######## design 1 ########
### config.mk
export PLATFORM = sky130hd
export DESIGN_NAME = ofdm_sym_sched
export DESIGN_NICKNAME = d
export VERILOG_FILES = /design/src/rtl/ofdm_pkg.sv /design/src/rtl/ofdm_sym_sched_sym_cnt.sv /design/src/rtl/ofdm_sym_sched.sv
export SDC_FILE = /design/constraint.sdc
export NUM_CORES = 1
export LEC_CHECK = 0
export CAP_MARGIN = 5
export CORE_MARGIN = 2
export CORE_UTILIZATION = 35
export DETAILED_ROUTE_END_ITERATION = 10
export GPL_TIMING_DRIVEN = 0
export SETUP_SLACK_MARGIN = 0.2
export SLEW_MARGIN = 0
export SYNTH_ARGS = -nofsm -noshare
export SYNTH_HDL_FRONTEND = slang
export SYNTH_SLANG_ARGS = --single-unit
### constraint.sdc
create_clock -name clk -period 3.06 [get_ports clk]
set_input_delay 0.765 -clock clk [delete_from_list [all_inputs] [get_ports clk]]
set_output_delay 0.765 -clock clk [all_outputs]
set_load 0.05 [all_outputs]
### src/rtl/ofdm_pkg.sv
// ---------------------------------------------------------------------------
// ofdm_pkg
// Shared definitions for the OFDM cyclic-prefix transmit chain.
// Holds the scheduler state encoding and the default geometry constants
// (FFT size, CP length, address width) used by the CP and FFT blocks.
// ---------------------------------------------------------------------------
package ofdm_pkg;

  localparam int NFFT_DEFAULT = 64;
  localparam int NCP_DEFAULT  = 16;
  localparam int AW_DEFAULT   = 6;
  localparam int GAP_DEFAULT  = 4;
  localparam int SW_DEFAULT   = 8;

  typedef enum logic [2:0] {
    ST_IDLE,
    ST_CP,
    ST_BODY,
    ST_GAP,
    ST_DONE
  } state_t;

  function automatic int max_int(input int a, input int b);
    return (a > b) ? a : b;
  endfunction

endpackage

### src/rtl/ofdm_sym_sched_sym_cnt.sv
// ---------------------------------------------------------------------------
// sym_cnt
// Loadable wrap counter with enable and terminal-count flag.
// Ports:
//   clk      - system clock, rising edge
//   rst      - asynchronous active-low reset
//   load     - synchronous load of load_val (highest priority after reset)
//   load_val - value taken on load
//   adv      - advance: count up, wrapping to 0 after reaching 'last'
//   last     - terminal value
//   cnt      - current count
//   tc       - high while cnt equals 'last'
// ---------------------------------------------------------------------------
module sym_cnt #(
  parameter int W = 8
) (
  input  logic         clk,
  input  logic         rst,
  input  logic         load,
  input  logic [W-1:0] load_val,
  input  logic         adv,
  input  logic [W-1:0] last,
  output logic [W-1:0] cnt,
  output logic         tc
);

  assign tc = (cnt == last);

  always_ff @(posedge clk or negedge rst) begin
    if (!rst) begin
      cnt <= '0;
    end else if (load) begin
      cnt <= load_val;
    end else if (adv) begin
      cnt <= tc ? '0 : cnt + 1'b1;
    end
  end

endmodule

### src/rtl/ofdm_sym_sched.sv
// ---------------------------------------------------------------------------
// ofdm_sym_sched
// Symbol scheduler for the OFDM CP-insertion chain. Emits each symbol as
// NCP cyclic-prefix samples (tail of the body) followed by the NFFT body
// samples, sequences a frame of cfg_nsym symbols with an optional idle gap,
// and stalls on downstream backpressure.
// Ports:
//   clk        - system clock, rising edge
//   rst        - asynchronous active-low reset
//   start      - frame start request, honoured only in IDLE
//   abort      - synchronous abort back to IDLE
//   cfg_nsym   - symbols per frame, latched on an accepted start
//   ready      - downstream can take a sample this cycle
//   en         - chain enable / sample valid
//   sop, eop   - first CP sample / last body sample of a symbol
//   cp_phase   - current sample belongs to the cyclic prefix
//   rd_addr    - sample buffer read address
//   sym_idx    - 0-based index of the current symbol
//   busy       - any state other than IDLE
//   frame_done - one-cycle pulse after the final eop
// ---------------------------------------------------------------------------
module ofdm_sym_sched
  import ofdm_pkg::*;
#(
  parameter int NFFT = NFFT_DEFAULT,
  parameter int NCP  = NCP_DEFAULT,
  parameter int GAP  = GAP_DEFAULT,
  parameter int AW   = AW_DEFAULT,
  parameter int SW   = SW_DEFAULT
) (
  input  logic          clk,
  input  logic          rst,
  input  logic          start,
  input  logic          abort,
  input  logic [SW-1:0] cfg_nsym,
  input  logic          ready,
  output logic          en,
  output logic          sop,
  output logic          eop,
  output logic          cp_phase,
  output logic [AW-1:0] rd_addr,
  output logic [SW-1:0] sym_idx,
  output logic          busy,
  output logic          frame_done
);

  // One extra bit over the widest terminal value so every terminal fits.
  localparam int CW = max_int(AW, $clog2(GAP)) + 1;

  localparam logic [CW-1:0] CP_LAST   = CW'(NCP - 1);
  localparam logic [CW-1:0] BODY_LAST = CW'(NFFT - 1);
  localparam logic [CW-1:0] GAP_LAST  = CW'((GAP > 0) ? (GAP - 1) : 0);
  localparam logic [AW-1:0] CP_BASE   = AW'(NFFT - NCP);

  state_t        state_q;
  state_t        state_d;
  logic [SW-1:0] nsym_q;
  logic [CW-1:0] s_cnt;
  logic [CW-1:0] s_last;
  logic          s_tc;
  logic          s_adv;
  logic [SW-1:0] y_cnt;
  logic          y_tc;
  logic          y_adv;
  logic          start_ok;
  logic          abort_hit;
  logic          cnt_clr;

  assign start_ok  = (state_q == ST_IDLE) && start && (cfg_nsym != '0);
  assign abort_hit = (state_q != ST_IDLE) && abort;
  assign cnt_clr   = start_ok || abort_hit;

  // Sample counter: the terminal value follows the phase being emitted.
  // It only moves on accepted samples, except in GAP where it free-runs.
  always_comb begin
    s_last = BODY_LAST;
    case (state_q)
      ST_CP:   s_last = CP_LAST;
      ST_GAP:  s_last = GAP_LAST;
      default: s_last = BODY_LAST;
    endcase
  end

  assign s_adv = en || (state_q == ST_GAP);

  sym_cnt #(.W(CW)) u_sample_cnt (
    .clk      (clk),
    .rst      (rst),
    .load     (cnt_clr),
    .load_val ('0),
    .adv      (s_adv),
    .last     (s_last),
    .cnt      (s_cnt),
    .tc       (s_tc)
  );

  // Symbol counter steps when the next symbol's CP begins: at the end of
  // the gap, or straight out of the body when there is no gap. It is never
  // stepped past the final symbol, so sym_idx holds through DONE.
  assign y_adv = ((state_q == ST_GAP) && s_tc) ||
                 ((GAP == 0) && (state_q == ST_BODY) && en && s_tc && !y_tc);

  sym_cnt #(.W(SW)) u_symbol_cnt (
    .clk      (clk),
    .rst      (rst),
    .load     (cnt_clr),
    .load_val ('0),
    .adv      (y_adv),
    .last     (nsym_q - 1'b1),
    .cnt      (y_cnt),
    .tc       (y_tc)
  );

  // Frame length is captured once so cfg_nsym may change mid-frame.
  always_ff @(posedge clk or negedge rst) begin
    if (!rst) begin
      nsym_q <= '0;
    end else if (abort_hit) begin
      nsym_q <= '0;
    end else if (start_ok) begin
      nsym_q <= cfg_nsym;
    end
  end

  always_ff @(posedge clk or negedge rst) begin
    if (!rst) begin
      state_q <= ST_IDLE;
    end else begin
      state_q <= state_d;
    end
  end

  // Abort overrides every other transition.
  always_comb begin
    state_d = state_q;
    if (abort_hit) begin
      state_d = ST_IDLE;
    end else begin
      case (state_q)
        ST_IDLE: if (start_ok) state_d = ST_CP;
        ST_CP:   if (en && s_tc) state_d = ST_BODY;
        ST_BODY: begin
          if (en && s_tc) begin
            if (y_tc)         state_d = ST_DONE;
            else if (GAP > 0) state_d = ST_GAP;
            else              state_d = ST_CP;
          end
        end
        ST_GAP:  if (s_tc) state_d = ST_CP;
        ST_DONE: state_d = ST_IDLE;
        default: state_d = ST_IDLE;
      endcase
    end
  end

  // Moore outputs; en passes ready through in the emitting phases so a
  // stalled sample keeps its address and framing until it is taken.
  always_comb begin
    en         = 1'b0;
    sop        = 1'b0;
    eop        = 1'b0;
    cp_phase   = 1'b0;
    rd_addr    = '0;
    busy       = (state_q != ST_IDLE);
    frame_done = (state_q == ST_DONE);
    case (state_q)
      ST_CP: begin
        en       = ready;
        cp_phase = 1'b1;
        sop      = (s_cnt == '0);
        rd_addr  = CP_BASE + s_cnt[AW-1:0];
      end
      ST_BODY: begin
        en      = ready;
        eop     = (s_cnt == BODY_LAST);
        rd_addr = s_cnt[AW-1:0];
      end
      default: ;
    endcase
  end

  assign sym_idx = y_cnt;

endmodule
**Design 1: placed standard cells**

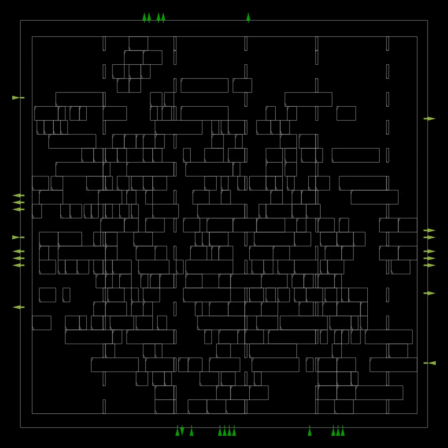
num sequential: 26
Filler cells: 545
core area: 0.00551 mm2
Final Util: 45.7%
row count: 27

==> results.py <==
# Flow results
metrics = {
    "run_status": {
        "status": "finished, final reports clean",
    },
    "routing": {
        "vias": 1835,
        "dr_wl_met2_mm": 2.45,
        "drtIter0Drc": 169,
        "wirelength_mm": 4.96,
    },
    "synth": {
        "numSynthFlops": 26,
        "yosys-top-cells-count": "26 x dfrtp_1, 26 x nor2_1, 17 x nand2_1",
        "top_cell_area_share_pct": 32.8,
        "xor_share_pct": 3.09,
        "edf_count": 0,
        "yosysWarningCount": 0,
    },
    "worst_setup_path": {
        "reg2regPathDepth": 8,
        "crit_path_top_delay_cell": "or4_1",
        "cp_data_required_time_ns": 3.22,
    },
    "grt": {
        "grt_pass1_wl_mm": 8.52,
        "grt_overflow_total": 0,
        "antenna_found_initial": 0,
        "grtUsageMet2_pct": 28.5,
    },
    "placed_design": {
        "routabilityCongestion": 0.822,
        "numPortBuffers": 32,
    },
    "cells_and_area": {
        "drive_above_1_share_pct": 16.3,
        "stdcell_area_mm2": 0.00252,
        "layout.nets": 290,
        "final_cells": 342,
        "buf_share_pct": 15.8,
        "multi_input_comb_cells": 185,
        "dominant_cells": "combinational gates",
        "reg_top3": "nsym_q x8, u_symbol_cnt.cnt x8, u_sample_cnt.cnt x7",
    },
    "floorplanning": {
        "die_w_um": 79.3,
        "io_pins": 33,
    },
    "final_timing": {
        "finalCritPeriodShare_pct": 89.1,
        "hold_viol": 0,
        "holdWs_ns": 0.554,
    },
    "cts": {
        "cts-buffers-inserted": 3,
        "clock_tree.root_cell": "clkbuf_8",
        "htreeDepth": 1,
        "cts.path.max_buffers": 2,
        "path_clk_slew_ns": 0.10,
    },
    "flow_run": {
        "cap_violations": 0,
        "warnings": 29,
    },
    "worst_hold_path": {
        "min_to": "nsym_q[7]",
    },
    "power_and_ir_drop": {
        "netSwitchingPower_mw": 0.734,
        "leakage_nw": 1.03,
        "clockPowerShare_pct": 14.7,
    },
}

######## design 2 ########
**Design 2: M3 wires**

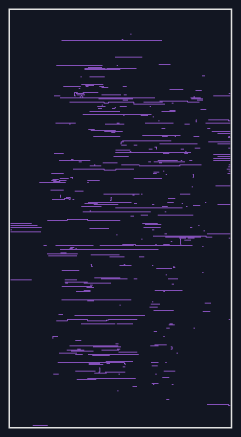
File: src/rtl/cpu_pkg.sv
// Shared encodings for the cpu_core_p multi-cycle core: opcodes, shift codes,
// FSM states, instruction field positions and the instruction classifier.
package cpu_pkg;

   localparam logic [2:0] OPC_MOV    = 3'b110;
   localparam logic [2:0] OPC_ALU    = 3'b101;
   localparam logic [1:0] OP_MOV_IMM = 2'b10;
   localparam logic [1:0] OP_MOV_REG = 2'b00;
   localparam logic [1:0] OP_ADD     = 2'b00;
   localparam logic [1:0] OP_CMP     = 2'b01;
   localparam logic [1:0] OP_AND     = 2'b10;
   localparam logic [1:0] OP_MVN     = 2'b11;

   localparam logic [1:0] SH_NONE = 2'b00;
   localparam logic [1:0] SH_LSL  = 2'b01;
   localparam logic [1:0] SH_LSR  = 2'b10;
   localparam logic [1:0] SH_ASR  = 2'b11;

   localparam int OPC_LSB = 13;
   localparam int OP_LSB  = 11;
   localparam int RN_LSB  = 8;
   localparam int RD_LSB  = 5;
   localparam int SH_LSB  = 3;
   localparam int RM_LSB  = 0;
   localparam int IMM_W   = 8;

   typedef enum logic [2:0] {
      S_WAIT   = 3'd0,
      S_DECODE = 3'd1,
      S_GETA   = 3'd2,
      S_GETB   = 3'd3,
      S_CALC   = 3'd4,
      S_WRITE  = 3'd5,
      S_WIMM   = 3'd6
   } state_t;

   typedef enum logic [2:0] {
      K_ILLEGAL, K_MOV_IMM, K_MOV_REG, K_ADD, K_CMP, K_AND, K_MVN
   } kind_t;

   function automatic kind_t decode_kind(input logic [15:0] ir);
      logic [2:0] opc;
      logic [1:0] op;
      opc = ir[OPC_LSB +: 3];
      op  = ir[OP_LSB +: 2];
      decode_kind = K_ILLEGAL;
      if (opc == OPC_MOV && op == OP_MOV_IMM) begin
         decode_kind = K_MOV_IMM;
      end else if (opc == OPC_MOV && op == OP_MOV_REG) begin
         decode_kind = K_MOV_REG;
      end else if (opc == OPC_ALU) begin
         case (op)
            OP_ADD:  decode_kind = K_ADD;
            OP_CMP:  decode_kind = K_CMP;
            OP_AND:  decode_kind = K_AND;
            OP_MVN:  decode_kind = K_MVN;
            default: decode_kind = K_ILLEGAL;
         endcase
      end
   endfunction

endpackage

File: src/rtl/cpu_core_p_if.sv
// Instruction/start, status and debug signals of cpu_core_p bundled as one port.
interface cpu_core_p_if #(parameter int DW = 16);
   import cpu_pkg::*;

   // Handshake: s is a start request accepted only on an edge where w=1; w=0
   // marks the core busy, and a request or load seen while busy is dropped.
   logic          s;
   logic          load;
   logic [15:0]   in;
   logic [2:0]    dbg_addr;
   logic [DW-1:0] out;
   logic          N;
   logic          V;
   logic          Z;
   logic          w;
   logic          illegal;
   logic [DW-1:0] dbg_data;
   state_t        dbg_state;

   modport master (
      output s, load, in, dbg_addr,
      input  out, N, V, Z, w, illegal, dbg_data, dbg_state
   );

   modport slave (
      input  s, load, in, dbg_addr,
      output out, N, V, Z, w, illegal, dbg_data, dbg_state
   );

endinterface

File: src/rtl/cpu_regfile.sv
// Eight-entry register file: one synchronous write port, two combinational
// operand reads and a combinational debug read, cleared by reset.
module cpu_regfile #(
   parameter int DW = 16
) (
   input  logic          clk,
   input  logic          reset,
   input  logic          we,
   input  logic [2:0]    waddr,
   input  logic [DW-1:0] wdata,
   input  logic [2:0]    raddr_a,
   input  logic [2:0]    raddr_b,
   input  logic [2:0]    dbg_addr,
   output logic [DW-1:0] rdata_a,
   output logic [DW-1:0] rdata_b,
   output logic [DW-1:0] dbg_data
);

   logic [DW-1:0] regs_q [8];

   always_ff @(posedge clk or negedge reset) begin
      if (!reset) begin
         for (int i = 0; i < 8; i++) regs_q[i] <= '0;
      end else if (we) begin
         regs_q[waddr] <= wdata;
      end
   end

   assign rdata_a  = regs_q[raddr_a];
   assign rdata_b  = regs_q[raddr_b];
   assign dbg_data = regs_q[dbg_addr];

endmodule

File: src/rtl/cpu_core_p.sv
// Multi-cycle 16-bit-ISA core with DW-wide datapath: instruction register,
// decode, control FSM, shifter, ALU, status flags and the register file.
module cpu_core_p
   import cpu_pkg::*;
#(
   parameter int DW   = 16,
   parameter int IR_W = 16
) (
   input logic         clk,
   input logic         reset,
   cpu_core_p_if.slave bus
);

   state_t          state_q;
   logic            w_q, illegal_q;
   logic [IR_W-1:0] ir_q, ir_d, instr;
   kind_t           kind;
   logic [DW-1:0]   a_q, a_d, b_q, b_d, c_q, c_d;
   logic            n_q, n_d, v_q, v_d, z_q, z_d;
   logic [2:0]      rn, rd, rm;
   logic [1:0]      sh;
   logic [DW-1:0]   sximm8, rd_a, rd_b, b_sh, alu_res;
   logic            rf_we;
   logic [2:0]      rf_waddr;
   logic [DW-1:0]   rf_wdata;

   // While idle, a word on `in` with load=1 is both captured and executed.
   always_comb begin
      ir_d = ir_q;
      if (w_q && bus.load) ir_d = bus.in;
   end

   assign instr  = ir_d;
   assign kind   = decode_kind(instr);
   assign rn     = instr[RN_LSB +: 3];
   assign rd     = instr[RD_LSB +: 3];
   assign rm     = instr[RM_LSB +: 3];
   assign sh     = instr[SH_LSB +: 2];
   assign sximm8 = {{(DW-IMM_W){instr[IMM_W-1]}}, instr[IMM_W-1:0]};

   always_comb begin
      case (sh)
         SH_NONE: b_sh = b_q;
         SH_LSL:  b_sh = {b_q[DW-2:0], 1'b0};
         SH_LSR:  b_sh = {1'b0, b_q[DW-1:1]};
         SH_ASR:  b_sh = {b_q[DW-1], b_q[DW-1:1]};
         default: b_sh = b_q;
      endcase
   end

   always_comb begin
      case (kind)
         K_ADD:   alu_res = a_q + b_sh;
         K_CMP:   alu_res = a_q - b_sh;
         K_AND:   alu_res = a_q & b_sh;
         K_MVN:   alu_res = ~b_sh;
         default: alu_res = a_q + b_sh; // MOV reg: A was cleared in DECODE
      endcase
   end

   always_comb begin
      a_d      = a_q;
      b_d      = b_q;
      c_d      = c_q;
      n_d      = n_q;
      v_d      = v_q;
      z_d      = z_q;
      rf_we    = 1'b0;
      rf_waddr = rd;
      rf_wdata = c_q;
      case (state_q)
         S_DECODE: a_d = '0;
         S_GETA:   a_d = rd_a;
         S_GETB:   b_d = rd_b;
         S_CALC: begin
            c_d = alu_res;
            if (kind == K_CMP) begin
               n_d = alu_res[DW-1];
               z_d = (alu_res == '0);
               v_d = (a_q[DW-1] != b_sh[DW-1]) && (alu_res[DW-1] != a_q[DW-1]);
            end
         end
         S_WRITE:  rf_we = 1'b1;
         S_WIMM: begin
            rf_we    = 1'b1;
            rf_waddr = rn;
            rf_wdata = sximm8;
         end
         default: ;
      endcase
   end

   always_ff @(posedge clk or negedge reset) begin
      if (!reset) begin
         ir_q <= '0;
         a_q  <= '0;
         b_q  <= '0;
         c_q  <= '0;
         n_q  <= 1'b0;
         v_q  <= 1'b0;
         z_q  <= 1'b0;
      end else begin
         ir_q <= ir_d;
         a_q  <= a_d;
         b_q  <= b_d;
         c_q  <= c_d;
         n_q  <= n_d;
         v_q  <= v_d;
         z_q  <= z_d;
      end
   end

   always_ff @(posedge clk or negedge reset) begin
      if (!reset) begin
         state_q   <= S_WAIT;
         w_q       <= 1'b1;
         illegal_q <= 1'b0;
      end else begin
         illegal_q <= 1'b0;
         case (state_q)
            S_WAIT: begin
               if (bus.s) begin
                  state_q   <= S_DECODE;
                  w_q       <= 1'b0;
                  illegal_q <= (kind == K_ILLEGAL);
               end
            end
            S_DECODE: begin
               case (kind)
                  K_MOV_IMM:           state_q <= S_WIMM;
                  K_MOV_REG, K_MVN:    state_q <= S_GETB;
                  K_ADD, K_AND, K_CMP: state_q <= S_GETA;
                  default: begin
                     state_q <= S_WAIT;
                     w_q     <= 1'b1;
                  end
               endcase
            end
            S_GETA: state_q <= S_GETB;
            S_GETB: state_q <= S_CALC;
            S_CALC: begin
               if (kind == K_CMP) begin
                  state_q <= S_WAIT;
                  w_q     <= 1'b1;
               end else begin
                  state_q <= S_WRITE;
               end
            end
            default: begin
               state_q <= S_WAIT;
               w_q     <= 1'b1;
            end
         endcase
      end
   end

   cpu_regfile #(.DW(DW)) u_regfile (
      .clk      (clk),
      .reset    (reset),
      .we       (rf_we),
      .waddr    (rf_waddr),
      .wdata    (rf_wdata),
      .raddr_a  (rn),
      .raddr_b  (rm),
      .dbg_addr (bus.dbg_addr),
      .rdata_a  (rd_a),
      .rdata_b  (rd_b),
      .dbg_data (bus.dbg_data)
   );

   assign bus.out       = c_q;
   assign bus.N         = n_q;
   assign bus.V         = v_q;
   assign bus.Z         = z_q;
   assign bus.w         = w_q;
   assign bus.illegal   = illegal_q;
   assign bus.dbg_state = state_q;

endmodule

File: src/flat_wrapper.sv
// flat-port wrapper written by rule: the top's interface ports become plain ports
module cpu_core_p_flat import cpu_pkg::*;
#(
   parameter int DW   = 16,
   parameter int IR_W = 16
)
  (clk, reset, bus_s, bus_load, bus_in, bus_dbg_addr, bus_out, bus_N, bus_V, bus_Z, bus_w, bus_illegal, bus_dbg_data, bus_dbg_state);
  cpu_core_p_if #(.DW(DW)) bus_i ();
  input logic clk;
  input logic reset;
  input wire logic [$bits(bus_i.s)-1:0] bus_s;
  input wire logic [$bits(bus_i.load)-1:0] bus_load;
  input wire logic [$bits(bus_i.in)-1:0] bus_in;
  input wire logic [$bits(bus_i.dbg_addr)-1:0] bus_dbg_addr;
  output wire logic [$bits(bus_i.out)-1:0] bus_out;
  output wire logic [$bits(bus_i.N)-1:0] bus_N;
  output wire logic [$bits(bus_i.V)-1:0] bus_V;
  output wire logic [$bits(bus_i.Z)-1:0] bus_Z;
  output wire logic [$bits(bus_i.w)-1:0] bus_w;
  output wire logic [$bits(bus_i.illegal)-1:0] bus_illegal;
  output wire logic [$bits(bus_i.dbg_data)-1:0] bus_dbg_data;
  output wire logic [$bits(bus_i.dbg_state)-1:0] bus_dbg_state;
  assign bus_i.s = bus_s;
  assign bus_i.load = bus_load;
  assign bus_i.in = bus_in;
  assign bus_i.dbg_addr = bus_dbg_addr;
  assign bus_out = bus_i.out;
  assign bus_N = bus_i.N;
  assign bus_V = bus_i.V;
  assign bus_Z = bus_i.Z;
  assign bus_w = bus_i.w;
  assign bus_illegal = bus_i.illegal;
  assign bus_dbg_data = bus_i.dbg_data;
  assign bus_dbg_state = bus_i.dbg_state;
  cpu_core_p #(.DW(DW), .IR_W(IR_W)) u_core (.clk(clk), .reset(reset), .bus(bus_i));
endmodule
File: config.mk
export PLATFORM = sky130hd
export DESIGN_NAME = cpu_core_p_flat
export DESIGN_NICKNAME = d
export VERILOG_FILES = /design/src/rtl/cpu_pkg.sv /design/src/rtl/cpu_core_p_if.sv /design/src/rtl/cpu_regfile.sv /design/src/rtl/cpu_core_p.sv /design/src/flat_wrapper.sv
export SDC_FILE = /design/constraint.sdc
export NUM_CORES = 1
export LEC_CHECK = 0
export CORE_ASPECT_RATIO = 2
export CORE_MARGIN = 8
export CORE_UTILIZATION = 40
export DETAILED_ROUTE_END_ITERATION = 8
export PLACE_DENSITY = 0.57
export RECOVER_POWER = 50
export SYNTH_ARGS = -nofsm -noshare
export SYNTH_HDL_FRONTEND = slang
export SYNTH_SLANG_ARGS = --single-unit
File: constraint.sdc
create_clock -name clk -period 4.94 [get_ports clk]
set_input_delay 1.235 -clock clk [delete_from_list [all_inputs] [get_ports clk]]
set_output_delay 1.235 -clock clk [all_outputs]
set_load 0.01 [all_outputs]
==> results.py <==
# Flow results
metrics = {
    "run_status": {
        "status": "finished with violations",
        "violations": "capacitance limit, slew limit, setup timing",
    },
    "synth": {
        "synth_cell_types": 94,
        "syn_inst": 1528,
        "numSynthFlops": 200,
        "simple_gate_share_pct": 21.9,
        "yosysWarningCount": 0,
        "ys_sh_aoi_pct": 19.3,
        "ys_seq_share_pct": 38.5,
        "topCellsByArea": "dfrtp_1 38%, nand2_1 12%, o21ai_0 6.3%",
    },
    "cells_and_area": {
        "n_all_inverters": 52,
        "seq_cell_count": 200,
        "buffers_excl_clock": 240,
        "multi_input_comb_cells": 1169,
    },
    "routing": {
        "drc_errors": 0,
        "via_per_inst": 5.88,
        "detail-route-antenna-nets": 0,
        "drtIter0Drc": 1051,
    },
    "cts": {
        "cts-buffers-inserted": 17,
    },
    "final_timing": {
        "maxSlewViolCount": 199,
        "finalCritPeriodShare_pct": 101,
        "layout_setup_ws_ns": -0.0265,
        "setup_viol": 2,
    },
    "power_and_ir_drop": {
        "combPwrFrac_pct": 64.2,
        "leakage_nw": 6.70,
    },
    "worst_setup_path": {
        "cp_max_fo": 6,
        "cp_common_cell": "or3b_4",
        "cpPeakStageDelay_ns": 0.42,
        "cp_cell_sequence": "buf_8, buf_12, and2_4, o21a_4, o311ai_4, or3b_4, or3b_4, o21ai_2, xor2_1, ha_1, nand2_1, and4b_1, nand3_2, and4_4, o311a_4, or3_4, mux2i_4, nor3_2, a221o_1",
        "cp_top_family": "simple AND/OR/NAND/NOR gates",
    },
    "floorplanning": {
        "fp_util_pct": 40.5,
        "die_y_um": 271,
        "die_w_um": 144,
    },
    "worst_hold_path": {
        "hold_path.class": "reg -> reg",
        "min_to": "u_core.bus.N",
    },
    "placed_design": {
        "hpwlAfterDp_mm": 37.4,
        "post_dp_cell_area_mm2": 0.0153,
        "dp.cells": 2077,
    },
    "grt": {
        "grt_pass1_vias": 12900,
        "grtUsageTotal_pct": 27.4,
    },
    "flow_run": {
        "warnings": 37,
        "cap_violations": 4,
    },
}
About 'M3 wires' of design 2:
share of all routed wire: 5.6%
main direction: horizontal
wire length on this layer: 2890 um
longest straight run: 65.1 um
nets with wire on the layer: 182


######## design 3 ########
**Design 3: wires at chosen ports, followed through buffers**

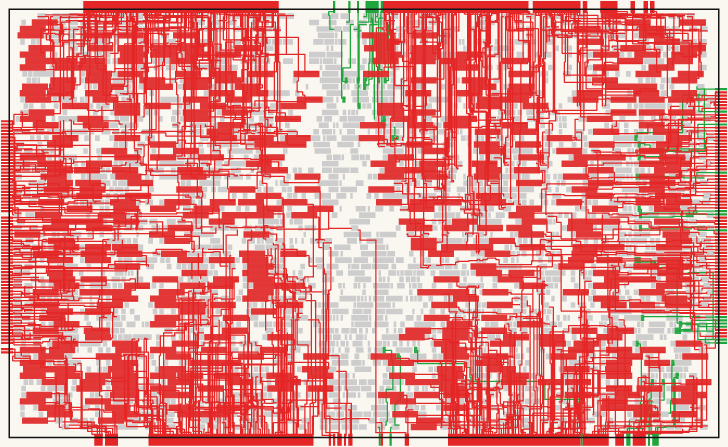
**Design 3: wiring heat map**

30 x 18 tiles, from black (low) to pale yellow (high), scaled to the fullest tile. Values are wire area over tile area, all layers added.
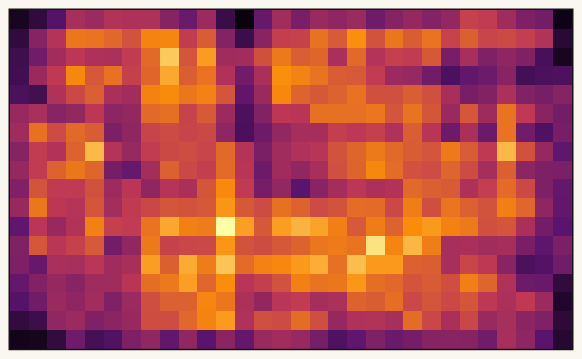
**src/rtl/apb_slv_pkg.sv**
```systemverilog
// Shared types and helpers for the APB register-file slave.
package apb_slv_pkg;

    typedef enum logic [1:0] {IDLE, WAIT, RESP} apb_slv_state_e;

    localparam logic APB_OKAY = 1'b0;
    localparam logic APB_ERR  = 1'b1;

    // Byte-lane merge sized for the widest bus; narrower buses zero-extend their operands.
    function automatic logic [31:0] strb_merge(input logic [31:0] old_val,
                                               input logic [31:0] new_val,
                                               input logic [3:0]  strb);
        logic [31:0] res;
        for (int b = 0; b < 4; b++) begin
            res[b*8 +: 8] = strb[b] ? new_val[b*8 +: 8] : old_val[b*8 +: 8];
        end
        return res;
    endfunction

endpackage

```
**src/rtl/apb_regfile_slv_if.sv**
```systemverilog
// APB4 completer-side signal bundle for the register-file slave.
interface apb_regfile_slv_if #(
    parameter int ADDR_WIDTH = 16,
    parameter int DATA_WIDTH = 32
);
    localparam int NB = DATA_WIDTH / 8;

    logic                  Psel;
    logic                  Penable;
    logic                  Pwrite;
    logic [ADDR_WIDTH-1:0] Paddr;
    logic [DATA_WIDTH-1:0] Pwdata;
    logic [NB-1:0]         Pstrb;
    logic [DATA_WIDTH-1:0] Prdata;
    logic                  Pready;
    logic                  Pslverr;

    modport master (output Psel, Penable, Pwrite, Paddr, Pwdata, Pstrb,
                    input  Prdata, Pready, Pslverr);

    modport slave  (input  Psel, Penable, Pwrite, Paddr, Pwdata, Pstrb,
                    output Prdata, Pready, Pslverr);
endinterface

```
**src/rtl/apb_regfile_core.sv**
```systemverilog
// Register array for the APB slave: byte-strobe bus writes, hardware writes
// limited to read-only registers, and the flattened register image.
module apb_regfile_core
    import apb_slv_pkg::*;
#(
    parameter int                    DATA_WIDTH = 32,
    parameter int                    NUM_REGS   = 16,
    parameter logic [NUM_REGS-1:0]   RO_MASK    = '0,
    parameter logic [DATA_WIDTH-1:0] RESET_VAL  = '0
) (
    input  logic                           Pclk,
    input  logic                           Preset,
    input  logic                           wr_en,
    input  logic [$clog2(NUM_REGS)-1:0]    wr_idx,
    input  logic [DATA_WIDTH-1:0]          wr_data,
    input  logic [DATA_WIDTH/8-1:0]        wr_strb,
    input  logic                           hw_we,
    input  logic [$clog2(NUM_REGS)-1:0]    hw_idx,
    input  logic [DATA_WIDTH-1:0]          hw_wdata,
    input  logic [$clog2(NUM_REGS)-1:0]    rd_idx,
    output logic [DATA_WIDTH-1:0]          rd_data,
    output logic [NUM_REGS*DATA_WIDTH-1:0] reg_q
);

    logic [DATA_WIDTH-1:0] regs [NUM_REGS];
    logic [31:0]           merged;
    logic                  hw_ok;
    logic                  apb_ok;

    assign merged  = strb_merge(32'(regs[wr_idx]), 32'(wr_data), 4'(wr_strb));
    assign hw_ok   = hw_we && (32'(hw_idx) < NUM_REGS) && RO_MASK[hw_idx];
    assign apb_ok  = wr_en && !RO_MASK[wr_idx];
    assign rd_data = regs[rd_idx];

    always_ff @(posedge Pclk) begin
        if (Preset) begin
            for (int i = 0; i < NUM_REGS; i++) begin
                regs[i] <= RESET_VAL;
            end
        end else begin
            if (apb_ok) begin
                regs[wr_idx] <= merged[DATA_WIDTH-1:0];
            end
            if (hw_ok) begin
                regs[hw_idx] <= hw_wdata;
            end
        end
    end

    for (genvar g = 0; g < NUM_REGS; g++) begin : g_flat
        assign reg_q[g*DATA_WIDTH +: DATA_WIDTH] = regs[g];
    end

endmodule

```
**src/rtl/apb_regfile_slv.sv**
```systemverilog
// APB4 register-file slave: transfer FSM, wait counter, decode and error logic.
//  state | meaning
//  IDLE  | waiting for a setup phase
//  WAIT  | access phase, Pready held low while cnt runs down
//  RESP  | Pready high for one cycle; writes commit on leaving
module apb_regfile_slv
    import apb_slv_pkg::*;
#(
    parameter int                    ADDR_WIDTH  = 16,
    parameter int                    DATA_WIDTH  = 32,
    parameter int                    NUM_REGS    = 16,
    parameter int                    WAIT_CYCLES = 0,
    parameter logic [NUM_REGS-1:0]   RO_MASK     = '0,
    parameter logic [DATA_WIDTH-1:0] RESET_VAL   = '0
) (
    input  logic                           Pclk,
    input  logic                           Preset,
    apb_regfile_slv_if.slave               apb,
    input  logic                           hw_we,
    input  logic [$clog2(NUM_REGS)-1:0]    hw_idx,
    input  logic [DATA_WIDTH-1:0]          hw_wdata,
    output logic [NUM_REGS*DATA_WIDTH-1:0] reg_q
);

    localparam int NB    = DATA_WIDTH / 8;
    localparam int LSB   = $clog2(NB);
    localparam int IDX_W = $clog2(NUM_REGS);

    apb_slv_state_e          state_q, state_d;
    logic [3:0]              cnt_q, cnt_d;
    logic                    pready_q, pready_d, pslverr_q, pslverr_d;
    logic [DATA_WIDTH-1:0]   prdata_q, prdata_d, rdat_q, rdat_d, wdata_q, wdata_d;
    logic [IDX_W-1:0]        idx_q, idx_d, idx_in;
    logic [NB-1:0]           strb_q, strb_d;
    logic                    write_q, write_d, err_q, err_d;
    logic [ADDR_WIDTH-LSB-1:0] word_idx;
    logic                    idx_ok, misalign, setup_err, setup, wr_en;
    logic [DATA_WIDTH-1:0]   rd_data;

    assign word_idx  = apb.Paddr[ADDR_WIDTH-1:LSB];
    assign idx_in    = word_idx[IDX_W-1:0];
    assign idx_ok    = 32'(word_idx) < NUM_REGS;
    assign misalign  = (apb.Paddr & ADDR_WIDTH'(NB - 1)) != '0;
    assign setup_err = !idx_ok || misalign || (apb.Pwrite && RO_MASK[idx_in]);
    assign setup     = apb.Psel && !apb.Penable;

    always_comb begin
        state_d   = state_q;
        cnt_d     = cnt_q;
        pready_d  = pready_q;
        pslverr_d = pslverr_q;
        prdata_d  = prdata_q;
        rdat_d    = rdat_q;
        wdata_d   = wdata_q;
        idx_d     = idx_q;
        strb_d    = strb_q;
        write_d   = write_q;
        err_d     = err_q;
        wr_en     = 1'b0;
        unique case (state_q)
            IDLE: begin
                if (setup) begin
                    idx_d   = idx_in;
                    write_d = apb.Pwrite;
                    wdata_d = apb.Pwdata;
                    strb_d  = apb.Pstrb;
                    err_d   = setup_err;
                    rdat_d  = rd_data;
                    if (WAIT_CYCLES == 0) begin
                        state_d   = RESP;
                        pready_d  = 1'b1;
                        pslverr_d = setup_err ? APB_ERR : APB_OKAY;
                        prdata_d  = setup_err ? '0 : rd_data;
                    end else begin
                        state_d = WAIT;
                        cnt_d   = 4'(WAIT_CYCLES - 1);
                    end
                end
            end
            WAIT: begin
                if (!apb.Psel) begin
                    state_d  = IDLE;
                    pready_d = 1'b0;
                end else if (cnt_q == 4'd0) begin
                    state_d   = RESP;
                    pready_d  = 1'b1;
                    pslverr_d = err_q ? APB_ERR : APB_OKAY;
                    prdata_d  = err_q ? '0 : rdat_q;
                end else begin
                    cnt_d = cnt_q - 4'd1;
                end
            end
            RESP: begin
                // Psel dropped during the response aborts the write.
                wr_en     = apb.Psel && write_q && !err_q;
                state_d   = IDLE;
                pready_d  = 1'b0;
                pslverr_d = APB_OKAY;
            end
            default: state_d = IDLE;
        endcase
    end

    always_ff @(posedge Pclk) begin
        if (Preset) begin
            state_q   <= IDLE;
            cnt_q     <= '0;
            pready_q  <= 1'b0;
            pslverr_q <= 1'b0;
            prdata_q  <= '0;
            rdat_q    <= '0;
            wdata_q   <= '0;
            idx_q     <= '0;
            strb_q    <= '0;
            write_q   <= 1'b0;
            err_q     <= 1'b0;
        end else begin
            state_q   <= state_d;
            cnt_q     <= cnt_d;
            pready_q  <= pready_d;
            pslverr_q <= pslverr_d;
            prdata_q  <= prdata_d;
            rdat_q    <= rdat_d;
            wdata_q   <= wdata_d;
            idx_q     <= idx_d;
            strb_q    <= strb_d;
            write_q   <= write_d;
            err_q     <= err_d;
        end
    end

    assign apb.Pready  = pready_q;
    assign apb.Pslverr = pslverr_q;
    assign apb.Prdata  = prdata_q;

    apb_regfile_core #(
        .DATA_WIDTH (DATA_WIDTH),
        .NUM_REGS   (NUM_REGS),
        .RO_MASK    (RO_MASK),
        .RESET_VAL  (RESET_VAL)
    ) u_core (
        .Pclk     (Pclk),
        .Preset   (Preset),
        .wr_en    (wr_en),
        .wr_idx   (idx_q),
        .wr_data  (wdata_q),
        .wr_strb  (strb_q),
        .hw_we    (hw_we),
        .hw_idx   (hw_idx),
        .hw_wdata (hw_wdata),
        .rd_idx   (idx_in),
        .rd_data  (rd_data),
        .reg_q    (reg_q)
    );

endmodule

```
**src/flat_wrapper.sv**
```systemverilog
// flat-port wrapper written by rule: the top's interface ports become plain ports
module apb_regfile_slv_flat import apb_slv_pkg::*;
#(
    parameter int                    ADDR_WIDTH  = 16,
    parameter int                    DATA_WIDTH  = 32,
    parameter int                    NUM_REGS    = 16,
    parameter int                    WAIT_CYCLES = 0,
    parameter logic [NUM_REGS-1:0]   RO_MASK     = '0,
    parameter logic [DATA_WIDTH-1:0] RESET_VAL   = '0
)
  (Pclk, Preset, hw_we, hw_idx, hw_wdata, reg_q, apb_Psel, apb_Penable, apb_Pwrite, apb_Paddr, apb_Pwdata, apb_Pstrb, apb_Prdata, apb_Pready, apb_Pslverr);
  apb_regfile_slv_if #(.ADDR_WIDTH(ADDR_WIDTH), .DATA_WIDTH(DATA_WIDTH)) apb_i ();
  input  logic Pclk;
  input  logic Preset;
  input  logic hw_we;
  input  logic [$clog2(NUM_REGS)-1:0] hw_idx;
  input  logic [DATA_WIDTH-1:0] hw_wdata;
  output logic [NUM_REGS*DATA_WIDTH-1:0] reg_q;
  input wire logic [$bits(apb_i.Psel)-1:0] apb_Psel;
  input wire logic [$bits(apb_i.Penable)-1:0] apb_Penable;
  input wire logic [$bits(apb_i.Pwrite)-1:0] apb_Pwrite;
  input wire logic [$bits(apb_i.Paddr)-1:0] apb_Paddr;
  input wire logic [$bits(apb_i.Pwdata)-1:0] apb_Pwdata;
  input wire logic [$bits(apb_i.Pstrb)-1:0] apb_Pstrb;
  output wire logic [$bits(apb_i.Prdata)-1:0] apb_Prdata;
  output wire logic [$bits(apb_i.Pready)-1:0] apb_Pready;
  output wire logic [$bits(apb_i.Pslverr)-1:0] apb_Pslverr;
  assign apb_i.Psel = apb_Psel;
  assign apb_i.Penable = apb_Penable;
  assign apb_i.Pwrite = apb_Pwrite;
  assign apb_i.Paddr = apb_Paddr;
  assign apb_i.Pwdata = apb_Pwdata;
  assign apb_i.Pstrb = apb_Pstrb;
  assign apb_Prdata = apb_i.Prdata;
  assign apb_Pready = apb_i.Pready;
  assign apb_Pslverr = apb_i.Pslverr;
  apb_regfile_slv #(.ADDR_WIDTH(ADDR_WIDTH), .DATA_WIDTH(DATA_WIDTH), .NUM_REGS(NUM_REGS), .WAIT_CYCLES(WAIT_CYCLES), .RO_MASK(RO_MASK), .RESET_VAL(RESET_VAL)) u_core (.Pclk(Pclk), .Preset(Preset), .apb(apb_i), .hw_we(hw_we), .hw_idx(hw_idx), .hw_wdata(hw_wdata), .reg_q(reg_q));
endmodule
```
**config.mk**
```make
export PLATFORM = sky130hd
export DESIGN_NAME = apb_regfile_slv_flat
export DESIGN_NICKNAME = d
export VERILOG_FILES = /design/src/rtl/apb_slv_pkg.sv /design/src/rtl/apb_regfile_slv_if.sv /design/src/rtl/apb_regfile_core.sv /design/src/rtl/apb_regfile_slv.sv /design/src/flat_wrapper.sv
export SDC_FILE = /design/constraint.sdc
export NUM_CORES = 1
export LEC_CHECK = 0
export CAP_MARGIN = 0
export CORE_ASPECT_RATIO = 0.6
export CORE_UTILIZATION = 50
export DETAILED_ROUTE_END_ITERATION = 8
export GPL_TIMING_DRIVEN = 0
export PLACE_DENSITY_LB_ADDON = 0.12
export SLEW_MARGIN = 5
export SYNTH_ARGS = -nofsm -noshare
export SYNTH_HDL_FRONTEND = slang
export SYNTH_SLANG_ARGS = --single-unit
export TNS_END_PERCENT = 100
```
**constraint.sdc**
```tcl
create_clock -name Pclk -period 2.4 [get_ports Pclk]
set_input_delay 0.48 -clock Pclk [delete_from_list [all_inputs] [get_ports Pclk]]
set_output_delay 0.48 -clock Pclk [all_outputs]
set_load 0.05 [all_outputs]
```
==> results.py <==
# Flow results
metrics = {
    "final_timing": {
        "layout_setup_ws_ns": -0.0308,
        "setup_viol": 8,
        "holdWs_ns": 0.434,
        "skew_ns": 0.0206,
        "maxSlewViolCount": 0,
        "relSlewSlack_pct": 36.1,
        "fmax_mhz": 411,
        "rsz0062_at_grt": "yes",
    },
    "worst_setup_path": {
        "cp-end-kind": "flip-flop",
        "cp_data_required_time_ns": 2.86,
        "timing.rr.end": "u_core.u_core.regs[6][17]",
        "cp_top_family": "buffers and inverters",
    },
    "routing": {
        "detail-route-antenna-nets": 0,
        "via_per_inst": 5.94,
    },
    "synth": {
        "ys_seq_share_pct": 63.4,
        "top_cell_area_share_pct": 57.7,
        "top_cell": "and2_1",
        "syn-mean-instance-area_um2": 13.5,
        "top_area_cell": "edfxtp_1",
        "fp_nets": 2061,
        "yosys-top-cells-count": "514 x and2_1, 512 x edfxtp_1, 130 x mux2i_1",
    },
    "worst_hold_path": {
        "min-delay-start": "apb_Pwdata[26]",
        "hold_path.class": "in -> reg",
    },
    "grt": {
        "grt_overflow_total": 0,
    },
    "cells_and_area": {
        "buffers_excl_clock": 720,
        "logic_area_mm2": 0.00956,
        "seq_cell_count": 588,
        "most-common-layout-cells": "587 x clkdlybuf4s50_1, 514 x and2_1, 512 x edfxtp_1, 130 x mux2i_1, 123 x nand2_1",
        "nClkBuffers": 64,
    },
    "power_and_ir_drop": {
        "power_mw": 24.2,
        "ir_drop_v": 0.000587,
        "power_density_mw_per_mm2": 675,
    },
    "cts": {
        "cts_sinks": 588,
        "cts-buffers-inserted": 54,
        "htreeDepth": 2,
        "cts_resized": 92,
        "cts_hold_buf": 0,
    },
    "floorplanning": {
        "taps": 703,
    },
    "run_status": {
        "status": "finished with violations",
        "violations": "setup timing",
    },
    "flow_run": {
        "cap_violations": 0,
    },
}
Notes on 'wires at chosen ports, followed through buffers' of design 3 above:
legend:
  red:
    port: reg_q
    bits: 512
    direction: output
    end_cells: 512
    buffers: 512
    wire: 30.9 mm
  green:
    port: apb_Pwdata
    bits: 32
    direction: input
    end_cells: 32
    buffers: 32
    wire: 1370 um
# port buffers: 599
Ports: 640

Notes on 'wiring heat map' of design 3 above:
fullest tile: 0.66
tiles over half the peak: 51%
mean over tiles: 0.33
routed via count: 20000
WL final: 103 mm


######## design 4 ########
**config.mk**
```make
export PLATFORM = sky130hd
export DESIGN_NAME = mem_sched
export DESIGN_NICKNAME = d
export VERILOG_FILES = /design/src/rtl/mem_sched.sv
export SDC_FILE = /design/constraint.sdc
export NUM_CORES = 1
export LEC_CHECK = 0
export ABC_AREA = 1
export CAP_MARGIN = 20
export CORE_MARGIN = 3
export CORE_UTILIZATION = 52
export DETAILED_ROUTE_END_ITERATION = 7
export PLACE_DENSITY_LB_ADDON = 0.3
export SETUP_SLACK_MARGIN = 0.4
export SLEW_MARGIN = 40
export SYNTH_ARGS = -nofsm -noshare
export SYNTH_HDL_FRONTEND = slang
export SYNTH_SLANG_ARGS = --single-unit
```
**constraint.sdc**
```tcl
create_clock -name clk -period 2.8 [get_ports clk]
set_clock_uncertainty 0.1 [all_clocks]
set_input_delay 0.56 -clock clk [delete_from_list [all_inputs] [get_ports clk]]
set_output_delay 0.56 -clock clk [all_outputs]
set_load 0.01 [all_outputs]
```
**src/rtl/mem_sched.sv**
```systemverilog
// Byte-serial RAM scheduler: icache refills and load/store buffer
// share one 8-bit RAM/IO port under round-robin arbitration.
module mem_sched #(
  parameter int         LINE_WORDS = 4,
  parameter logic [1:0] IO_SEL     = 2'b11
) (
  input  logic                          clk,
  input  logic                          rst,
  input  logic                          rdy,
  input  logic                          flush,
  input  logic                          io_buffer_full,
  input  logic [7:0]                    mem_din,
  output logic [7:0]                    mem_dout,
  output logic [31:0]                   mem_a,
  output logic                          mem_wr,
  input  logic                          ic_req,
  input  logic [31:0]                   ic_addr,
  output logic                          ic_data_valid,
  output logic [$clog2(LINE_WORDS)-1:0] ic_word_idx,
  output logic [31:0]                   ic_data,
  output logic                          ic_done,
  input  logic                          ls_req,
  input  logic                          ls_wr,
  input  logic [1:0]                    ls_width,
  input  logic [31:0]                   ls_addr,
  input  logic [31:0]                   ls_wdata,
  output logic                          ls_done,
  output logic [31:0]                   ls_rdata
);

  localparam int NB = 4 * LINE_WORDS;
  localparam int CW = $clog2(NB + 1);
  localparam int IW = $clog2(LINE_WORDS);

  typedef enum logic [1:0] {
    IDLE,
    IC_RD,
    LS_RD,
    LS_WR
  } state_t;

  state_t        state;
  logic [CW-1:0] cnt;
  logic [CW-1:0] rcv;
  logic [CW-1:0] len;
  logic [31:0]   base;
  logic [31:0]   wdata;
  logic          io_q;
  logic          v1;
  logic          v2;
  logic [31:0]   asm_q;
  logic          last_ic;

  logic          ic_ok;
  logic          ls_ok;
  logic          pick_ic;
  logic          pick_ls;
  logic          can_grant;
  logic          ls_io;
  logic          issue_rd;
  logic          wr_stall;
  logic [CW-1:0] ls_len;
  logic [CW-1:0] rcv_inc;
  logic [CW-1:0] cnt_inc;
  logic [31:0]   cnt_ext;
  logic [31:0]   asm_nxt;
  logic [7:0]    wr_byte;

  // A requester whose done pulse is up still holds req this cycle.
  assign ic_ok     = ic_req && !ic_done;
  assign ls_ok     = ls_req && !ls_done;
  assign pick_ic   = ic_ok && (!ls_ok || !last_ic);
  assign pick_ls   = ls_ok && !pick_ic;
  assign can_grant = rdy && !flush;
  assign ls_io     = ls_addr[17:16] == IO_SEL;
  assign issue_rd  = rdy && (cnt != len);
  assign wr_stall  = io_q && io_buffer_full;
  assign rcv_inc   = rcv + CW'(1);
  assign cnt_inc   = cnt + CW'(1);
  assign cnt_ext   = {{(32-CW){1'b0}}, cnt};
  assign wr_byte   = wdata[{cnt[1:0], 3'b000} +: 8];

  always_comb begin
    ls_len = CW'(4);
    unique case (1'b1)
      ls_width == 2'd0: ls_len = CW'(1);
      ls_width == 2'd1: ls_len = CW'(2);
      default:          ls_len = CW'(4);
    endcase
  end

  always_comb begin
    asm_nxt = asm_q;
    asm_nxt[{rcv[1:0], 3'b000} +: 8] = mem_din;
  end

  always_ff @(posedge clk) begin
    if (rst) begin
      state         <= IDLE;
      mem_a         <= '0;
      mem_dout      <= '0;
      mem_wr        <= 1'b0;
      ic_data_valid <= 1'b0;
      ic_word_idx   <= '0;
      ic_data       <= '0;
      ic_done       <= 1'b0;
      ls_done       <= 1'b0;
      ls_rdata      <= '0;
      cnt           <= '0;
      rcv           <= '0;
      len           <= '0;
      base          <= '0;
      wdata         <= '0;
      io_q          <= 1'b0;
      v1            <= 1'b0;
      v2            <= 1'b0;
      asm_q         <= '0;
      last_ic       <= 1'b0;
    end else begin
      mem_wr        <= 1'b0;
      ic_data_valid <= 1'b0;
      ic_done       <= 1'b0;
      ls_done       <= 1'b0;
      unique case (state)
        IDLE: begin
          v1 <= 1'b0;
          v2 <= 1'b0;
          if (can_grant && (pick_ic || pick_ls)) begin
            mem_a   <= pick_ic ? ic_addr : ls_addr;
            base    <= pick_ic ? ic_addr : ls_addr;
            rcv     <= '0;
            asm_q   <= '0;
            last_ic <= pick_ic;
            if (pick_ic) begin
              state <= IC_RD;
              len   <= CW'(NB);
              cnt   <= CW'(1);
              v1    <= 1'b1;
            end else begin
              len   <= ls_len;
              wdata <= ls_wdata;
              io_q  <= ls_io;
              if (ls_wr) begin
                state <= LS_WR;
                // Byte 0 of a stalled IO store is retried from LS_WR.
                if (ls_io && io_buffer_full) begin
                  cnt <= '0;
                end else begin
                  cnt      <= CW'(1);
                  mem_wr   <= 1'b1;
                  mem_dout <= ls_wdata[7:0];
                end
              end else begin
                state <= LS_RD;
                cnt   <= CW'(1);
                v1    <= 1'b1;
              end
            end
          end
        end
        IC_RD, LS_RD: begin
          if (flush) begin
            state <= IDLE;
            v1    <= 1'b0;
            v2    <= 1'b0;
          end else begin
            v1 <= issue_rd;
            v2 <= v1;
            if (issue_rd) begin
              mem_a <= base + cnt_ext;
              cnt   <= cnt_inc;
            end
            if (v2) begin
              asm_q <= asm_nxt;
              rcv   <= rcv_inc;
              if (state == IC_RD && rcv[1:0] == 2'd3) begin
                ic_data_valid <= 1'b1;
                ic_data       <= asm_nxt;
                ic_word_idx   <= rcv[IW+1:2];
              end
              if (rcv_inc == len) begin
                state <= IDLE;
                v1    <= 1'b0;
                v2    <= 1'b0;
                if (state == IC_RD) begin
                  ic_done <= 1'b1;
                end else begin
                  ls_done  <= 1'b1;
                  ls_rdata <= asm_nxt;
                end
              end
            end
          end
        end
        LS_WR: begin
          if (cnt == len) begin
            state   <= IDLE;
            ls_done <= 1'b1;
          end else if (rdy && !wr_stall) begin
            mem_a    <= base + cnt_ext;
            mem_dout <= wr_byte;
            mem_wr   <= 1'b1;
            cnt      <= cnt_inc;
          end
        end
        default: state <= IDLE;
      endcase
    end
  end

endmodule

```
**Design 4: M3 wires**

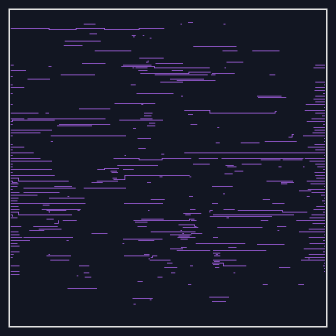
nets with wire on the layer: 248
longest straight run: 67.4 um

**Design 4: cell density map**

15 x 15 tiles, from black (low) to pale yellow (high), 0 to 100% covered.
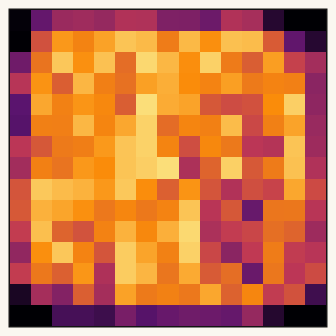
tiles over 75% full: 31%
fullest tile: 93%
nearly empty tiles: 3.6%

==> results.py <==
# Flow results
metrics = {
    "synth": {
        "mux_share_pct": 0.813,
        "syn-mean-instance-area_um2": 6.70,
        "numSynthFlops": 225,
        "topCellsByArea": "dfxtp_1 41%, nand2_1 14%, a21oi_1 8.2%",
        "edf_count": 0,
        "yosysWarningCount": 0,
    },
    "power_and_ir_drop": {
        "switching_share_pct": 34.5,
    },
    "final_timing": {
        "finalCritPeriodShare_pct": 82.4,
        "relSlewSlack_pct": 56.8,
        "finalSetupTns_ns": 0,
    },
    "cells_and_area": {
        "stdcell_area_mm2": 0.0144,
        "final_cells": 2133,
        "dominant_cells": "combinational gates",
    },
    "flow_run": {
        "warnings": 37,
    },
    "worst_setup_path": {
        "crit_path_top_delay_cell": "dfxtp_1",
        "cp_common_cell": "inv_1",
    },
    "grt": {
        "grt_max_degree": 104,
        "gr-usage-met1_pct": 38.5,
        "grtUsageTotal_pct": 28.7,
    },
    "routing": {
        "drt_pass1_iterations": 5,
        "wl_met3_mm": 2.59,
        "via_per_inst": 5.47,
    },
    "placed_design": {
        "numPortBuffers": 223,
    },
    "worst_hold_path": {
        "min-delay-start": "wdata[1]",
    },
    "run_status": {
        "status": "finished, final reports clean",
    },
    "cts": {
        "cts_hold_buf": 0,
    },
}

######## design 5 ########
**Design 5: wires at chosen ports, followed through buffers**

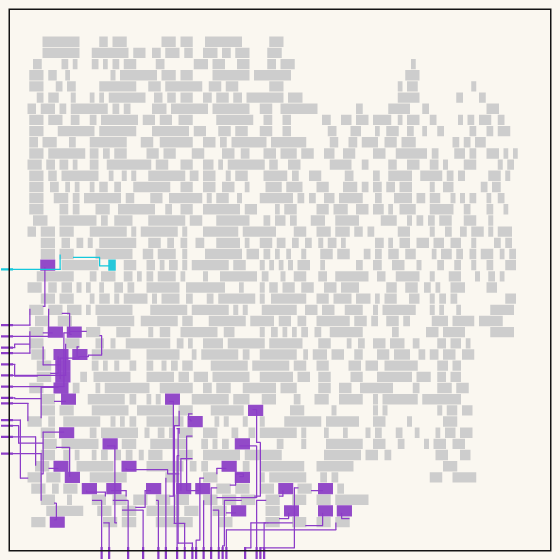
**Design 5: wiring heat map**

26 x 26 tiles, from black (low) to pale yellow (high), scaled to the fullest tile. Values are wire area over tile area, all layers added.
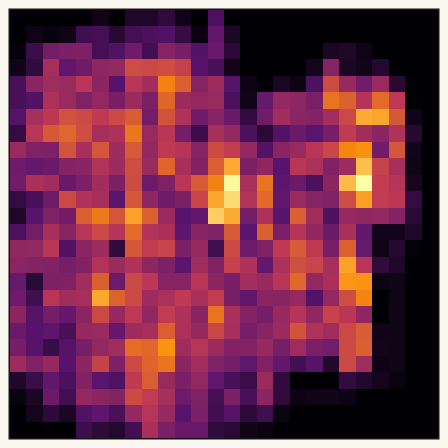
File: src/rtl/sms4_pkg.sv
//==============================================================================
// Module      : sms4_pkg
// Description : Shared definitions for the SM4 tau scheduler: FSM state
//               encoding, requester ID constants and the per-word byte count.
// Revision    : 1.0 - initial release
//==============================================================================
`default_nettype none

package sms4_pkg;

  typedef enum logic [1:0] {
    ST_IDLE   = 2'd0,
    ST_LOOKUP = 2'd1,
    ST_RESP   = 2'd2
  } state_t;

  localparam logic ID_ENC = 1'b0;
  localparam logic ID_KEY = 1'b1;

  localparam int         BYTE_COUNT = 4;
  localparam logic [1:0] LAST_BYTE  = 2'(BYTE_COUNT - 1);

endpackage

`default_nettype wire

File: src/rtl/sbox_core.sv
//==============================================================================
// Module      : sbox_core
// Description : Combinational SM4 8-bit S-box built on composite-field
//               inversion.  S(x) = A * inv(A*x ^ C) ^ C over GF(2^8) mod 0x1F5.
//               The input affine step is fused with the isomorphic map into
//               GF((2^4)^2); the inverse map is fused with the output affine.
// Ports       : din  - input byte
//               dout - substituted byte
// Revision    : 1.0 - initial release
//==============================================================================
`default_nettype none

module sbox_core (
  input  logic [7:0] din,
  output logic [7:0] dout
);

  localparam logic [8:0] FIELD_POLY   = 9'h1F5;  // SM4 polynomial basis field
  localparam logic [7:0] AFFINE_ROW   = 8'hA7;   // output bit i = parity(x & rotl(row, i))
  localparam logic [7:0] AFFINE_CONST = 8'hD3;

  // GF(2^4) multiply, modulus x^4 + x + 1.
  function automatic logic [3:0] gf16_mul(input logic [3:0] a, input logic [3:0] b);
    logic [3:0] acc;
    logic [3:0] sh;
    acc = '0;
    sh  = a;
    for (int i = 0; i < 4; i++) begin
      if (b[i]) acc = acc ^ sh;
      sh = {sh[2:0], 1'b0} ^ (sh[3] ? 4'h3 : 4'h0);
    end
    return acc;
  endfunction

  // a^14 == a^-1 in GF(2^4); maps 0 to 0.
  function automatic logic [3:0] gf16_inv(input logic [3:0] a);
    logic [3:0] a2, a4, a8;
    a2 = gf16_mul(a, a);
    a4 = gf16_mul(a2, a2);
    a8 = gf16_mul(a4, a4);
    return gf16_mul(gf16_mul(a8, a4), a2);
  endfunction

  // Composite element {hi, lo} = hi*y + lo with y^2 = y + lambda.
  function automatic logic [7:0] comp_mul(input logic [7:0] a, input logic [7:0] b,
                                          input logic [3:0] lam);
    logic [3:0] hh;
    hh = gf16_mul(a[7:4], b[7:4]);
    return {hh ^ gf16_mul(a[7:4], b[3:0]) ^ gf16_mul(a[3:0], b[7:4]),
            gf16_mul(hh, lam) ^ gf16_mul(a[3:0], b[3:0])};
  endfunction

  // Inverse via the norm: d = h^2*lambda + h*l + l^2, inv = (h*y + h + l) / d.
  function automatic logic [7:0] comp_inv(input logic [7:0] a, input logic [3:0] lam);
    logic [3:0] d, di;
    d  = gf16_mul(gf16_mul(a[7:4], a[7:4]), lam) ^ gf16_mul(a[7:4], a[3:0]) ^
         gf16_mul(a[3:0], a[3:0]);
    di = gf16_inv(d);
    return {gf16_mul(a[7:4], di), gf16_mul(a[7:4] ^ a[3:0], di)};
  endfunction

  // Smallest lambda for which y^2 + y + lambda has no root in GF(2^4).
  function automatic logic [3:0] find_lambda(input logic [3:0] start);
    logic [3:0] lam;
    logic       found, has_root;
    lam   = '0;
    found = 1'b0;
    for (int l = 1; l < 16; l++) begin
      has_root = 1'b0;
      for (int g = 0; g < 16; g++) begin
        if ((gf16_mul(4'(g), 4'(g)) ^ 4'(g)) == 4'(l)) has_root = 1'b1;
      end
      if (!found && !has_root && 4'(l) >= start) begin
        lam   = 4'(l);
        found = 1'b1;
      end
    end
    return lam;
  endfunction

  // A composite-field root of FIELD_POLY fixes the isomorphism x^i -> r^i.
  function automatic logic [7:0] find_root(input logic [3:0] lam);
    logic [7:0] root, pw, acc;
    logic       found;
    root  = '0;
    found = 1'b0;
    for (int c = 1; c < 256; c++) begin
      acc = '0;
      pw  = 8'h01;
      for (int k = 0; k < 9; k++) begin
        if (FIELD_POLY[k]) acc = acc ^ pw;
        pw = comp_mul(pw, 8'(c), lam);
      end
      if (!found && acc == 8'h00) begin
        root  = 8'(c);
        found = 1'b1;
      end
    end
    return root;
  endfunction

  // Linear map given as eight packed columns: column i is the image of bit i.
  function automatic logic [7:0] apply_cols(input logic [63:0] cols, input logic [7:0] x);
    logic [7:0] acc;
    acc = '0;
    for (int i = 0; i < 8; i++) begin
      if (x[i]) acc = acc ^ cols[8*i +: 8];
    end
    return acc;
  endfunction

  function automatic logic [7:0] affine_lin(input logic [7:0] x);
    logic [7:0] rot;
    logic [7:0] y;
    rot = AFFINE_ROW;
    y   = '0;
    for (int i = 0; i < 8; i++) begin
      y[i] = ^(x & rot);
      rot  = {rot[6:0], rot[7]};
    end
    return y;
  endfunction

  function automatic logic [63:0] build_iso(input logic [7:0] root, input logic [3:0] lam);
    logic [63:0] cols;
    logic [7:0]  pw;
    pw = 8'h01;
    cols = '0;
    for (int i = 0; i < 8; i++) begin
      cols[8*i +: 8] = pw;
      pw = comp_mul(pw, root, lam);
    end
    return cols;
  endfunction

  function automatic logic [63:0] build_inv(input logic [63:0] iso);
    logic [63:0] cols;
    cols = '0;
    for (int j = 0; j < 8; j++) begin
      for (int b = 1; b < 256; b++) begin
        if (apply_cols(iso, 8'(b)) == (8'h01 << j)) cols[8*j +: 8] = 8'(b);
      end
    end
    return cols;
  endfunction

  function automatic logic [63:0] build_in(input logic [63:0] iso);
    logic [63:0] cols;
    cols = '0;
    for (int i = 0; i < 8; i++) begin
      cols[8*i +: 8] = apply_cols(iso, affine_lin(8'h01 << i));
    end
    return cols;
  endfunction

  function automatic logic [63:0] build_out(input logic [63:0] inv);
    logic [63:0] cols;
    cols = '0;
    for (int i = 0; i < 8; i++) begin
      cols[8*i +: 8] = affine_lin(apply_cols(inv, 8'h01 << i));
    end
    return cols;
  endfunction

  // All mapping matrices are elaboration-time constants.
  localparam logic [3:0]  LAMBDA   = find_lambda(4'h1);
  localparam logic [7:0]  ROOT     = find_root(LAMBDA);
  localparam logic [63:0] ISO_COLS = build_iso(ROOT, LAMBDA);
  localparam logic [63:0] INV_COLS = build_inv(ISO_COLS);
  localparam logic [63:0] IN_COLS  = build_in(ISO_COLS);
  localparam logic [7:0]  IN_CONST = apply_cols(ISO_COLS, AFFINE_CONST);
  localparam logic [63:0] OUT_COLS = build_out(INV_COLS);

  logic [7:0] mapped;
  logic [7:0] inverted;

  always_comb begin
    mapped   = apply_cols(IN_COLS, din) ^ IN_CONST;
    inverted = comp_inv(mapped, LAMBDA);
    dout     = apply_cols(OUT_COLS, inverted) ^ AFFINE_CONST;
  end

endmodule

`default_nettype wire

File: src/rtl/tau_sched.sv
//==============================================================================
// Module      : tau_sched
// Description : Shares one SM4 S-box between the round-function (enc) and the
//               key-expansion (key) requesters.  A granted word is substituted
//               one byte per cycle (byte 3 first) and returned with its owner.
// Ports       : clk, rst_n                     - clock, async active-low reset
//               enc_req_valid/data/ready       - enc request handshake
//               key_req_valid/data/ready       - key request handshake
//               rsp_valid/id/data, rsp_ready   - response handshake
//               busy                           - high whenever not IDLE
// Parameters  : KEY_PRIO - 0 round-robin, 1 key has fixed priority
// Revision    : 1.0 - initial release
//==============================================================================
`default_nettype none

module tau_sched
  import sms4_pkg::*;
#(
  parameter bit KEY_PRIO = 1'b0
) (
  input  logic        clk,
  input  logic        rst_n,
  input  logic        enc_req_valid,
  input  logic [31:0] enc_req_data,
  output logic        enc_req_ready,
  input  logic        key_req_valid,
  input  logic [31:0] key_req_data,
  output logic        key_req_ready,
  output logic        rsp_valid,
  output logic        rsp_id,
  output logic [31:0] rsp_data,
  input  logic        rsp_ready,
  output logic        busy
);

  state_t      state, state_nxt;
  logic [1:0]  cnt;
  logic [31:0] word;
  logic [31:0] result;
  logic        owner;
  logic        last_grant;
  logic        grant_key;
  logic        accept;
  logic [7:0]  sbox_in;
  logic [7:0]  sbox_out;

  // Arbitration winner, meaningful only while at least one requester is valid.
  always_comb begin
    grant_key = key_req_valid;
    if (key_req_valid && enc_req_valid) begin
      grant_key = KEY_PRIO ? 1'b1 : (last_grant == ID_ENC);
    end
  end

  always_comb begin
    state_nxt     = state;
    enc_req_ready = 1'b0;
    key_req_ready = 1'b0;
    case (state)
      ST_IDLE: begin
        enc_req_ready = enc_req_valid && !grant_key;
        key_req_ready = key_req_valid && grant_key;
        if (enc_req_valid || key_req_valid) state_nxt = ST_LOOKUP;
      end
      ST_LOOKUP: begin
        if (cnt == 2'd0) state_nxt = ST_RESP;
      end
      ST_RESP: begin
        if (rsp_ready) state_nxt = ST_IDLE;
      end
      default: state_nxt = ST_IDLE;
    endcase
  end

  assign accept  = (state == ST_IDLE) && (enc_req_valid || key_req_valid);
  assign sbox_in = word[{cnt, 3'b000} +: 8];

  sbox_core u_sbox (
    .din  (sbox_in),
    .dout (sbox_out)
  );

  always_ff @(posedge clk or negedge rst_n) begin
    if (!rst_n) begin
      state      <= ST_IDLE;
      cnt        <= 2'd0;
      word       <= '0;
      result     <= '0;
      owner      <= ID_ENC;
      last_grant <= ID_KEY;  // enc wins the first tie after reset
    end else begin
      state <= state_nxt;
      if (accept) begin
        word       <= grant_key ? key_req_data : enc_req_data;
        owner      <= grant_key ? ID_KEY : ID_ENC;
        last_grant <= grant_key ? ID_KEY : ID_ENC;
        cnt        <= LAST_BYTE;
        result     <= '0;
      end else if (state == ST_LOOKUP) begin
        result[{cnt, 3'b000} +: 8] <= sbox_out;
        if (cnt != 2'd0) cnt <= cnt - 2'd1;
      end
    end
  end

  assign rsp_valid = (state == ST_RESP);
  assign rsp_id    = rsp_valid & owner;
  assign rsp_data  = rsp_valid ? result : 32'h0;
  assign busy      = (state != ST_IDLE);

endmodule

`default_nettype wire

File: config.mk
export PLATFORM = sky130hd
export DESIGN_NAME = tau_sched
export DESIGN_NICKNAME = d
export VERILOG_FILES = /design/src/rtl/sms4_pkg.sv /design/src/rtl/sbox_core.sv /design/src/rtl/tau_sched.sv
export SDC_FILE = /design/constraint.sdc
export NUM_CORES = 1
export LEC_CHECK = 0
export CELL_PAD_IN_SITES_DETAIL_PLACEMENT = 1
export CELL_PAD_IN_SITES_GLOBAL_PLACEMENT = 1
export CORE_MARGIN = 4
export CORE_UTILIZATION = 42
export CTS_CLUSTER_DIAMETER = 50
export DETAILED_ROUTE_END_ITERATION = 7
export HOLD_SLACK_MARGIN = 0.06
export PLACE_DENSITY = 0.82
export SYNTH_ARGS = -nofsm -noshare
export SYNTH_HDL_FRONTEND = slang
export SYNTH_SLANG_ARGS = --single-unit
File: constraint.sdc
create_clock -name clk -period 10.2 [get_ports clk]
set_input_delay 2.04 -clock clk [delete_from_list [all_inputs] [get_ports clk]]
set_output_delay 2.04 -clock clk [all_outputs]
set_load 0.005 [all_outputs]
==> results.py <==
# Flow results
metrics = {
    "run_status": {
        "status": "finished, final reports clean",
    },
    "floorplanning": {
        "io_pins": 106,
        "fp-row-count": 44,
        "taps": 184,
        "die-area_mm2": 0.0173,
        "core_region_area_mm2": 0.0148,
    },
    "synth": {
        "synth-async-reset-ratio_pct": 100,
        "ys_seq_share_pct": 27.4,
        "yosysWarningCount": 0,
        "top_cell": "nand2_1",
        "topCellsByArea": "dfrtp_1 27%, mux2i_1 7.2%, xnor2_1 6.7%",
        "ys_chip_area_mm2": 0.00640,
        "xor_share_pct": 19.6,
        "logic_family": "XOR/XNOR gates",
        "ys.flop_type": "dfrtp_1",
        "yosys-top-cells-count": "77 x nand2_1, 69 x dfrtp_1, 57 x o21ai_0",
        "simple_gate_share_pct": 16.6,
        "top_cell_area_share_pct": 27.0,
        "mux_share_pct": 11.1,
        "ys_sh_adder_pct": 2.27,
        "syn_area_mm2": 0.00640,
    },
    "worst_setup_path": {
        "timing.rr.end": "result[2]",
        "crit_type": "reg -> reg",
        "reg2regPathDepth": 32,
        "r2r-start": "cnt[1]",
        "cp_common_cell": "xnor2_1",
        "r2r_setup_slack_ns": 0.63,
    },
    "routing": {
        "top_layer": "met4",
        "detail-route-antenna-nets": 0,
        "drc_errors": 0,
        "drt_pass1_iterations": 4,
        "wirelength_mm": 20.9,
    },
    "cells_and_area": {
        "buffers_excl_clock": 117,
        "fin_util_pct": 54.1,
        "dominant_cells": "combinational gates",
        "stdcell_area_mm2": 0.00798,
        "seq_cell_count": 70,
        "syn2layout_area_growth_pct": 24.5,
        "buf_share_pct": 14.2,
        "logic_area_mm2": 0.00442,
        "ff_latch_area_mm2": 0.00175,
        "seqAreaFraction_pct": 22.0,
        "drive_above_1_share_pct": 9.90,
        "most-common-layout-cells": "104 x clkdlybuf4s50_1, 77 x nand2_1, 68 x dfrtp_1, 57 x o21ai_0, 48 x xnor2_1",
        "n_all_inverters": 17,
    },
    "cts": {
        "cts_tree": "done",
        "post-cts-setup-buffers": 0,
        "cts-buffers-inserted": 9,
        "htreeDepth": 3,
        "clock_tree.root_cell": "clkbuf_16",
    },
    "grt": {
        "grt_busiest_layer": "met2",
        "grt.met3_usage_pct": 4.05,
        "gr-usage-met1_pct": 28.7,
        "grt_max_degree": 71,
    },
    "final_timing": {
        "fmax_mhz": 104,
        "maxSlewViolCount": 0,
        "finalSetupTns_ns": 0,
        "holdWs_ns": 0.476,
    },
    "worst_hold_path": {
        "min-delay-start": "owner",
        "min_to": "owner",
    },
    "flow_run": {
        "cap_violations": 0,
    },
}
Notes on 'wires at chosen ports, followed through buffers' of design 5 above:
legend:
  cyan:
    port: rsp_ready
    bits: 1
    direction: input
    end_cells: 1
    buffers: 1
    wire: 26.1 um
  purple:
    port: key_req_data
    bits: 32
    direction: input
    end_cells: 32
    buffers: 32
    wire: 822 um

Notes on 'wiring heat map' of design 5 above:
mean over tiles: 0.19
tiles over half the peak: 18%
emptiest ninth of the die: bottom right
fullest tile: 0.62
densest ninth of the die: middle


######## design 6 ########
File: src/rtl/ring_counter.sv
`default_nettype none
// ============================================================================
// Module      : ring_counter
// Description : Free-running one-hot ring counter. A single '1' circulates
//               through a WIDTH-bit register. Each rising clock edge moves it
//               one stage. The counter also provides a registered binary
//               index of the set bit and a wrap indicator.
// Parameters  : WIDTH    - number of ring stages (2..32)
//               INIT_POS - bit index loaded on reset (0..WIDTH-1)
//               DIR_LEFT - 1: rotate toward MSB, 0: rotate toward LSB
// Ports       : clk   - rising-edge clock
//               reset - asynchronous active-high reset
//               q     - one-hot ring state (registered)
//               pos   - index of the set bit in q (registered)
//               wrap  - next edge moves the '1' from end stage to start stage
//               err   - illegal-state flag (registered, self-correct build)
// Options     : RING_COUNTER_SELF_CORRECT_EN - when defined, a non-one-hot
//               state is replaced by the reset pattern on the next edge and
//               err pulses for one cycle. Otherwise q is a pure rotation.
// Revision    : 1.0 - initial release
// ============================================================================
module ring_counter #(
  parameter int WIDTH    = 4,
  parameter int INIT_POS = 0,
  parameter int DIR_LEFT = 1,
  localparam int PW      = ($clog2(WIDTH) > 1) ? $clog2(WIDTH) : 1
) (
  input  logic             clk,
  input  logic             reset,
  output logic [WIDTH-1:0] q,
  output logic [PW-1:0]    pos,
  output logic             wrap,
  output logic             err
);

  localparam logic [WIDTH-1:0] c_one     = WIDTH'(1);
  localparam logic [WIDTH-1:0] c_q_rst   = c_one << INIT_POS;
  localparam logic [PW-1:0]    c_pos_rst = PW'(INIT_POS);

  logic [WIDTH-1:0] r_q;
  logic [PW-1:0]    r_pos;
  logic [WIDTH-1:0] w_q_rot;
  logic             w_wrap;

  // Rotation and end-stage detection depend only on direction.
  generate
    if (DIR_LEFT != 0) begin : g_left
      assign w_q_rot = {r_q[WIDTH-2:0], r_q[WIDTH-1]};
      assign w_wrap  = r_q[WIDTH-1];
    end else begin : g_right
      assign w_q_rot = {r_q[0], r_q[WIDTH-1:1]};
      assign w_wrap  = r_q[0];
    end
  endgenerate

`ifdef RING_COUNTER_SELF_CORRECT_EN
  localparam logic [PW-1:0] c_pos_one = PW'(1);
  localparam logic [PW-1:0] c_pos_end = PW'(WIDTH - 1);

  logic          r_err;
  logic          w_onehot;
  logic [PW-1:0] w_pos_nxt;

  // x & (x-1) clears the lowest set bit: zero result means at most one bit.
  assign w_onehot = (r_q != '0) && ((r_q & (r_q - c_one)) == '0);

  // pos tracks the ring arithmetically, wrapping modulo WIDTH (WIDTH need
  // not be a power of two).
  generate
    if (DIR_LEFT != 0) begin : g_pos_inc
      assign w_pos_nxt = (r_pos == c_pos_end) ? '0 : r_pos + c_pos_one;
    end else begin : g_pos_dec
      assign w_pos_nxt = (r_pos == '0) ? c_pos_end : r_pos - c_pos_one;
    end
  endgenerate

  always_ff @(posedge clk or posedge reset) begin
    if (reset) begin
      r_q   <= c_q_rst;
      r_pos <= c_pos_rst;
      r_err <= 1'b0;
    end else if (!w_onehot) begin
      // Recover from a corrupted ring by reloading the reset pattern.
      r_q   <= c_q_rst;
      r_pos <= c_pos_rst;
      r_err <= 1'b1;
    end else begin
      r_q   <= w_q_rot;
      r_pos <= w_pos_nxt;
      r_err <= 1'b0;
    end
  end

  assign err = r_err;
`else
  logic [PW-1:0] w_low;

  // Lowest set bit of the next state; scanning downward lets the lowest
  // index win. An all-zero ring reports index 0.
  always_comb begin
    w_low = '0;
    for (int i = WIDTH - 1; i >= 0; i--) begin
      if (w_q_rot[i]) begin
        w_low = PW'(i);
      end
    end
  end

  always_ff @(posedge clk or posedge reset) begin
    if (reset) begin
      r_q   <= c_q_rst;
      r_pos <= c_pos_rst;
    end else begin
      r_q   <= w_q_rot;
      r_pos <= w_low;
    end
  end

  assign err = 1'b0;
`endif

  assign q    = r_q;
  assign pos  = r_pos;
  assign wrap = w_wrap;

endmodule
`default_nettype wire

File: config.mk
export PLATFORM = sky130hd
export DESIGN_NAME = ring_counter
export DESIGN_NICKNAME = d
export VERILOG_FILES = /design/src/rtl/ring_counter.sv
export SDC_FILE = /design/constraint.sdc
export NUM_CORES = 1
export LEC_CHECK = 0
export ABC_AREA = 1
export CORE_AREA = 2 2 39 41
export DETAILED_ROUTE_END_ITERATION = 16
export DIE_AREA = 0 0 41 43
export GPL_TIMING_DRIVEN = 0
export SLEW_MARGIN = 5
export SYNTH_ARGS = -nofsm -noshare
export SYNTH_HDL_FRONTEND = slang
export SYNTH_SLANG_ARGS = --single-unit
File: constraint.sdc
create_clock -name clk -period 1.2 [get_ports clk]
set_input_delay 0.36 -clock clk [delete_from_list [all_inputs] [get_ports clk]]
set_output_delay 0.36 -clock clk [all_outputs]
set_load 0.005 [all_outputs]
**Design 6: wiring heat map**

8 x 9 tiles, from black (low) to pale yellow (high), scaled to the fullest tile. Values are wire area over tile area, all layers added.
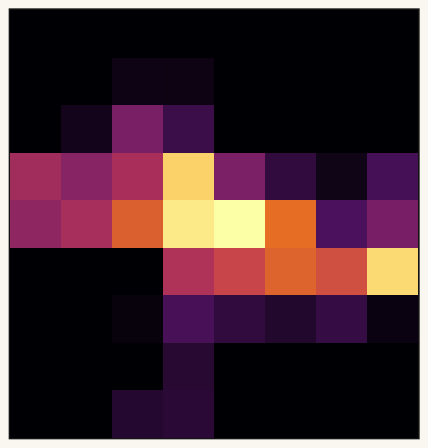
tiles over half the peak: 13%
nearly empty tiles: 51%
emptiest ninth of the die: top right
mean over tiles: 0.043
wire per inst: 8.33 um
Total Routing Usage GR: 6.67%

==> results.py <==
# Flow results
metrics = {
    "run_status": {
        "status": "finished with violations",
        "violations": "setup timing",
    },
    "cells_and_area": {
        "most-common-layout-cells": "6 x buf_4, 4 x dfrtp_1, 3 x inv_1, 3 x clkbuf_4, 3 x clkbuf_2",
        "buf_share_pct": 31.9,
        "logic_area_um2": 30.0,
        "multi_input_comb_cells": 5,
        "n_all_inverters": 3,
    },
    "placed_design": {
        "numPortBuffers": 8,
    },
    "worst_setup_path": {
        "cp_cell_sequence": "buf_6, buf_6",
        "r2r_setup_slack_ns": 0.31,
        "cp_common_cell": "buf_6",
        "cpPeakStageDelay_ns": 0.41,
        "cp_top_family": "flip-flops",
        "startpoint_type": "flip-flop",
        "cp_data_required_time_ns": 0.84,
        "r2r-start": "q[1]",
    },
    "power_and_ir_drop": {
        "switching_share_pct": 19.5,
        "ir_drop_v": 0.000452,
        "power_density_mw_per_mm2": 1180,
    },
    "routing": {
        "via_per_inst": 3.31,
        "dr_wl_met2_um": 167,
        "drt_pass1_iterations": 2,
        "wl_met3_um": 73,
    },
    "floorplanning": {
        "die-area_mm2": 0.00176,
        "fp_util_pct": 15.0,
        "core_region_area_mm2": 0.00138,
    },
    "worst_hold_path": {
        "hold_path.class": "in -> async",
    },
    "cts": {
        "cts.path.max_buffers": 2,
        "cts_sinks": 6,
        "htreeDepth": 1,
    },
    "synth": {
        "syn_inst": 16,
        "top_cell_area_share_pct": 60.2,
        "topCellsByArea": "dfrtp_1 60%, dfstp_2 13%, buf_4 7.2%",
        "synth_cell_types": 9,
    },
    "grt": {
        "gr-usage-met1_pct": 5.26,
        "grt_pass1_vias": 179,
        "grt_pass1_wl_um": 683,
    },
    "final_timing": {
        "layout_setup_ws_ns": -0.0404,
        "finalCritPeriodShare_pct": 103,
        "holdWs_ns": 0.321,
        "hold_viol": 0,
        "finalSetupTns_ns": -0.0685,
        "setup_viol": 2,
    },
    "flow_run": {
        "cap_violations": 0,
    },
}
**Design 6: M3 wires**

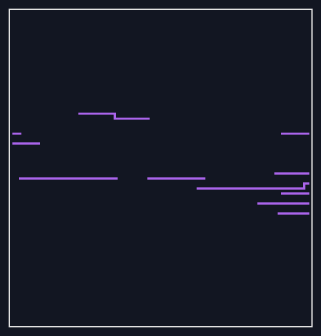
main direction: horizontal
longest straight run: 14.5 um
share of all routed wire: 18%
wire length on this layer: 73.4 um
nets with wire on the layer: 9
WL final: 408 um
met3 usage: 6.81%
routed via count: 162


######## design 7 ########
[src/rtl/branch_resolve_unit_pkg.sv]
// ============================================================================
// Module : branch_resolve_unit_pkg
// Brief  : Branch condition encodings, redirect FSM states, parameter checks.
// Rev    : 1.0  initial release
// ============================================================================
`default_nettype none

package branch_resolve_unit_pkg;

    localparam logic [2:0] BR_EQ  = 3'b000;
    localparam logic [2:0] BR_NE  = 3'b001;
    localparam logic [2:0] BR_LT  = 3'b100;
    localparam logic [2:0] BR_GE  = 3'b101;
    localparam logic [2:0] BR_LTU = 3'b110;
    localparam logic [2:0] BR_GEU = 3'b111;

    typedef enum logic [0:0] {
        IDLE     = 1'b0,
        REDIRECT = 1'b1
    } brs_state_e;

    function automatic bit pipe_stages_legal(input int n);
        return (n == 1) || (n == 2);
    endfunction

endpackage

`default_nettype wire

[src/rtl/branch_resolve_unit_cond_eval.sv]
// ============================================================================
// Module : br_cond_eval
// Brief  : Combinational operand compare and branch direction from funct3.
// Rev    : 1.0  initial release
// ============================================================================
`default_nettype none

module br_cond_eval
    import branch_resolve_unit_pkg::*;
#(
    parameter int XLEN = 32
) (
    input  logic [XLEN-1:0] i_rs1,
    input  logic [XLEN-1:0] i_rs2,
    input  logic [2:0]      i_funct3,
    output logic            o_eq,
    output logic            o_slt,
    output logic            o_ult,
    output logic            o_taken
);

    assign o_eq  = (i_rs1 == i_rs2);
    assign o_slt = ($signed(i_rs1) < $signed(i_rs2));
    assign o_ult = (i_rs1 < i_rs2);

    // Encodings 010/011 are not branches and resolve not-taken.
    always_comb begin
        o_taken = 1'b0;
        case (i_funct3)
            BR_EQ:   o_taken = o_eq;
            BR_NE:   o_taken = !o_eq;
            BR_LT:   o_taken = o_slt;
            BR_GE:   o_taken = !o_slt;
            BR_LTU:  o_taken = o_ult;
            BR_GEU:  o_taken = !o_ult;
            default: o_taken = 1'b0;
        endcase
    end

endmodule

`default_nettype wire

[src/rtl/branch_resolve_unit.sv]
// ============================================================================
// Module : branch_resolve_unit
// Brief  : Pipelined branch resolution with mispredict redirect and counter.
// Rev    : 1.0  initial release
// ============================================================================
`default_nettype none

module branch_resolve_unit
    import branch_resolve_unit_pkg::*;
#(
    parameter int XLEN        = 32,
    parameter int PIPE_STAGES = 2,
    parameter int CNT_W       = 16
) (
    input  logic             i_clk,
    input  logic             i_rst,
    input  logic             i_valid,
    output logic             o_ready,
    input  logic [2:0]       i_funct3,
    input  logic [XLEN-1:0]  i_rs1,
    input  logic [XLEN-1:0]  i_rs2,
    input  logic [XLEN-1:0]  i_pc,
    input  logic [XLEN-1:0]  i_imm,
    input  logic             i_pred_taken,
    input  logic [XLEN-1:0]  i_pred_target,
    input  logic             i_flush,
    output logic             o_valid,
    input  logic             i_ready,
    output logic             o_brEq,
    output logic             o_brLT,
    output logic             o_taken,
    output logic [XLEN-1:0]  o_target,
    output logic             o_mispredict,
    output logic             o_redirect_valid,
    output logic [XLEN-1:0]  o_redirect_pc,
    input  logic             i_redirect_ack,
    output logic [CNT_W-1:0] o_mispredict_count
);

    generate
        if (!pipe_stages_legal(PIPE_STAGES)) begin : g_bad_pipe_stages
            $error("branch_resolve_unit: PIPE_STAGES must be 1 or 2");
        end
    endgenerate

    logic            w_eq, w_slt, w_ult, w_taken;
    logic            w_accept, w_fire, w_s1_adv;
    logic            w_out_misp;
    logic [XLEN-1:0] w_out_rpc;
    logic            w_s1_lt, w_s1_misp;
    logic [XLEN-1:0] w_s1_rpc;

    logic            s1_valid_q, s1_eq_q, s1_slt_q, s1_ult_q, s1_taken_q;
    logic            s1_unsigned_q, s1_pred_taken_q;
    logic [XLEN-1:0] s1_target_q, s1_pc4_q, s1_pred_target_q;

    brs_state_e      state_q;
    logic            redir_valid_q;
    logic [XLEN-1:0] redir_pc_q;
    logic [CNT_W-1:0] cnt_q;

    br_cond_eval #(.XLEN(XLEN)) u_cond (
        .i_rs1    (i_rs1),
        .i_rs2    (i_rs2),
        .i_funct3 (i_funct3),
        .o_eq     (w_eq),
        .o_slt    (w_slt),
        .o_ult    (w_ult),
        .o_taken  (w_taken)
    );

    assign o_ready  = (state_q == IDLE) && !i_flush && (!s1_valid_q || w_s1_adv);
    assign w_accept = i_valid && o_ready;
    assign w_fire   = o_valid && i_ready;

    assign w_s1_lt   = s1_unsigned_q ? s1_ult_q : s1_slt_q;
    assign w_s1_misp = (s1_taken_q != s1_pred_taken_q) ||
                       (s1_taken_q && (s1_target_q != s1_pred_target_q));
    assign w_s1_rpc  = s1_taken_q ? s1_target_q : s1_pc4_q;

    always_ff @(posedge i_clk) begin
        if (i_rst) begin
            s1_valid_q       <= 1'b0;
            s1_eq_q          <= 1'b0;
            s1_slt_q         <= 1'b0;
            s1_ult_q         <= 1'b0;
            s1_taken_q       <= 1'b0;
            s1_unsigned_q    <= 1'b0;
            s1_pred_taken_q  <= 1'b0;
            s1_target_q      <= '0;
            s1_pc4_q         <= '0;
            s1_pred_target_q <= '0;
        end else if (i_flush) begin
            s1_valid_q <= 1'b0;
        end else if (!s1_valid_q || w_s1_adv) begin
            s1_valid_q <= w_accept;
            if (w_accept) begin
                s1_eq_q          <= w_eq;
                s1_slt_q         <= w_slt;
                s1_ult_q         <= w_ult;
                s1_taken_q       <= w_taken;
                s1_unsigned_q    <= i_funct3[1];
                s1_pred_taken_q  <= i_pred_taken;
                s1_target_q      <= i_pc + i_imm;
                s1_pc4_q         <= i_pc + XLEN'(4);
                s1_pred_target_q <= i_pred_target;
            end
        end
    end

    generate
        if (PIPE_STAGES == 2) begin : g_two_stage
            logic            s2_valid_q, s2_eq_q, s2_lt_q, s2_taken_q, s2_misp_q;
            logic [XLEN-1:0] s2_target_q, s2_rpc_q;

            assign w_s1_adv = !s2_valid_q || w_fire;

            always_ff @(posedge i_clk) begin
                if (i_rst) begin
                    s2_valid_q  <= 1'b0;
                    s2_eq_q     <= 1'b0;
                    s2_lt_q     <= 1'b0;
                    s2_taken_q  <= 1'b0;
                    s2_misp_q   <= 1'b0;
                    s2_target_q <= '0;
                    s2_rpc_q    <= '0;
                end else if (i_flush) begin
                    s2_valid_q <= 1'b0;
                end else if (w_s1_adv) begin
                    s2_valid_q <= s1_valid_q;
                    if (s1_valid_q) begin
                        s2_eq_q     <= s1_eq_q;
                        s2_lt_q     <= w_s1_lt;
                        s2_taken_q  <= s1_taken_q;
                        s2_misp_q   <= w_s1_misp;
                        s2_target_q <= s1_target_q;
                        s2_rpc_q    <= w_s1_rpc;
                    end
                end
            end

            assign o_valid      = s2_valid_q;
            assign o_brEq       = s2_eq_q;
            assign o_brLT       = s2_lt_q;
            assign o_taken      = s2_taken_q;
            assign o_target     = s2_target_q;
            assign o_mispredict = s2_misp_q;
            assign w_out_rpc    = s2_rpc_q;
        end else begin : g_one_stage
            assign w_s1_adv     = w_fire;
            assign o_valid      = s1_valid_q;
            assign o_brEq       = s1_eq_q;
            assign o_brLT       = w_s1_lt;
            assign o_taken      = s1_taken_q;
            assign o_target     = s1_target_q;
            assign o_mispredict = w_s1_misp;
            assign w_out_rpc    = w_s1_rpc;
        end
    endgenerate

    assign w_out_misp = o_mispredict;

    // Flush wins over a result handshaking in the same cycle: no count, no redirect.
    always_ff @(posedge i_clk) begin
        if (i_rst) begin
            state_q       <= IDLE;
            redir_valid_q <= 1'b0;
            redir_pc_q    <= '0;
            cnt_q         <= '0;
        end else if (i_flush) begin
            state_q       <= IDLE;
            redir_valid_q <= 1'b0;
        end else begin
            if (w_fire && w_out_misp && (cnt_q != {CNT_W{1'b1}}))
                cnt_q <= cnt_q + CNT_W'(1);
            case (state_q)
                IDLE: begin
                    if (w_fire && w_out_misp) begin
                        state_q       <= REDIRECT;
                        redir_valid_q <= 1'b1;
                        redir_pc_q    <= w_out_rpc;
                    end
                end
                REDIRECT: begin
                    if (i_redirect_ack) begin
                        state_q       <= IDLE;
                        redir_valid_q <= 1'b0;
                    end
                end
                default: begin
                    state_q       <= IDLE;
                    redir_valid_q <= 1'b0;
                end
            endcase
        end
    end

    assign o_redirect_valid   = redir_valid_q;
    assign o_redirect_pc      = redir_pc_q;
    assign o_mispredict_count = cnt_q;

endmodule

`default_nettype wire

[config.mk]
export PLATFORM = sky130hd
export DESIGN_NAME = branch_resolve_unit
export DESIGN_NICKNAME = d
export VERILOG_FILES = /design/src/rtl/branch_resolve_unit_pkg.sv /design/src/rtl/branch_resolve_unit_cond_eval.sv /design/src/rtl/branch_resolve_unit.sv
export SDC_FILE = /design/constraint.sdc
export NUM_CORES = 1
export LEC_CHECK = 0
export CAP_MARGIN = 15
export CORE_ASPECT_RATIO = 1.5
export CORE_MARGIN = 2
export CORE_UTILIZATION = 35
export CTS_CLUSTER_SIZE = 16
export DETAILED_ROUTE_END_ITERATION = 6
export PLACE_DENSITY = 0.68
export SYNTH_ARGS = -nofsm -noshare
export SYNTH_HDL_FRONTEND = slang
export SYNTH_SLANG_ARGS = --single-unit
[constraint.sdc]
create_clock -name i_clk -period 3.6 [get_ports i_clk]
set_input_delay 0.36 -clock i_clk [delete_from_list [all_inputs] [get_ports i_clk]]
set_output_delay 0.36 -clock i_clk [all_outputs]
set_load 0.03 [all_outputs]
**Design 7: M3 wires**

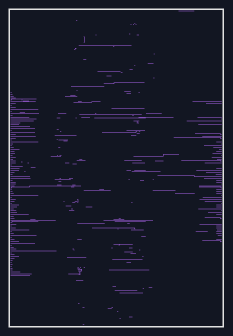
wire length on this layer: 2140 um
nets with wire on the layer: 236
longest straight run: 44.2 um
main direction: horizontal
met3 usage: 3.31%
routed via count: 10700

**Design 7: placed standard cells**

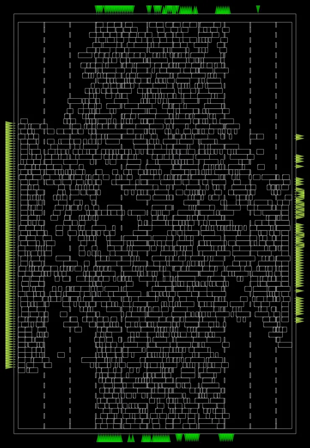
tapcell count: 410
num sequential: 222
Seq/total area: 29.5%
core area: 0.0319 mm2
row count: 80

==> results.py <==
# Flow results
metrics = {
    "run_status": {
        "status": "finished, final reports clean",
    },
    "cts": {
        "cts.path.max_buffers": 3,
        "post-cts-setup-buffers": 0,
    },
    "synth": {
        "top_area_cell": "dfxtp_1",
        "syn_inst": 1407,
        "syn_area_mm2": 0.0114,
        "topCellsByArea": "dfxtp_1 39%, nand2_1 9.2%, a21oi_1 7.4%",
    },
    "worst_hold_path": {
        "min_to": "s1_pred_target_q[1]",
        "min_delay_path_depth": 3,
    },
    "routing": {
        "drt_pass1_iterations": 5,
    },
    "power_and_ir_drop": {
        "combPwrFrac_pct": 16.3,
    },
    "cells_and_area": {
        "layout_top_cell": "nand2_1",
        "nClkBuffers": 24,
        "drive_above_1_share_pct": 4.94,
        "syn2layout_area_growth_pct": 32.4,
        "ff_latch_area_mm2": 0.00445,
    },
    "worst_setup_path": {
        "timing.rr.end": "o_mispredict_count[9]",
        "cp-end-kind": "flip-flop",
        "cp_max_fo": 4,
        "cp_top_family": "AND-OR/OR-AND gates",
    },
    "final_timing": {
        "finalCritPeriodShare_pct": 84.5,
        "skew_ns": 0.0197,
        "rsz0062_at_grt": "no",
        "maxSlewViolCount": 0,
    },
    "placed_design": {
        "routabilityCongestion": 0.883,
        "dp.cells": 2013,
    },
    "grt": {
        "grt_busiest_layer": "met2",
        "grtUsageMet2_pct": 34.4,
    },
    "floorplanning": {
        "die_w_um": 151,
        "io_pins": 257,
    },
}

######## design 8 ########
**Design 8: M3 wires**

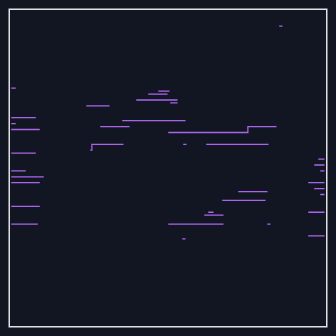
**config.mk**
```make
export PLATFORM = sky130hd
export DESIGN_NAME = vga_timing_gen
export DESIGN_NICKNAME = d
export VERILOG_FILES = /design/src/rtl/vga_timing_pkg.sv /design/src/rtl/vga_axis_counter.sv /design/src/rtl/vga_timing_gen.sv
export SDC_FILE = /design/constraint.sdc
export NUM_CORES = 1
export LEC_CHECK = 0
export ABC_AREA = 1
export CAP_MARGIN = 20
export CORE_MARGIN = 2
export CORE_UTILIZATION = 45
export CTS_CLUSTER_SIZE = 24
export DETAILED_ROUTE_END_ITERATION = 6
export GPL_ROUTABILITY_DRIVEN = 1
export GPL_TIMING_DRIVEN = 0
export PLACE_DENSITY = 0.68
export SKIP_CTS_REPAIR_TIMING = 1
export SYNTH_ARGS = -nofsm -noshare
export SYNTH_HDL_FRONTEND = slang
export SYNTH_SLANG_ARGS = --single-unit
```
**constraint.sdc**
```tcl
create_clock -name clk -period 2.3 [get_ports clk]
set_input_delay 0.23 -clock clk [delete_from_list [all_inputs] [get_ports clk]]
set_output_delay 0.23 -clock clk [all_outputs]
set_load 0.05 [all_outputs]
```
**src/rtl/vga_timing_pkg.sv**
```systemverilog
// Shared 640x480@60 timing constants and decode helpers for the VGA
// timing generator and the downstream pattern stages.
package vga_timing_pkg;

    localparam int unsigned CNT_W       = 10;
    localparam int unsigned FRAME_CNT_W = 10;

    localparam int unsigned H_DISPLAY = 640;
    localparam int unsigned H_FRONT   = 16;
    localparam int unsigned H_SYNC    = 96;
    localparam int unsigned H_BACK    = 48;
    localparam int unsigned H_TOTAL   = H_DISPLAY + H_FRONT + H_SYNC + H_BACK;
    localparam int unsigned H_SYNC_START = H_DISPLAY + H_FRONT;
    localparam int unsigned H_SYNC_END   = H_SYNC_START + H_SYNC - 1;

    localparam int unsigned V_DISPLAY = 480;
    localparam int unsigned V_FRONT   = 10;
    localparam int unsigned V_SYNC    = 2;
    localparam int unsigned V_BACK    = 33;
    localparam int unsigned V_TOTAL   = V_DISPLAY + V_FRONT + V_SYNC + V_BACK;
    localparam int unsigned V_SYNC_START = V_DISPLAY + V_FRONT;
    localparam int unsigned V_SYNC_END   = V_SYNC_START + V_SYNC - 1;

    // 0 = active-low sync, as used by the standard 640x480 mode.
    localparam logic SYNC_POL = 1'b0;

    function automatic logic in_window(input logic [CNT_W-1:0] val,
                                       input logic [CNT_W-1:0] lo,
                                       input logic [CNT_W-1:0] hi);
        return (val >= lo) && (val <= hi);
    endfunction

endpackage

```
**src/rtl/vga_axis_counter.sv**
```systemverilog
// One timing axis: wrap-at-limit counter with carry-out and a registered
// sync-window decode taken from the counter's next value.
module vga_axis_counter
    import vga_timing_pkg::*;
#(
    parameter int unsigned LIMIT      = H_TOTAL,
    parameter int unsigned WIN_LO     = H_SYNC_START,
    parameter int unsigned WIN_HI     = H_SYNC_END,
    parameter logic        ACTIVE_LVL = SYNC_POL
) (
    input  logic             i_clk,
    input  logic             i_reset,
    input  logic             i_en,
    output logic [CNT_W-1:0] o_count,
    output logic [CNT_W-1:0] o_next,
    output logic             o_carry,
    output logic             o_win
);

    localparam logic [CNT_W-1:0] L_LAST = CNT_W'(LIMIT - 1);
    localparam logic [CNT_W-1:0] L_LO   = CNT_W'(WIN_LO);
    localparam logic [CNT_W-1:0] L_HI   = CNT_W'(WIN_HI);

    logic [CNT_W-1:0] r_count;
    logic [CNT_W-1:0] w_next;
    logic             w_carry;
    logic             r_win;

    always_comb begin
        w_carry = i_en && (r_count == L_LAST);
        w_next  = r_count;
        if (w_carry) begin
            w_next = '0;
        end else if (i_en) begin
            w_next = r_count + 1'b1;
        end
    end

    // Reset parks the counter on its last value so the first enabled cycle lands on 0.
    always_ff @(posedge i_clk) begin
        if (i_reset) begin
            r_count <= L_LAST;
            r_win   <= ~ACTIVE_LVL;
        end else begin
            r_count <= w_next;
            r_win   <= in_window(w_next, L_LO, L_HI) ? ACTIVE_LVL : ~ACTIVE_LVL;
        end
    end

    assign o_count = r_count;
    assign o_next  = w_next;
    assign o_carry = w_carry;
    assign o_win   = r_win;

endmodule

```
**src/rtl/vga_timing_gen.sv**
```systemverilog
// VGA raster timing generator: horizontal/vertical counters, registered
// sync/blanking decode, line/frame pulses and an animation frame counter.
module vga_timing_gen
    import vga_timing_pkg::*;
#(
    parameter int unsigned P_H_DISPLAY = H_DISPLAY,
    parameter int unsigned P_H_FRONT   = H_FRONT,
    parameter int unsigned P_H_SYNC    = H_SYNC,
    parameter int unsigned P_H_BACK    = H_BACK,
    parameter int unsigned P_V_DISPLAY = V_DISPLAY,
    parameter int unsigned P_V_FRONT   = V_FRONT,
    parameter int unsigned P_V_SYNC    = V_SYNC,
    parameter int unsigned P_V_BACK    = V_BACK,
    parameter logic        P_SYNC_POL  = SYNC_POL
) (
    input  logic                   clk,
    input  logic                   reset,
    input  logic                   pix_en,
    input  logic [1:0]             frame_step,
    output logic [CNT_W-1:0]       hpos,
    output logic [CNT_W-1:0]       vpos,
    output logic                   hsync,
    output logic                   vsync,
    output logic                   display_on,
    output logic                   line_start,
    output logic                   frame_start,
    output logic [FRAME_CNT_W-1:0] frame_count
);

    localparam int unsigned L_H_TOTAL = P_H_DISPLAY + P_H_FRONT + P_H_SYNC + P_H_BACK;
    localparam int unsigned L_V_TOTAL = P_V_DISPLAY + P_V_FRONT + P_V_SYNC + P_V_BACK;
    localparam logic [CNT_W-1:0] L_HD = CNT_W'(P_H_DISPLAY);
    localparam logic [CNT_W-1:0] L_VD = CNT_W'(P_V_DISPLAY);

    logic [CNT_W-1:0]       w_h_next;
    logic [CNT_W-1:0]       w_v_next;
    logic                   w_h_carry;
    logic                   w_v_carry;
    logic                   r_display_on;
    logic                   r_line_start;
    logic                   r_frame_start;
    logic [FRAME_CNT_W-1:0] r_frame_count;

    vga_axis_counter #(
        .LIMIT      (L_H_TOTAL),
        .WIN_LO     (P_H_DISPLAY + P_H_FRONT),
        .WIN_HI     (P_H_DISPLAY + P_H_FRONT + P_H_SYNC - 1),
        .ACTIVE_LVL (P_SYNC_POL)
    ) u_h_axis (
        .i_clk   (clk),
        .i_reset (reset),
        .i_en    (pix_en),
        .o_count (hpos),
        .o_next  (w_h_next),
        .o_carry (w_h_carry),
        .o_win   (hsync)
    );

    vga_axis_counter #(
        .LIMIT      (L_V_TOTAL),
        .WIN_LO     (P_V_DISPLAY + P_V_FRONT),
        .WIN_HI     (P_V_DISPLAY + P_V_FRONT + P_V_SYNC - 1),
        .ACTIVE_LVL (P_SYNC_POL)
    ) u_v_axis (
        .i_clk   (clk),
        .i_reset (reset),
        .i_en    (w_h_carry),
        .o_count (vpos),
        .o_next  (w_v_next),
        .o_carry (w_v_carry),
        .o_win   (vsync)
    );

    // Horizontal carry already implies pix_en, so pulses are naturally 0 on idle cycles.
    always_ff @(posedge clk) begin
        if (reset) begin
            r_display_on  <= 1'b0;
            r_line_start  <= 1'b0;
            r_frame_start <= 1'b0;
            r_frame_count <= '0;
        end else begin
            r_display_on  <= (w_h_next < L_HD) && (w_v_next < L_VD);
            r_line_start  <= w_h_carry;
            r_frame_start <= w_h_carry && w_v_carry;
            if (w_h_carry && (w_v_next == L_VD)) begin
                r_frame_count <= r_frame_count + FRAME_CNT_W'(frame_step);
            end
        end
    end

    assign display_on  = r_display_on;
    assign line_start  = r_line_start;
    assign frame_start = r_frame_start;
    assign frame_count = r_frame_count;

endmodule

```
==> results.py <==
# Flow results
metrics = {
    "grt": {
        "grtUsageTotal_pct": 20.8,
        "grtUsageMet2_pct": 31.3,
        "grt_busiest_layer": "met2",
        "grt_pass1_wl_mm": 8.68,
    },
    "routing": {
        "drt_pass1_iterations": 4,
        "wl_met1_mm": 2.63,
        "drc_errors": 0,
        "wirelength_mm": 5.14,
        "top_layer": "met4",
        "drtIter0Drc": 159,
        "routedWlPerCell_um": 12.2,
        "dr_wl_met2_mm": 2.26,
    },
    "worst_setup_path": {
        "cp_cell_sequence": "ha_1, nand3_1, inv_2, nand2_2, nor2_8, nand3_1, nand2_1, nand2_2, inv_2, nand3_2, nor2_4, nand3_1, and3_1",
        "crit_path_top_delay_cell": "dfxtp_1",
        "critPathCapture": "frame_count[1]",
        "r2r_setup_slack_ns": 0.20,
        "cp_top_family": "simple AND/OR/NAND/NOR gates",
        "cp_max_fo": 9,
    },
    "cts": {
        "cts_sinks": 35,
        "cts-buffers-inserted": 5,
        "cts.path.max_buffers": 2,
    },
    "power_and_ir_drop": {
        "leakage_nw": 1.26,
        "p_comb_mw": 0.788,
        "ir_drop_v": 0.000452,
        "power.group.top": "combinational logic",
    },
    "floorplanning": {
        "die_w_um": 72.7,
        "core_region_area_mm2": 0.00463,
    },
    "final_timing": {
        "setup_viol": 0,
        "maxSlewViolCount": 0,
        "relSlewSlack_pct": 65.6,
        "finalSetupTns_ns": 0,
        "hold_viol": 0,
        "layout_setup_ws_ns": 0.201,
        "skew_ns": 0.00831,
    },
    "synth": {
        "top_cell": "nand2_1",
        "ys_seq_share_pct": 33.0,
        "top_area_cell": "dfxtp_1",
        "edf_count": 0,
        "fp_nets": 329,
        "ys.flop_type": "dfxtp_1",
        "yosys-top-cells-count": "78 x nand2_1, 39 x inv_1, 39 x nor2_1",
        "top_cell_area_share_pct": 33.0,
        "numSynthFlops": 35,
        "ys_chip_area_mm2": 0.00213,
    },
    "cells_and_area": {
        "comb_share_pct": 44.9,
        "nFillCells": 443,
        "clock_area_share_pct": 4.32,
        "ff_latch_area_um2": 702,
        "layout.nets": 376,
        "seq_cell_count": 35,
        "buf_share_pct": 15.8,
        "layout_top_cell": "nand2_1",
        "drive_above_1_share_pct": 12.6,
    },
    "placed_design": {
        "hpwlAfterDp_mm": 3.94,
        "post_dp_cell_area_mm2": 0.00257,
    },
    "run_status": {
        "status": "finished, final reports clean",
    },
}
About 'M3 wires' of design 8:
main direction: horizontal
longest straight run: 18.2 um
share of all routed wire: 3.7%
wire length on this layer: 190 um
met3 usage: 3.73%
routed via count: 2124


######## design 9 ########
**config.mk**
```make
export PLATFORM = sky130hd
export DESIGN_NAME = reset_request_combiner
export DESIGN_NICKNAME = d
export VERILOG_FILES = /design/src/rtl/reset_pkg.sv /design/src/rtl/reset_sync.sv /design/src/rtl/reset_request_combiner.sv
export SDC_FILE = /design/constraint.sdc
export NUM_CORES = 1
export LEC_CHECK = 0
export ABC_AREA = 1
export CAP_MARGIN = 25
export CORE_ASPECT_RATIO = 1.1
export CORE_MARGIN = 2
export CORE_UTILIZATION = 60
export DETAILED_ROUTE_END_ITERATION = 8
export GPL_ROUTABILITY_DRIVEN = 0
export HOLD_SLACK_MARGIN = 0.12
export PLACE_DENSITY = 0.83
export SETUP_SLACK_MARGIN = 0.4
export SYNTH_ARGS = -nofsm -noshare
export SYNTH_HDL_FRONTEND = slang
export SYNTH_SLANG_ARGS = --single-unit
```
**constraint.sdc**
```tcl
create_clock -name clk -period 1.9 [get_ports clk]
set_input_delay 0.57 -clock clk [delete_from_list [all_inputs] [get_ports clk]]
set_output_delay 0.57 -clock clk [all_outputs]
set_load 0.02 [all_outputs]
```
**src/rtl/reset_pkg.sv**
```systemverilog
// Shared types for the reset request combiner: FSM states and cause codes.
package reset_pkg;

    typedef enum logic [1:0] {
        ST_ASSERT  = 2'b00,
        ST_HOLDOFF = 2'b01,
        ST_RUN     = 2'b10
    } state_t;

    localparam logic [1:0] CAUSE_POR = 2'b00;
    localparam logic [1:0] CAUSE_SW  = 2'b01;
    localparam logic [1:0] CAUSE_WDT = 2'b10;

    // The watchdog wins over a software request arriving in the same cycle.
    function automatic logic [1:0] pick_cause(input logic wdt_req);
        return wdt_req ? CAUSE_WDT : CAUSE_SW;
    endfunction

endpackage

```
**src/rtl/reset_sync.sv**
```systemverilog
// Reset synchronizer: asserts asynchronously, releases after STAGES clock edges.
module reset_sync #(
    parameter int STAGES = 2
) (
    input  logic clk,
    input  logic rst_n,
    output logic rst_sync_n
);

    logic [STAGES-1:0] sync_r;

    // Shift ones in once rst_n is released; any low on rst_n clears the chain.
    always_ff @(posedge clk or negedge rst_n) begin
        if (!rst_n) begin
            sync_r <= '0;
        end else begin
            sync_r <= {sync_r[STAGES-2:0], 1'b1};
        end
    end

    assign rst_sync_n = sync_r[STAGES-1];

endmodule

```
**src/rtl/reset_request_combiner.sv**
```systemverilog
// Merges board, software and watchdog reset sources into one minimum-width
// active-low reset with a holdoff window and a sticky cause code.
module reset_request_combiner
    import reset_pkg::*;
#(
    parameter int SYNC_STAGES = 2,
    parameter int MIN_PULSE   = 16,
    parameter int HOLDOFF     = 8,
    parameter int WDT_TIMEOUT = 1048576
) (
    input  logic       clk,
    input  logic       resetn,
    input  logic       sw_rst_req,
    input  logic       wdt_enable,
    input  logic       wdt_kick,
    output logic       resetn_out,
    output logic [1:0] rst_cause
);

    localparam int CNT_LIMIT = (MIN_PULSE > HOLDOFF) ? MIN_PULSE : HOLDOFF;
    localparam int CW = $clog2(CNT_LIMIT) + 1;
    localparam int WW = $clog2(WDT_TIMEOUT) + 1;
    localparam logic [CW-1:0] PULSE_LAST = CW'(MIN_PULSE - 1);
    localparam logic [CW-1:0] HOLD_LAST  = CW'((HOLDOFF > 0) ? HOLDOFF - 1 : 0);
    localparam logic [CW-1:0] CNT_ONE    = CW'(1'b1);
    localparam logic [WW-1:0] WDT_LAST   = WW'(WDT_TIMEOUT - 1);
    localparam logic [WW-1:0] WDT_ONE    = WW'(1'b1);

    logic          rst_sync_n_s;
    state_t        state_r, state_s;
    logic [CW-1:0] cnt_r, cnt_s;
    logic [WW-1:0] wdt_cnt_r, wdt_cnt_s;
    logic          pend_r, pend_s;
    logic [1:0]    pend_cause_r, pend_cause_s;
    logic [1:0]    cause_r, cause_s;
    logic          out_r;
    logic          wdt_req_s;
    logic          req_s;
    logic [1:0]    req_cause_s;

    reset_sync #(
        .STAGES(SYNC_STAGES)
    ) u_sync (
        .clk       (clk),
        .rst_n     (resetn),
        .rst_sync_n(rst_sync_n_s)
    );

    // Watchdog only counts in RUN while enabled; a kick in the timeout cycle suppresses the request.
    always_comb begin
        wdt_cnt_s = wdt_cnt_r;
        wdt_req_s = 1'b0;
        if (!wdt_enable || wdt_kick || (state_r != ST_RUN)) begin
            wdt_cnt_s = '0;
        end else begin
            wdt_cnt_s = wdt_cnt_r + WDT_ONE;
            wdt_req_s = (wdt_cnt_r == WDT_LAST);
        end
        req_s       = sw_rst_req | wdt_req_s;
        req_cause_s = pick_cause(wdt_req_s);
    end

    // Next-state logic for the pulse / holdoff / run sequencer.
    always_comb begin
        state_s      = state_r;
        cnt_s        = cnt_r;
        pend_s       = pend_r;
        pend_cause_s = pend_cause_r;
        cause_s      = cause_r;
        case (state_r)
            ST_ASSERT: begin
                if (req_s) begin
                    cnt_s   = '0;
                    cause_s = req_cause_s;
                end else if (cnt_r == PULSE_LAST) begin
                    cnt_s   = '0;
                    state_s = (HOLDOFF == 0) ? ST_RUN : ST_HOLDOFF;
                end else begin
                    cnt_s = cnt_r + CNT_ONE;
                end
            end
            ST_HOLDOFF: begin
                if (req_s) begin
                    pend_s       = 1'b1;
                    pend_cause_s = req_cause_s;
                end else begin
                    pend_s       = pend_r;
                    pend_cause_s = pend_cause_r;
                end
                // A request landing in the last holdoff cycle is honoured like a pending one.
                if (cnt_r == HOLD_LAST) begin
                    cnt_s = '0;
                    if (pend_r || req_s) begin
                        state_s = ST_ASSERT;
                        pend_s  = 1'b0;
                        cause_s = req_s ? req_cause_s : pend_cause_r;
                    end else begin
                        state_s = ST_RUN;
                    end
                end else begin
                    cnt_s = cnt_r + CNT_ONE;
                end
            end
            ST_RUN: begin
                if (req_s) begin
                    state_s = ST_ASSERT;
                    cnt_s   = '0;
                    cause_s = req_cause_s;
                end else begin
                    state_s = ST_RUN;
                end
            end
            default: begin
                state_s = ST_ASSERT;
                cnt_s   = '0;
            end
        endcase
    end

    // State, counters and cause; everything clears on the synchronized board reset.
    always_ff @(posedge clk or negedge rst_sync_n_s) begin
        if (!rst_sync_n_s) begin
            state_r      <= ST_ASSERT;
            cnt_r        <= '0;
            wdt_cnt_r    <= '0;
            pend_r       <= 1'b0;
            pend_cause_r <= CAUSE_POR;
            cause_r      <= CAUSE_POR;
            out_r        <= 1'b0;
        end else begin
            state_r      <= state_s;
            cnt_r        <= cnt_s;
            wdt_cnt_r    <= wdt_cnt_s;
            pend_r       <= pend_s;
            pend_cause_r <= pend_cause_s;
            cause_r      <= cause_s;
            out_r        <= (state_s != ST_ASSERT);
        end
    end

    assign resetn_out = out_r & rst_sync_n_s;
    assign rst_cause  = cause_r;

endmodule

```
==> results.py <==
# Flow results
metrics = {
    "run_status": {
        "status": "finished, final reports clean",
    },
    "cts": {
        "htreeDepth": 2,
        "cts_tree": "done",
        "clock_tree.root_cell": "clkbuf_4",
        "cts_sinks": 36,
        "post-cts-setup-buffers": 5,
        "cts-buffers-inserted": 5,
    },
    "power_and_ir_drop": {
        "combPwrFrac_pct": 5.6,
        "intPower_mw": 0.989,
        "pg_clk_mw": 0.439,
        "power.group.top": "registers",
    },
    "worst_setup_path": {
        "r2r_setup_slack_ns": 0.40,
        "startpoint_type": "flip-flop",
        "cp-startpoint": "u_sync.sync_r[1]",
        "crit_type": "reg -> out",
        "cpPeakStageDelay_ns": 0.49,
    },
    "flow_run": {
        "warnings": 30,
    },
    "cells_and_area": {
        "layout.nets": 288,
        "multi_input_comb_cells": 178,
        "top_register": "wdt_cnt_r",
        "largest_reg_flops": 21,
    },
    "placed_design": {
        "post_dp_cell_area_mm2": 0.00215,
        "dp.cells": 297,
        "numPortBuffers": 7,
    },
    "floorplanning": {
        "die_w_um": 58.8,
        "fp_util_pct": 63.9,
    },
    "routing": {
        "drtIter0Drc": 158,
        "detail-route-antenna-nets": 0,
        "drt_pass1_iterations": 4,
        "drc_errors": 0,
    },
    "grt": {
        "antenna_found_initial": 0,
        "grt_busiest_layer": "met2",
    },
    "final_timing": {
        "fmax_mhz": 620,
        "skew_ns": 0.00838,
        "layout_setup_ws_ns": 0.288,
        "period_needed_ns": 1.61,
        "hold_viol": 0,
    },
    "synth": {
        "ys_sh_adder_pct": 2.53,
        "syn_area_mm2": 0.00198,
        "topCellsByArea": "dfrtp_1 45%, nand2_1 9.7%, nor2_1 6.4%",
        "yosys-top-cells-count": "51 x nand2_1, 36 x dfrtp_1, 34 x nor2_1",
    },
    "worst_hold_path": {
        "hold_path.class": "reg -> async",
    },
}
**Design 9: placed standard cells**

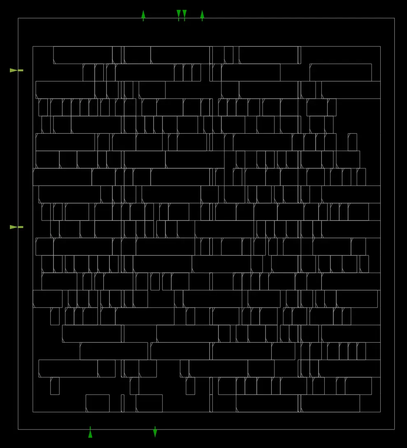
Final Util: 77.8%
tapcell count: 34
Seq/total area: 37.8%
Non-Filler Instances: 314

**Design 9: sequential cells grouped by signal name**

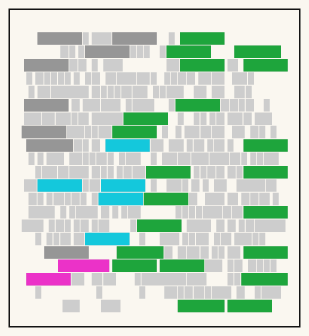
legend:
  green:
    signal: wdt_cnt_r
    sequential_cells: 21
  magenta:
    signal: u_sync.sync_r
    sequential_cells: 2
  cyan:
    signal: cnt_r
    sequential_cells: 5

**Design 9: M3 wires**

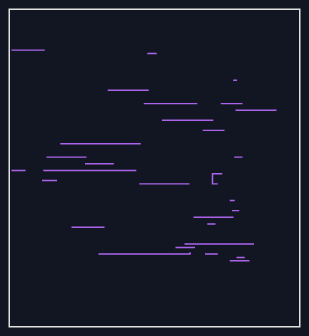
share of all routed wire: 4.2%
main direction: horizontal
nets with wire on the layer: 22
longest straight run: 18.6 um
wire length on this layer: 183 um
met3 usage: 5.87%
WL final: 4.34 mm
routed via count: 1765


######## design 10 ########
**Design 10: wires at chosen ports, followed through buffers**

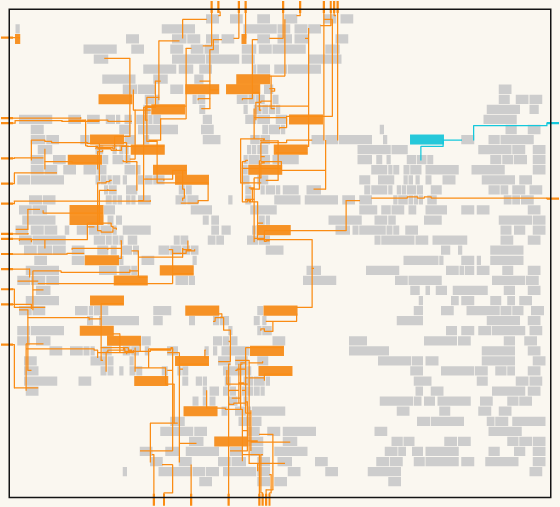
**Design 10: M3 wires**

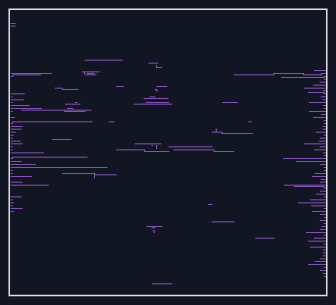
===== src/rtl/fetch_pkg.sv =====
// Shared constants and state/select encodings for the fetch stage.
package fetch_pkg;

  localparam logic [31:0] NOP_INSTR = 32'h0000_0013;
  localparam logic [31:0] PC_INCR   = 32'd4;

  typedef enum logic [1:0] {
    BOOT = 2'd0,
    RUN  = 2'd1,
    HALT = 2'd2
  } fetch_state_t;

  typedef enum logic [1:0] {
    PC_HOLD = 2'd0,
    PC_STEP = 2'd1,
    PC_JUMP = 2'd2
  } pc_sel_t;

endpackage


===== src/rtl/fetch_unit_pc_next.sv =====
// Combinational next-PC selection: hold, sequential step, or word-aligned redirect.
module pc_next
  import fetch_pkg::*;
#(
  parameter int ADDRESS_WIDTH = 32
) (
  input  logic [ADDRESS_WIDTH-1:0] pc,
  input  logic [ADDRESS_WIDTH-1:0] target,
  input  logic [1:0]               sel,
  output logic [ADDRESS_WIDTH-1:0] next_pc
);

  localparam logic [ADDRESS_WIDTH-1:0] ALIGN_MASK = ~ADDRESS_WIDTH'(2'b11);

  // Next-PC mux; the step wraps naturally at the top of the address space.
  always_comb begin
    next_pc = pc;
    case (sel)
      PC_HOLD: next_pc = pc;
      PC_STEP: next_pc = pc + ADDRESS_WIDTH'(PC_INCR);
      PC_JUMP: next_pc = target & ALIGN_MASK;
      default: next_pc = pc;
    endcase
  end

endmodule


===== src/rtl/fetch_unit.sv =====
// PC sequencing and IF/ID fetch register for the reduced RISC-V core.
// Optional misaligned-redirect trap enabled by defining FETCH_MISALIGN_TRAP_EN.
module fetch_unit
  import fetch_pkg::*;
#(
  parameter int                     ADDRESS_WIDTH = 32,
  parameter int                     DATA_WIDTH    = 32,
  parameter logic [ADDRESS_WIDTH-1:0] RESET_PC    = 32'h0000_0000
) (
  input  logic                     clk,
  input  logic                     rst_n,
  input  logic                     stall,
  input  logic                     redirect,
  input  logic [ADDRESS_WIDTH-1:0] target,
  output logic [ADDRESS_WIDTH-1:0] instr_addr,
  input  logic [DATA_WIDTH-1:0]    instr_rdata,
  output logic [DATA_WIDTH-1:0]    if_instr,
  output logic [ADDRESS_WIDTH-1:0] if_pc,
  output logic                     if_valid,
`ifdef FETCH_MISALIGN_TRAP_EN
  output logic                     misalign,
`endif
  output logic                     halted
);

  fetch_state_t             state_r, state_nxt_s;
  logic [ADDRESS_WIDTH-1:0] pc_q, pc_nxt_s;
  logic [1:0]               pc_sel_s;
  logic [DATA_WIDTH-1:0]    if_instr_nxt_s;
  logic [ADDRESS_WIDTH-1:0] if_pc_nxt_s;
  logic                     if_valid_nxt_s;
  logic                     halted_nxt_s;
  logic                     bad_target_s;
`ifdef FETCH_MISALIGN_TRAP_EN
  logic                     misalign_nxt_s;
  assign bad_target_s = |target[1:0];
`else
  assign bad_target_s = 1'b0;
`endif

  assign instr_addr = pc_q;

  pc_next #(.ADDRESS_WIDTH(ADDRESS_WIDTH)) u_pc_next (
    .pc      (pc_q),
    .target  (target),
    .sel     (pc_sel_s),
    .next_pc (pc_nxt_s)
  );

  // Next-state and fetch-register update decisions.
  always_comb begin
    state_nxt_s    = state_r;
    pc_sel_s       = PC_HOLD;
    if_instr_nxt_s = if_instr;
    if_pc_nxt_s    = if_pc;
    if_valid_nxt_s = if_valid;
    halted_nxt_s   = halted;
`ifdef FETCH_MISALIGN_TRAP_EN
    misalign_nxt_s = misalign;
`endif
    case (state_r)
      BOOT: begin
        state_nxt_s = RUN;
      end
      RUN: begin
        if (redirect) begin
          if (bad_target_s) begin
            state_nxt_s    = HALT;
            halted_nxt_s   = 1'b1;
            if_valid_nxt_s = 1'b0;
`ifdef FETCH_MISALIGN_TRAP_EN
            misalign_nxt_s = 1'b1;
`endif
          end else begin
            pc_sel_s       = PC_JUMP;
            if_valid_nxt_s = 1'b0;
            if_instr_nxt_s = DATA_WIDTH'(NOP_INSTR);
          end
        end else if (stall) begin
          pc_sel_s = PC_HOLD;
        end else if (instr_rdata == '0) begin
          state_nxt_s    = HALT;
          halted_nxt_s   = 1'b1;
          if_valid_nxt_s = 1'b0;
        end else begin
          pc_sel_s       = PC_STEP;
          if_instr_nxt_s = instr_rdata;
          if_pc_nxt_s    = pc_q;
          if_valid_nxt_s = 1'b1;
        end
      end
      HALT: begin
        if_valid_nxt_s = 1'b0;
        halted_nxt_s   = 1'b1;
        if (redirect && !bad_target_s) begin
          state_nxt_s    = RUN;
          pc_sel_s       = PC_JUMP;
          halted_nxt_s   = 1'b0;
          if_instr_nxt_s = DATA_WIDTH'(NOP_INSTR);
        end else if (redirect) begin
`ifdef FETCH_MISALIGN_TRAP_EN
          misalign_nxt_s = 1'b1;
`endif
          state_nxt_s = HALT;
        end else begin
          state_nxt_s = HALT;
        end
      end
      default: begin
        state_nxt_s = BOOT;
      end
    endcase
  end

  // State, PC and fetch register.
  always_ff @(posedge clk or negedge rst_n) begin
    if (!rst_n) begin
      state_r  <= BOOT;
      pc_q     <= RESET_PC;
      if_instr <= DATA_WIDTH'(NOP_INSTR);
      if_pc    <= '0;
      if_valid <= 1'b0;
      halted   <= 1'b0;
`ifdef FETCH_MISALIGN_TRAP_EN
      misalign <= 1'b0;
`endif
    end else begin
      state_r  <= state_nxt_s;
      pc_q     <= pc_nxt_s;
      if_instr <= if_instr_nxt_s;
      if_pc    <= if_pc_nxt_s;
      if_valid <= if_valid_nxt_s;
      halted   <= halted_nxt_s;
`ifdef FETCH_MISALIGN_TRAP_EN
      misalign <= misalign_nxt_s;
`endif
    end
  end

endmodule


===== config.mk =====
export PLATFORM = sky130hd
export DESIGN_NAME = fetch_unit
export DESIGN_NICKNAME = d
export VERILOG_FILES = /design/src/rtl/fetch_pkg.sv /design/src/rtl/fetch_unit_pc_next.sv /design/src/rtl/fetch_unit.sv
export SDC_FILE = /design/constraint.sdc
export NUM_CORES = 1
export LEC_CHECK = 0
export CORE_ASPECT_RATIO = 0.9
export CORE_MARGIN = 1
export CORE_UTILIZATION = 25
export CTS_BUF_LIST = sky130_fd_sc_hd__clkbuf_2 sky130_fd_sc_hd__clkbuf_4 sky130_fd_sc_hd__clkbuf_8
export CTS_CLUSTER_DIAMETER = 100
export DETAILED_ROUTE_END_ITERATION = 10
export PLACE_DENSITY = 0.57
export SLEW_MARGIN = 15
export SYNTH_ARGS = -nofsm -noshare
export SYNTH_HDL_FRONTEND = slang
export SYNTH_SLANG_ARGS = --single-unit
export TNS_END_PERCENT = 1

===== constraint.sdc =====
create_clock -name clk -period 3.6 [get_ports clk]
set_input_delay 0.72 -clock clk [delete_from_list [all_inputs] [get_ports clk]]
set_output_delay 0.72 -clock clk [all_outputs]
set_load 0.05 [all_outputs]

==> results.py <==
# Flow results
metrics = {
    "worst_setup_path": {
        "cp_max_fo": 25,
        "crit_type": "in -> reg",
        "r2r_setup_slack_ns": 1.12,
        "worst-path-stages": 12,
        "critPathCapture": "instr_addr[10]",
        "cp_common_cell": "nor2_1",
        "crit_path_top_delay_cell": "nor4_1",
        "cp-end-kind": "flip-flop",
    },
    "floorplanning": {
        "fp-row-count": 47,
    },
    "cts": {
        "cts_resized": 0,
        "cts-buffers-inserted": 9,
        "path_clk_slew_ns": 0.10,
        "cts_hold_buf": 0,
        "insertion_delay_ns": 0.38,
        "clock_tree.root_cell": "clkbuf_8",
    },
    "cells_and_area": {
        "most-common-layout-cells": "158 x clkdlybuf4s50_1, 93 x dfrtp_1, 30 x nor2_1, 29 x a22o_1, 27 x mux2_2",
        "n_all_inverters": 18,
        "layout_top_cell": "clkdlybuf4s50_1",
        "seqAreaFraction_pct": 35.4,
        "final_cells": 832,
        "largest_reg_flops": 32,
    },
    "power_and_ir_drop": {
        "p_comb_mw": 3.80,
        "power_density_mw_per_mm2": 976,
        "power_mw": 6.64,
        "combPwrFrac_pct": 57.3,
        "switching_share_pct": 49.7,
    },
    "routing": {
        "wl_met1_mm": 6.58,
        "drtIter0Drc": 175,
        "top_layer": "met4",
    },
    "synth": {
        "ys.flop_type": "dfrtp_1",
        "mux_share_pct": 7.67,
        "synth_cell_types": 58,
        "edf_count": 0,
        "syn-mean-instance-area_um2": 10.9,
    },
    "run_status": {
        "status": "finished, final reports clean",
    },
    "final_timing": {
        "skew_ns": 0.0104,
        "fmax_mhz": 327,
    },
    "placed_design": {
        "routabilityCongestion": 0.883,
    },
}
About 'wires at chosen ports, followed through buffers' of design 10:
legend:
  cyan:
    port: halted
    bits: 1
    direction: output
    end_cells: 1
    buffers: 1
    wire: 41.5 um
  orange:
    port: instr_addr
    bits: 32
    direction: output
    end_cells: 32
    buffers: 30
    wire: 2180 um

About 'M3 wires' of design 10:
nets with wire on the layer: 133
main direction: horizontal
longest straight run: 44.4 um
share of all routed wire: 6.9%
wire length on this layer: 1000 um
WL final: 14.5 mm
met3 usage: 4.41%
routed via count: 4117



## Gallery

Sequential cells grouped by signal name.
shot_01.png
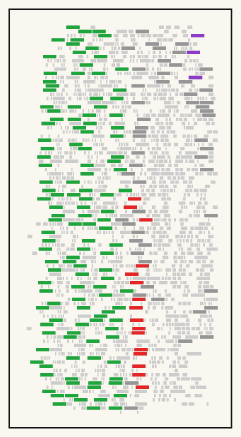
shot_02.png
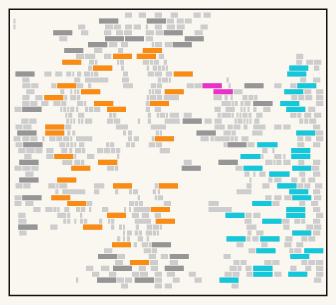
shot_03.png
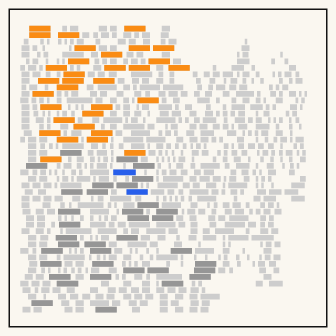
shot_04.png
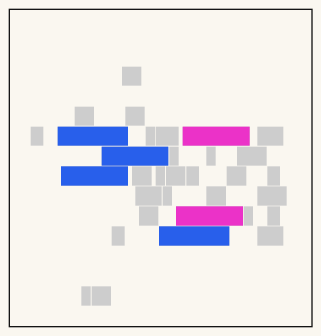
shot_05.png
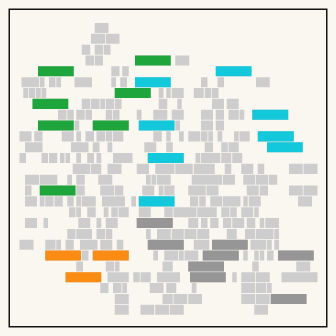
shot_06.png
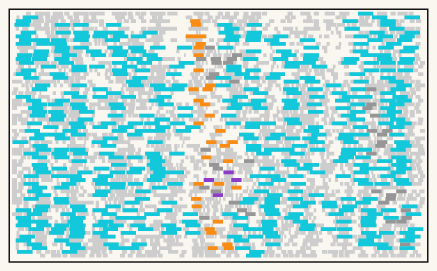
The one with the fewest sequential cells is shot_04.png.
shot_03.png is design 5.
shot_02.png is design 10.
shot_05.png is design 1.
shot_04.png is design 6.
shot_06.png is design 3.
shot_01.png is design 2.

Key to shot_06.png:
legend:
  purple:
    signal: u_core.strb_q
    sequential_cells: 4
  orange:
    signal: u_core.apb.Prdata
    sequential_cells: 32
    where: a column down the middle
  cyan:
    signal: u_core.u_core.regs
    sequential_cells: 512
    where: widely spread
not colored: 40


==> gallery <==
Placed standard cells.
image #1
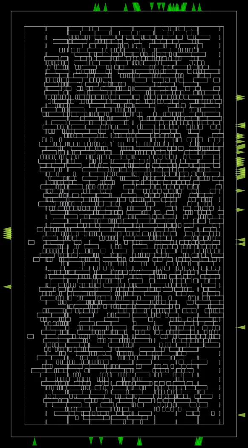
image #2
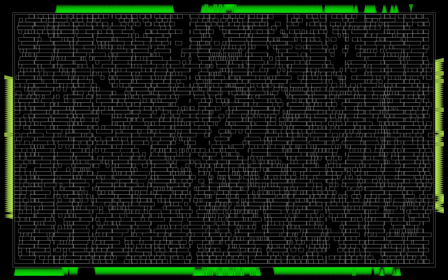
image #3
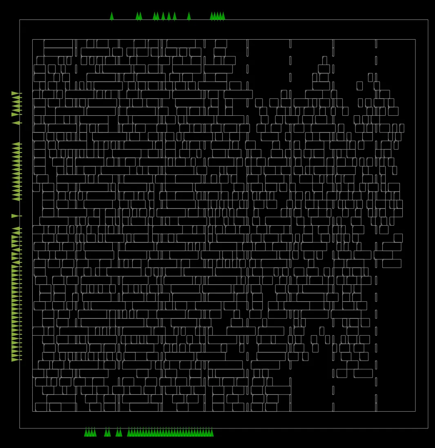
image #4
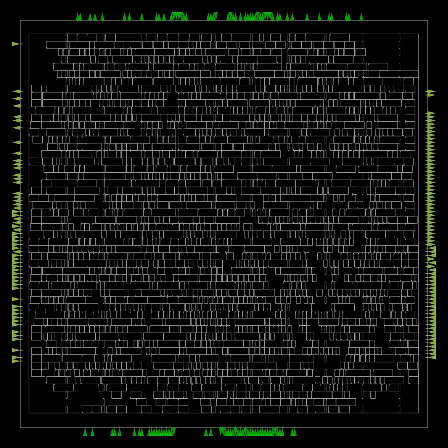
image #5
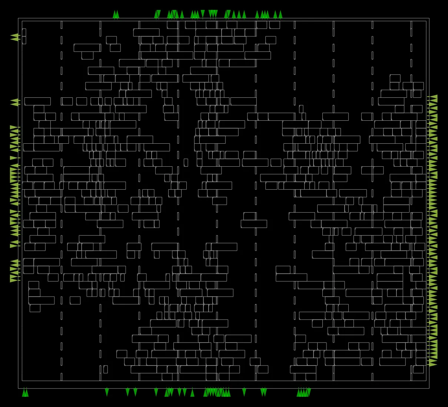
image #6
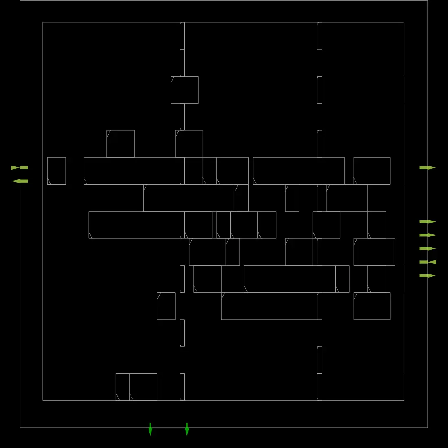
image #2: design 3
image #3: design 5
image #4: design 4
image #5: design 10
image #1: design 2
image #6: design 6
The one with the fewest sequential cells is image #6.
The one with the most sequential cells is image #2.

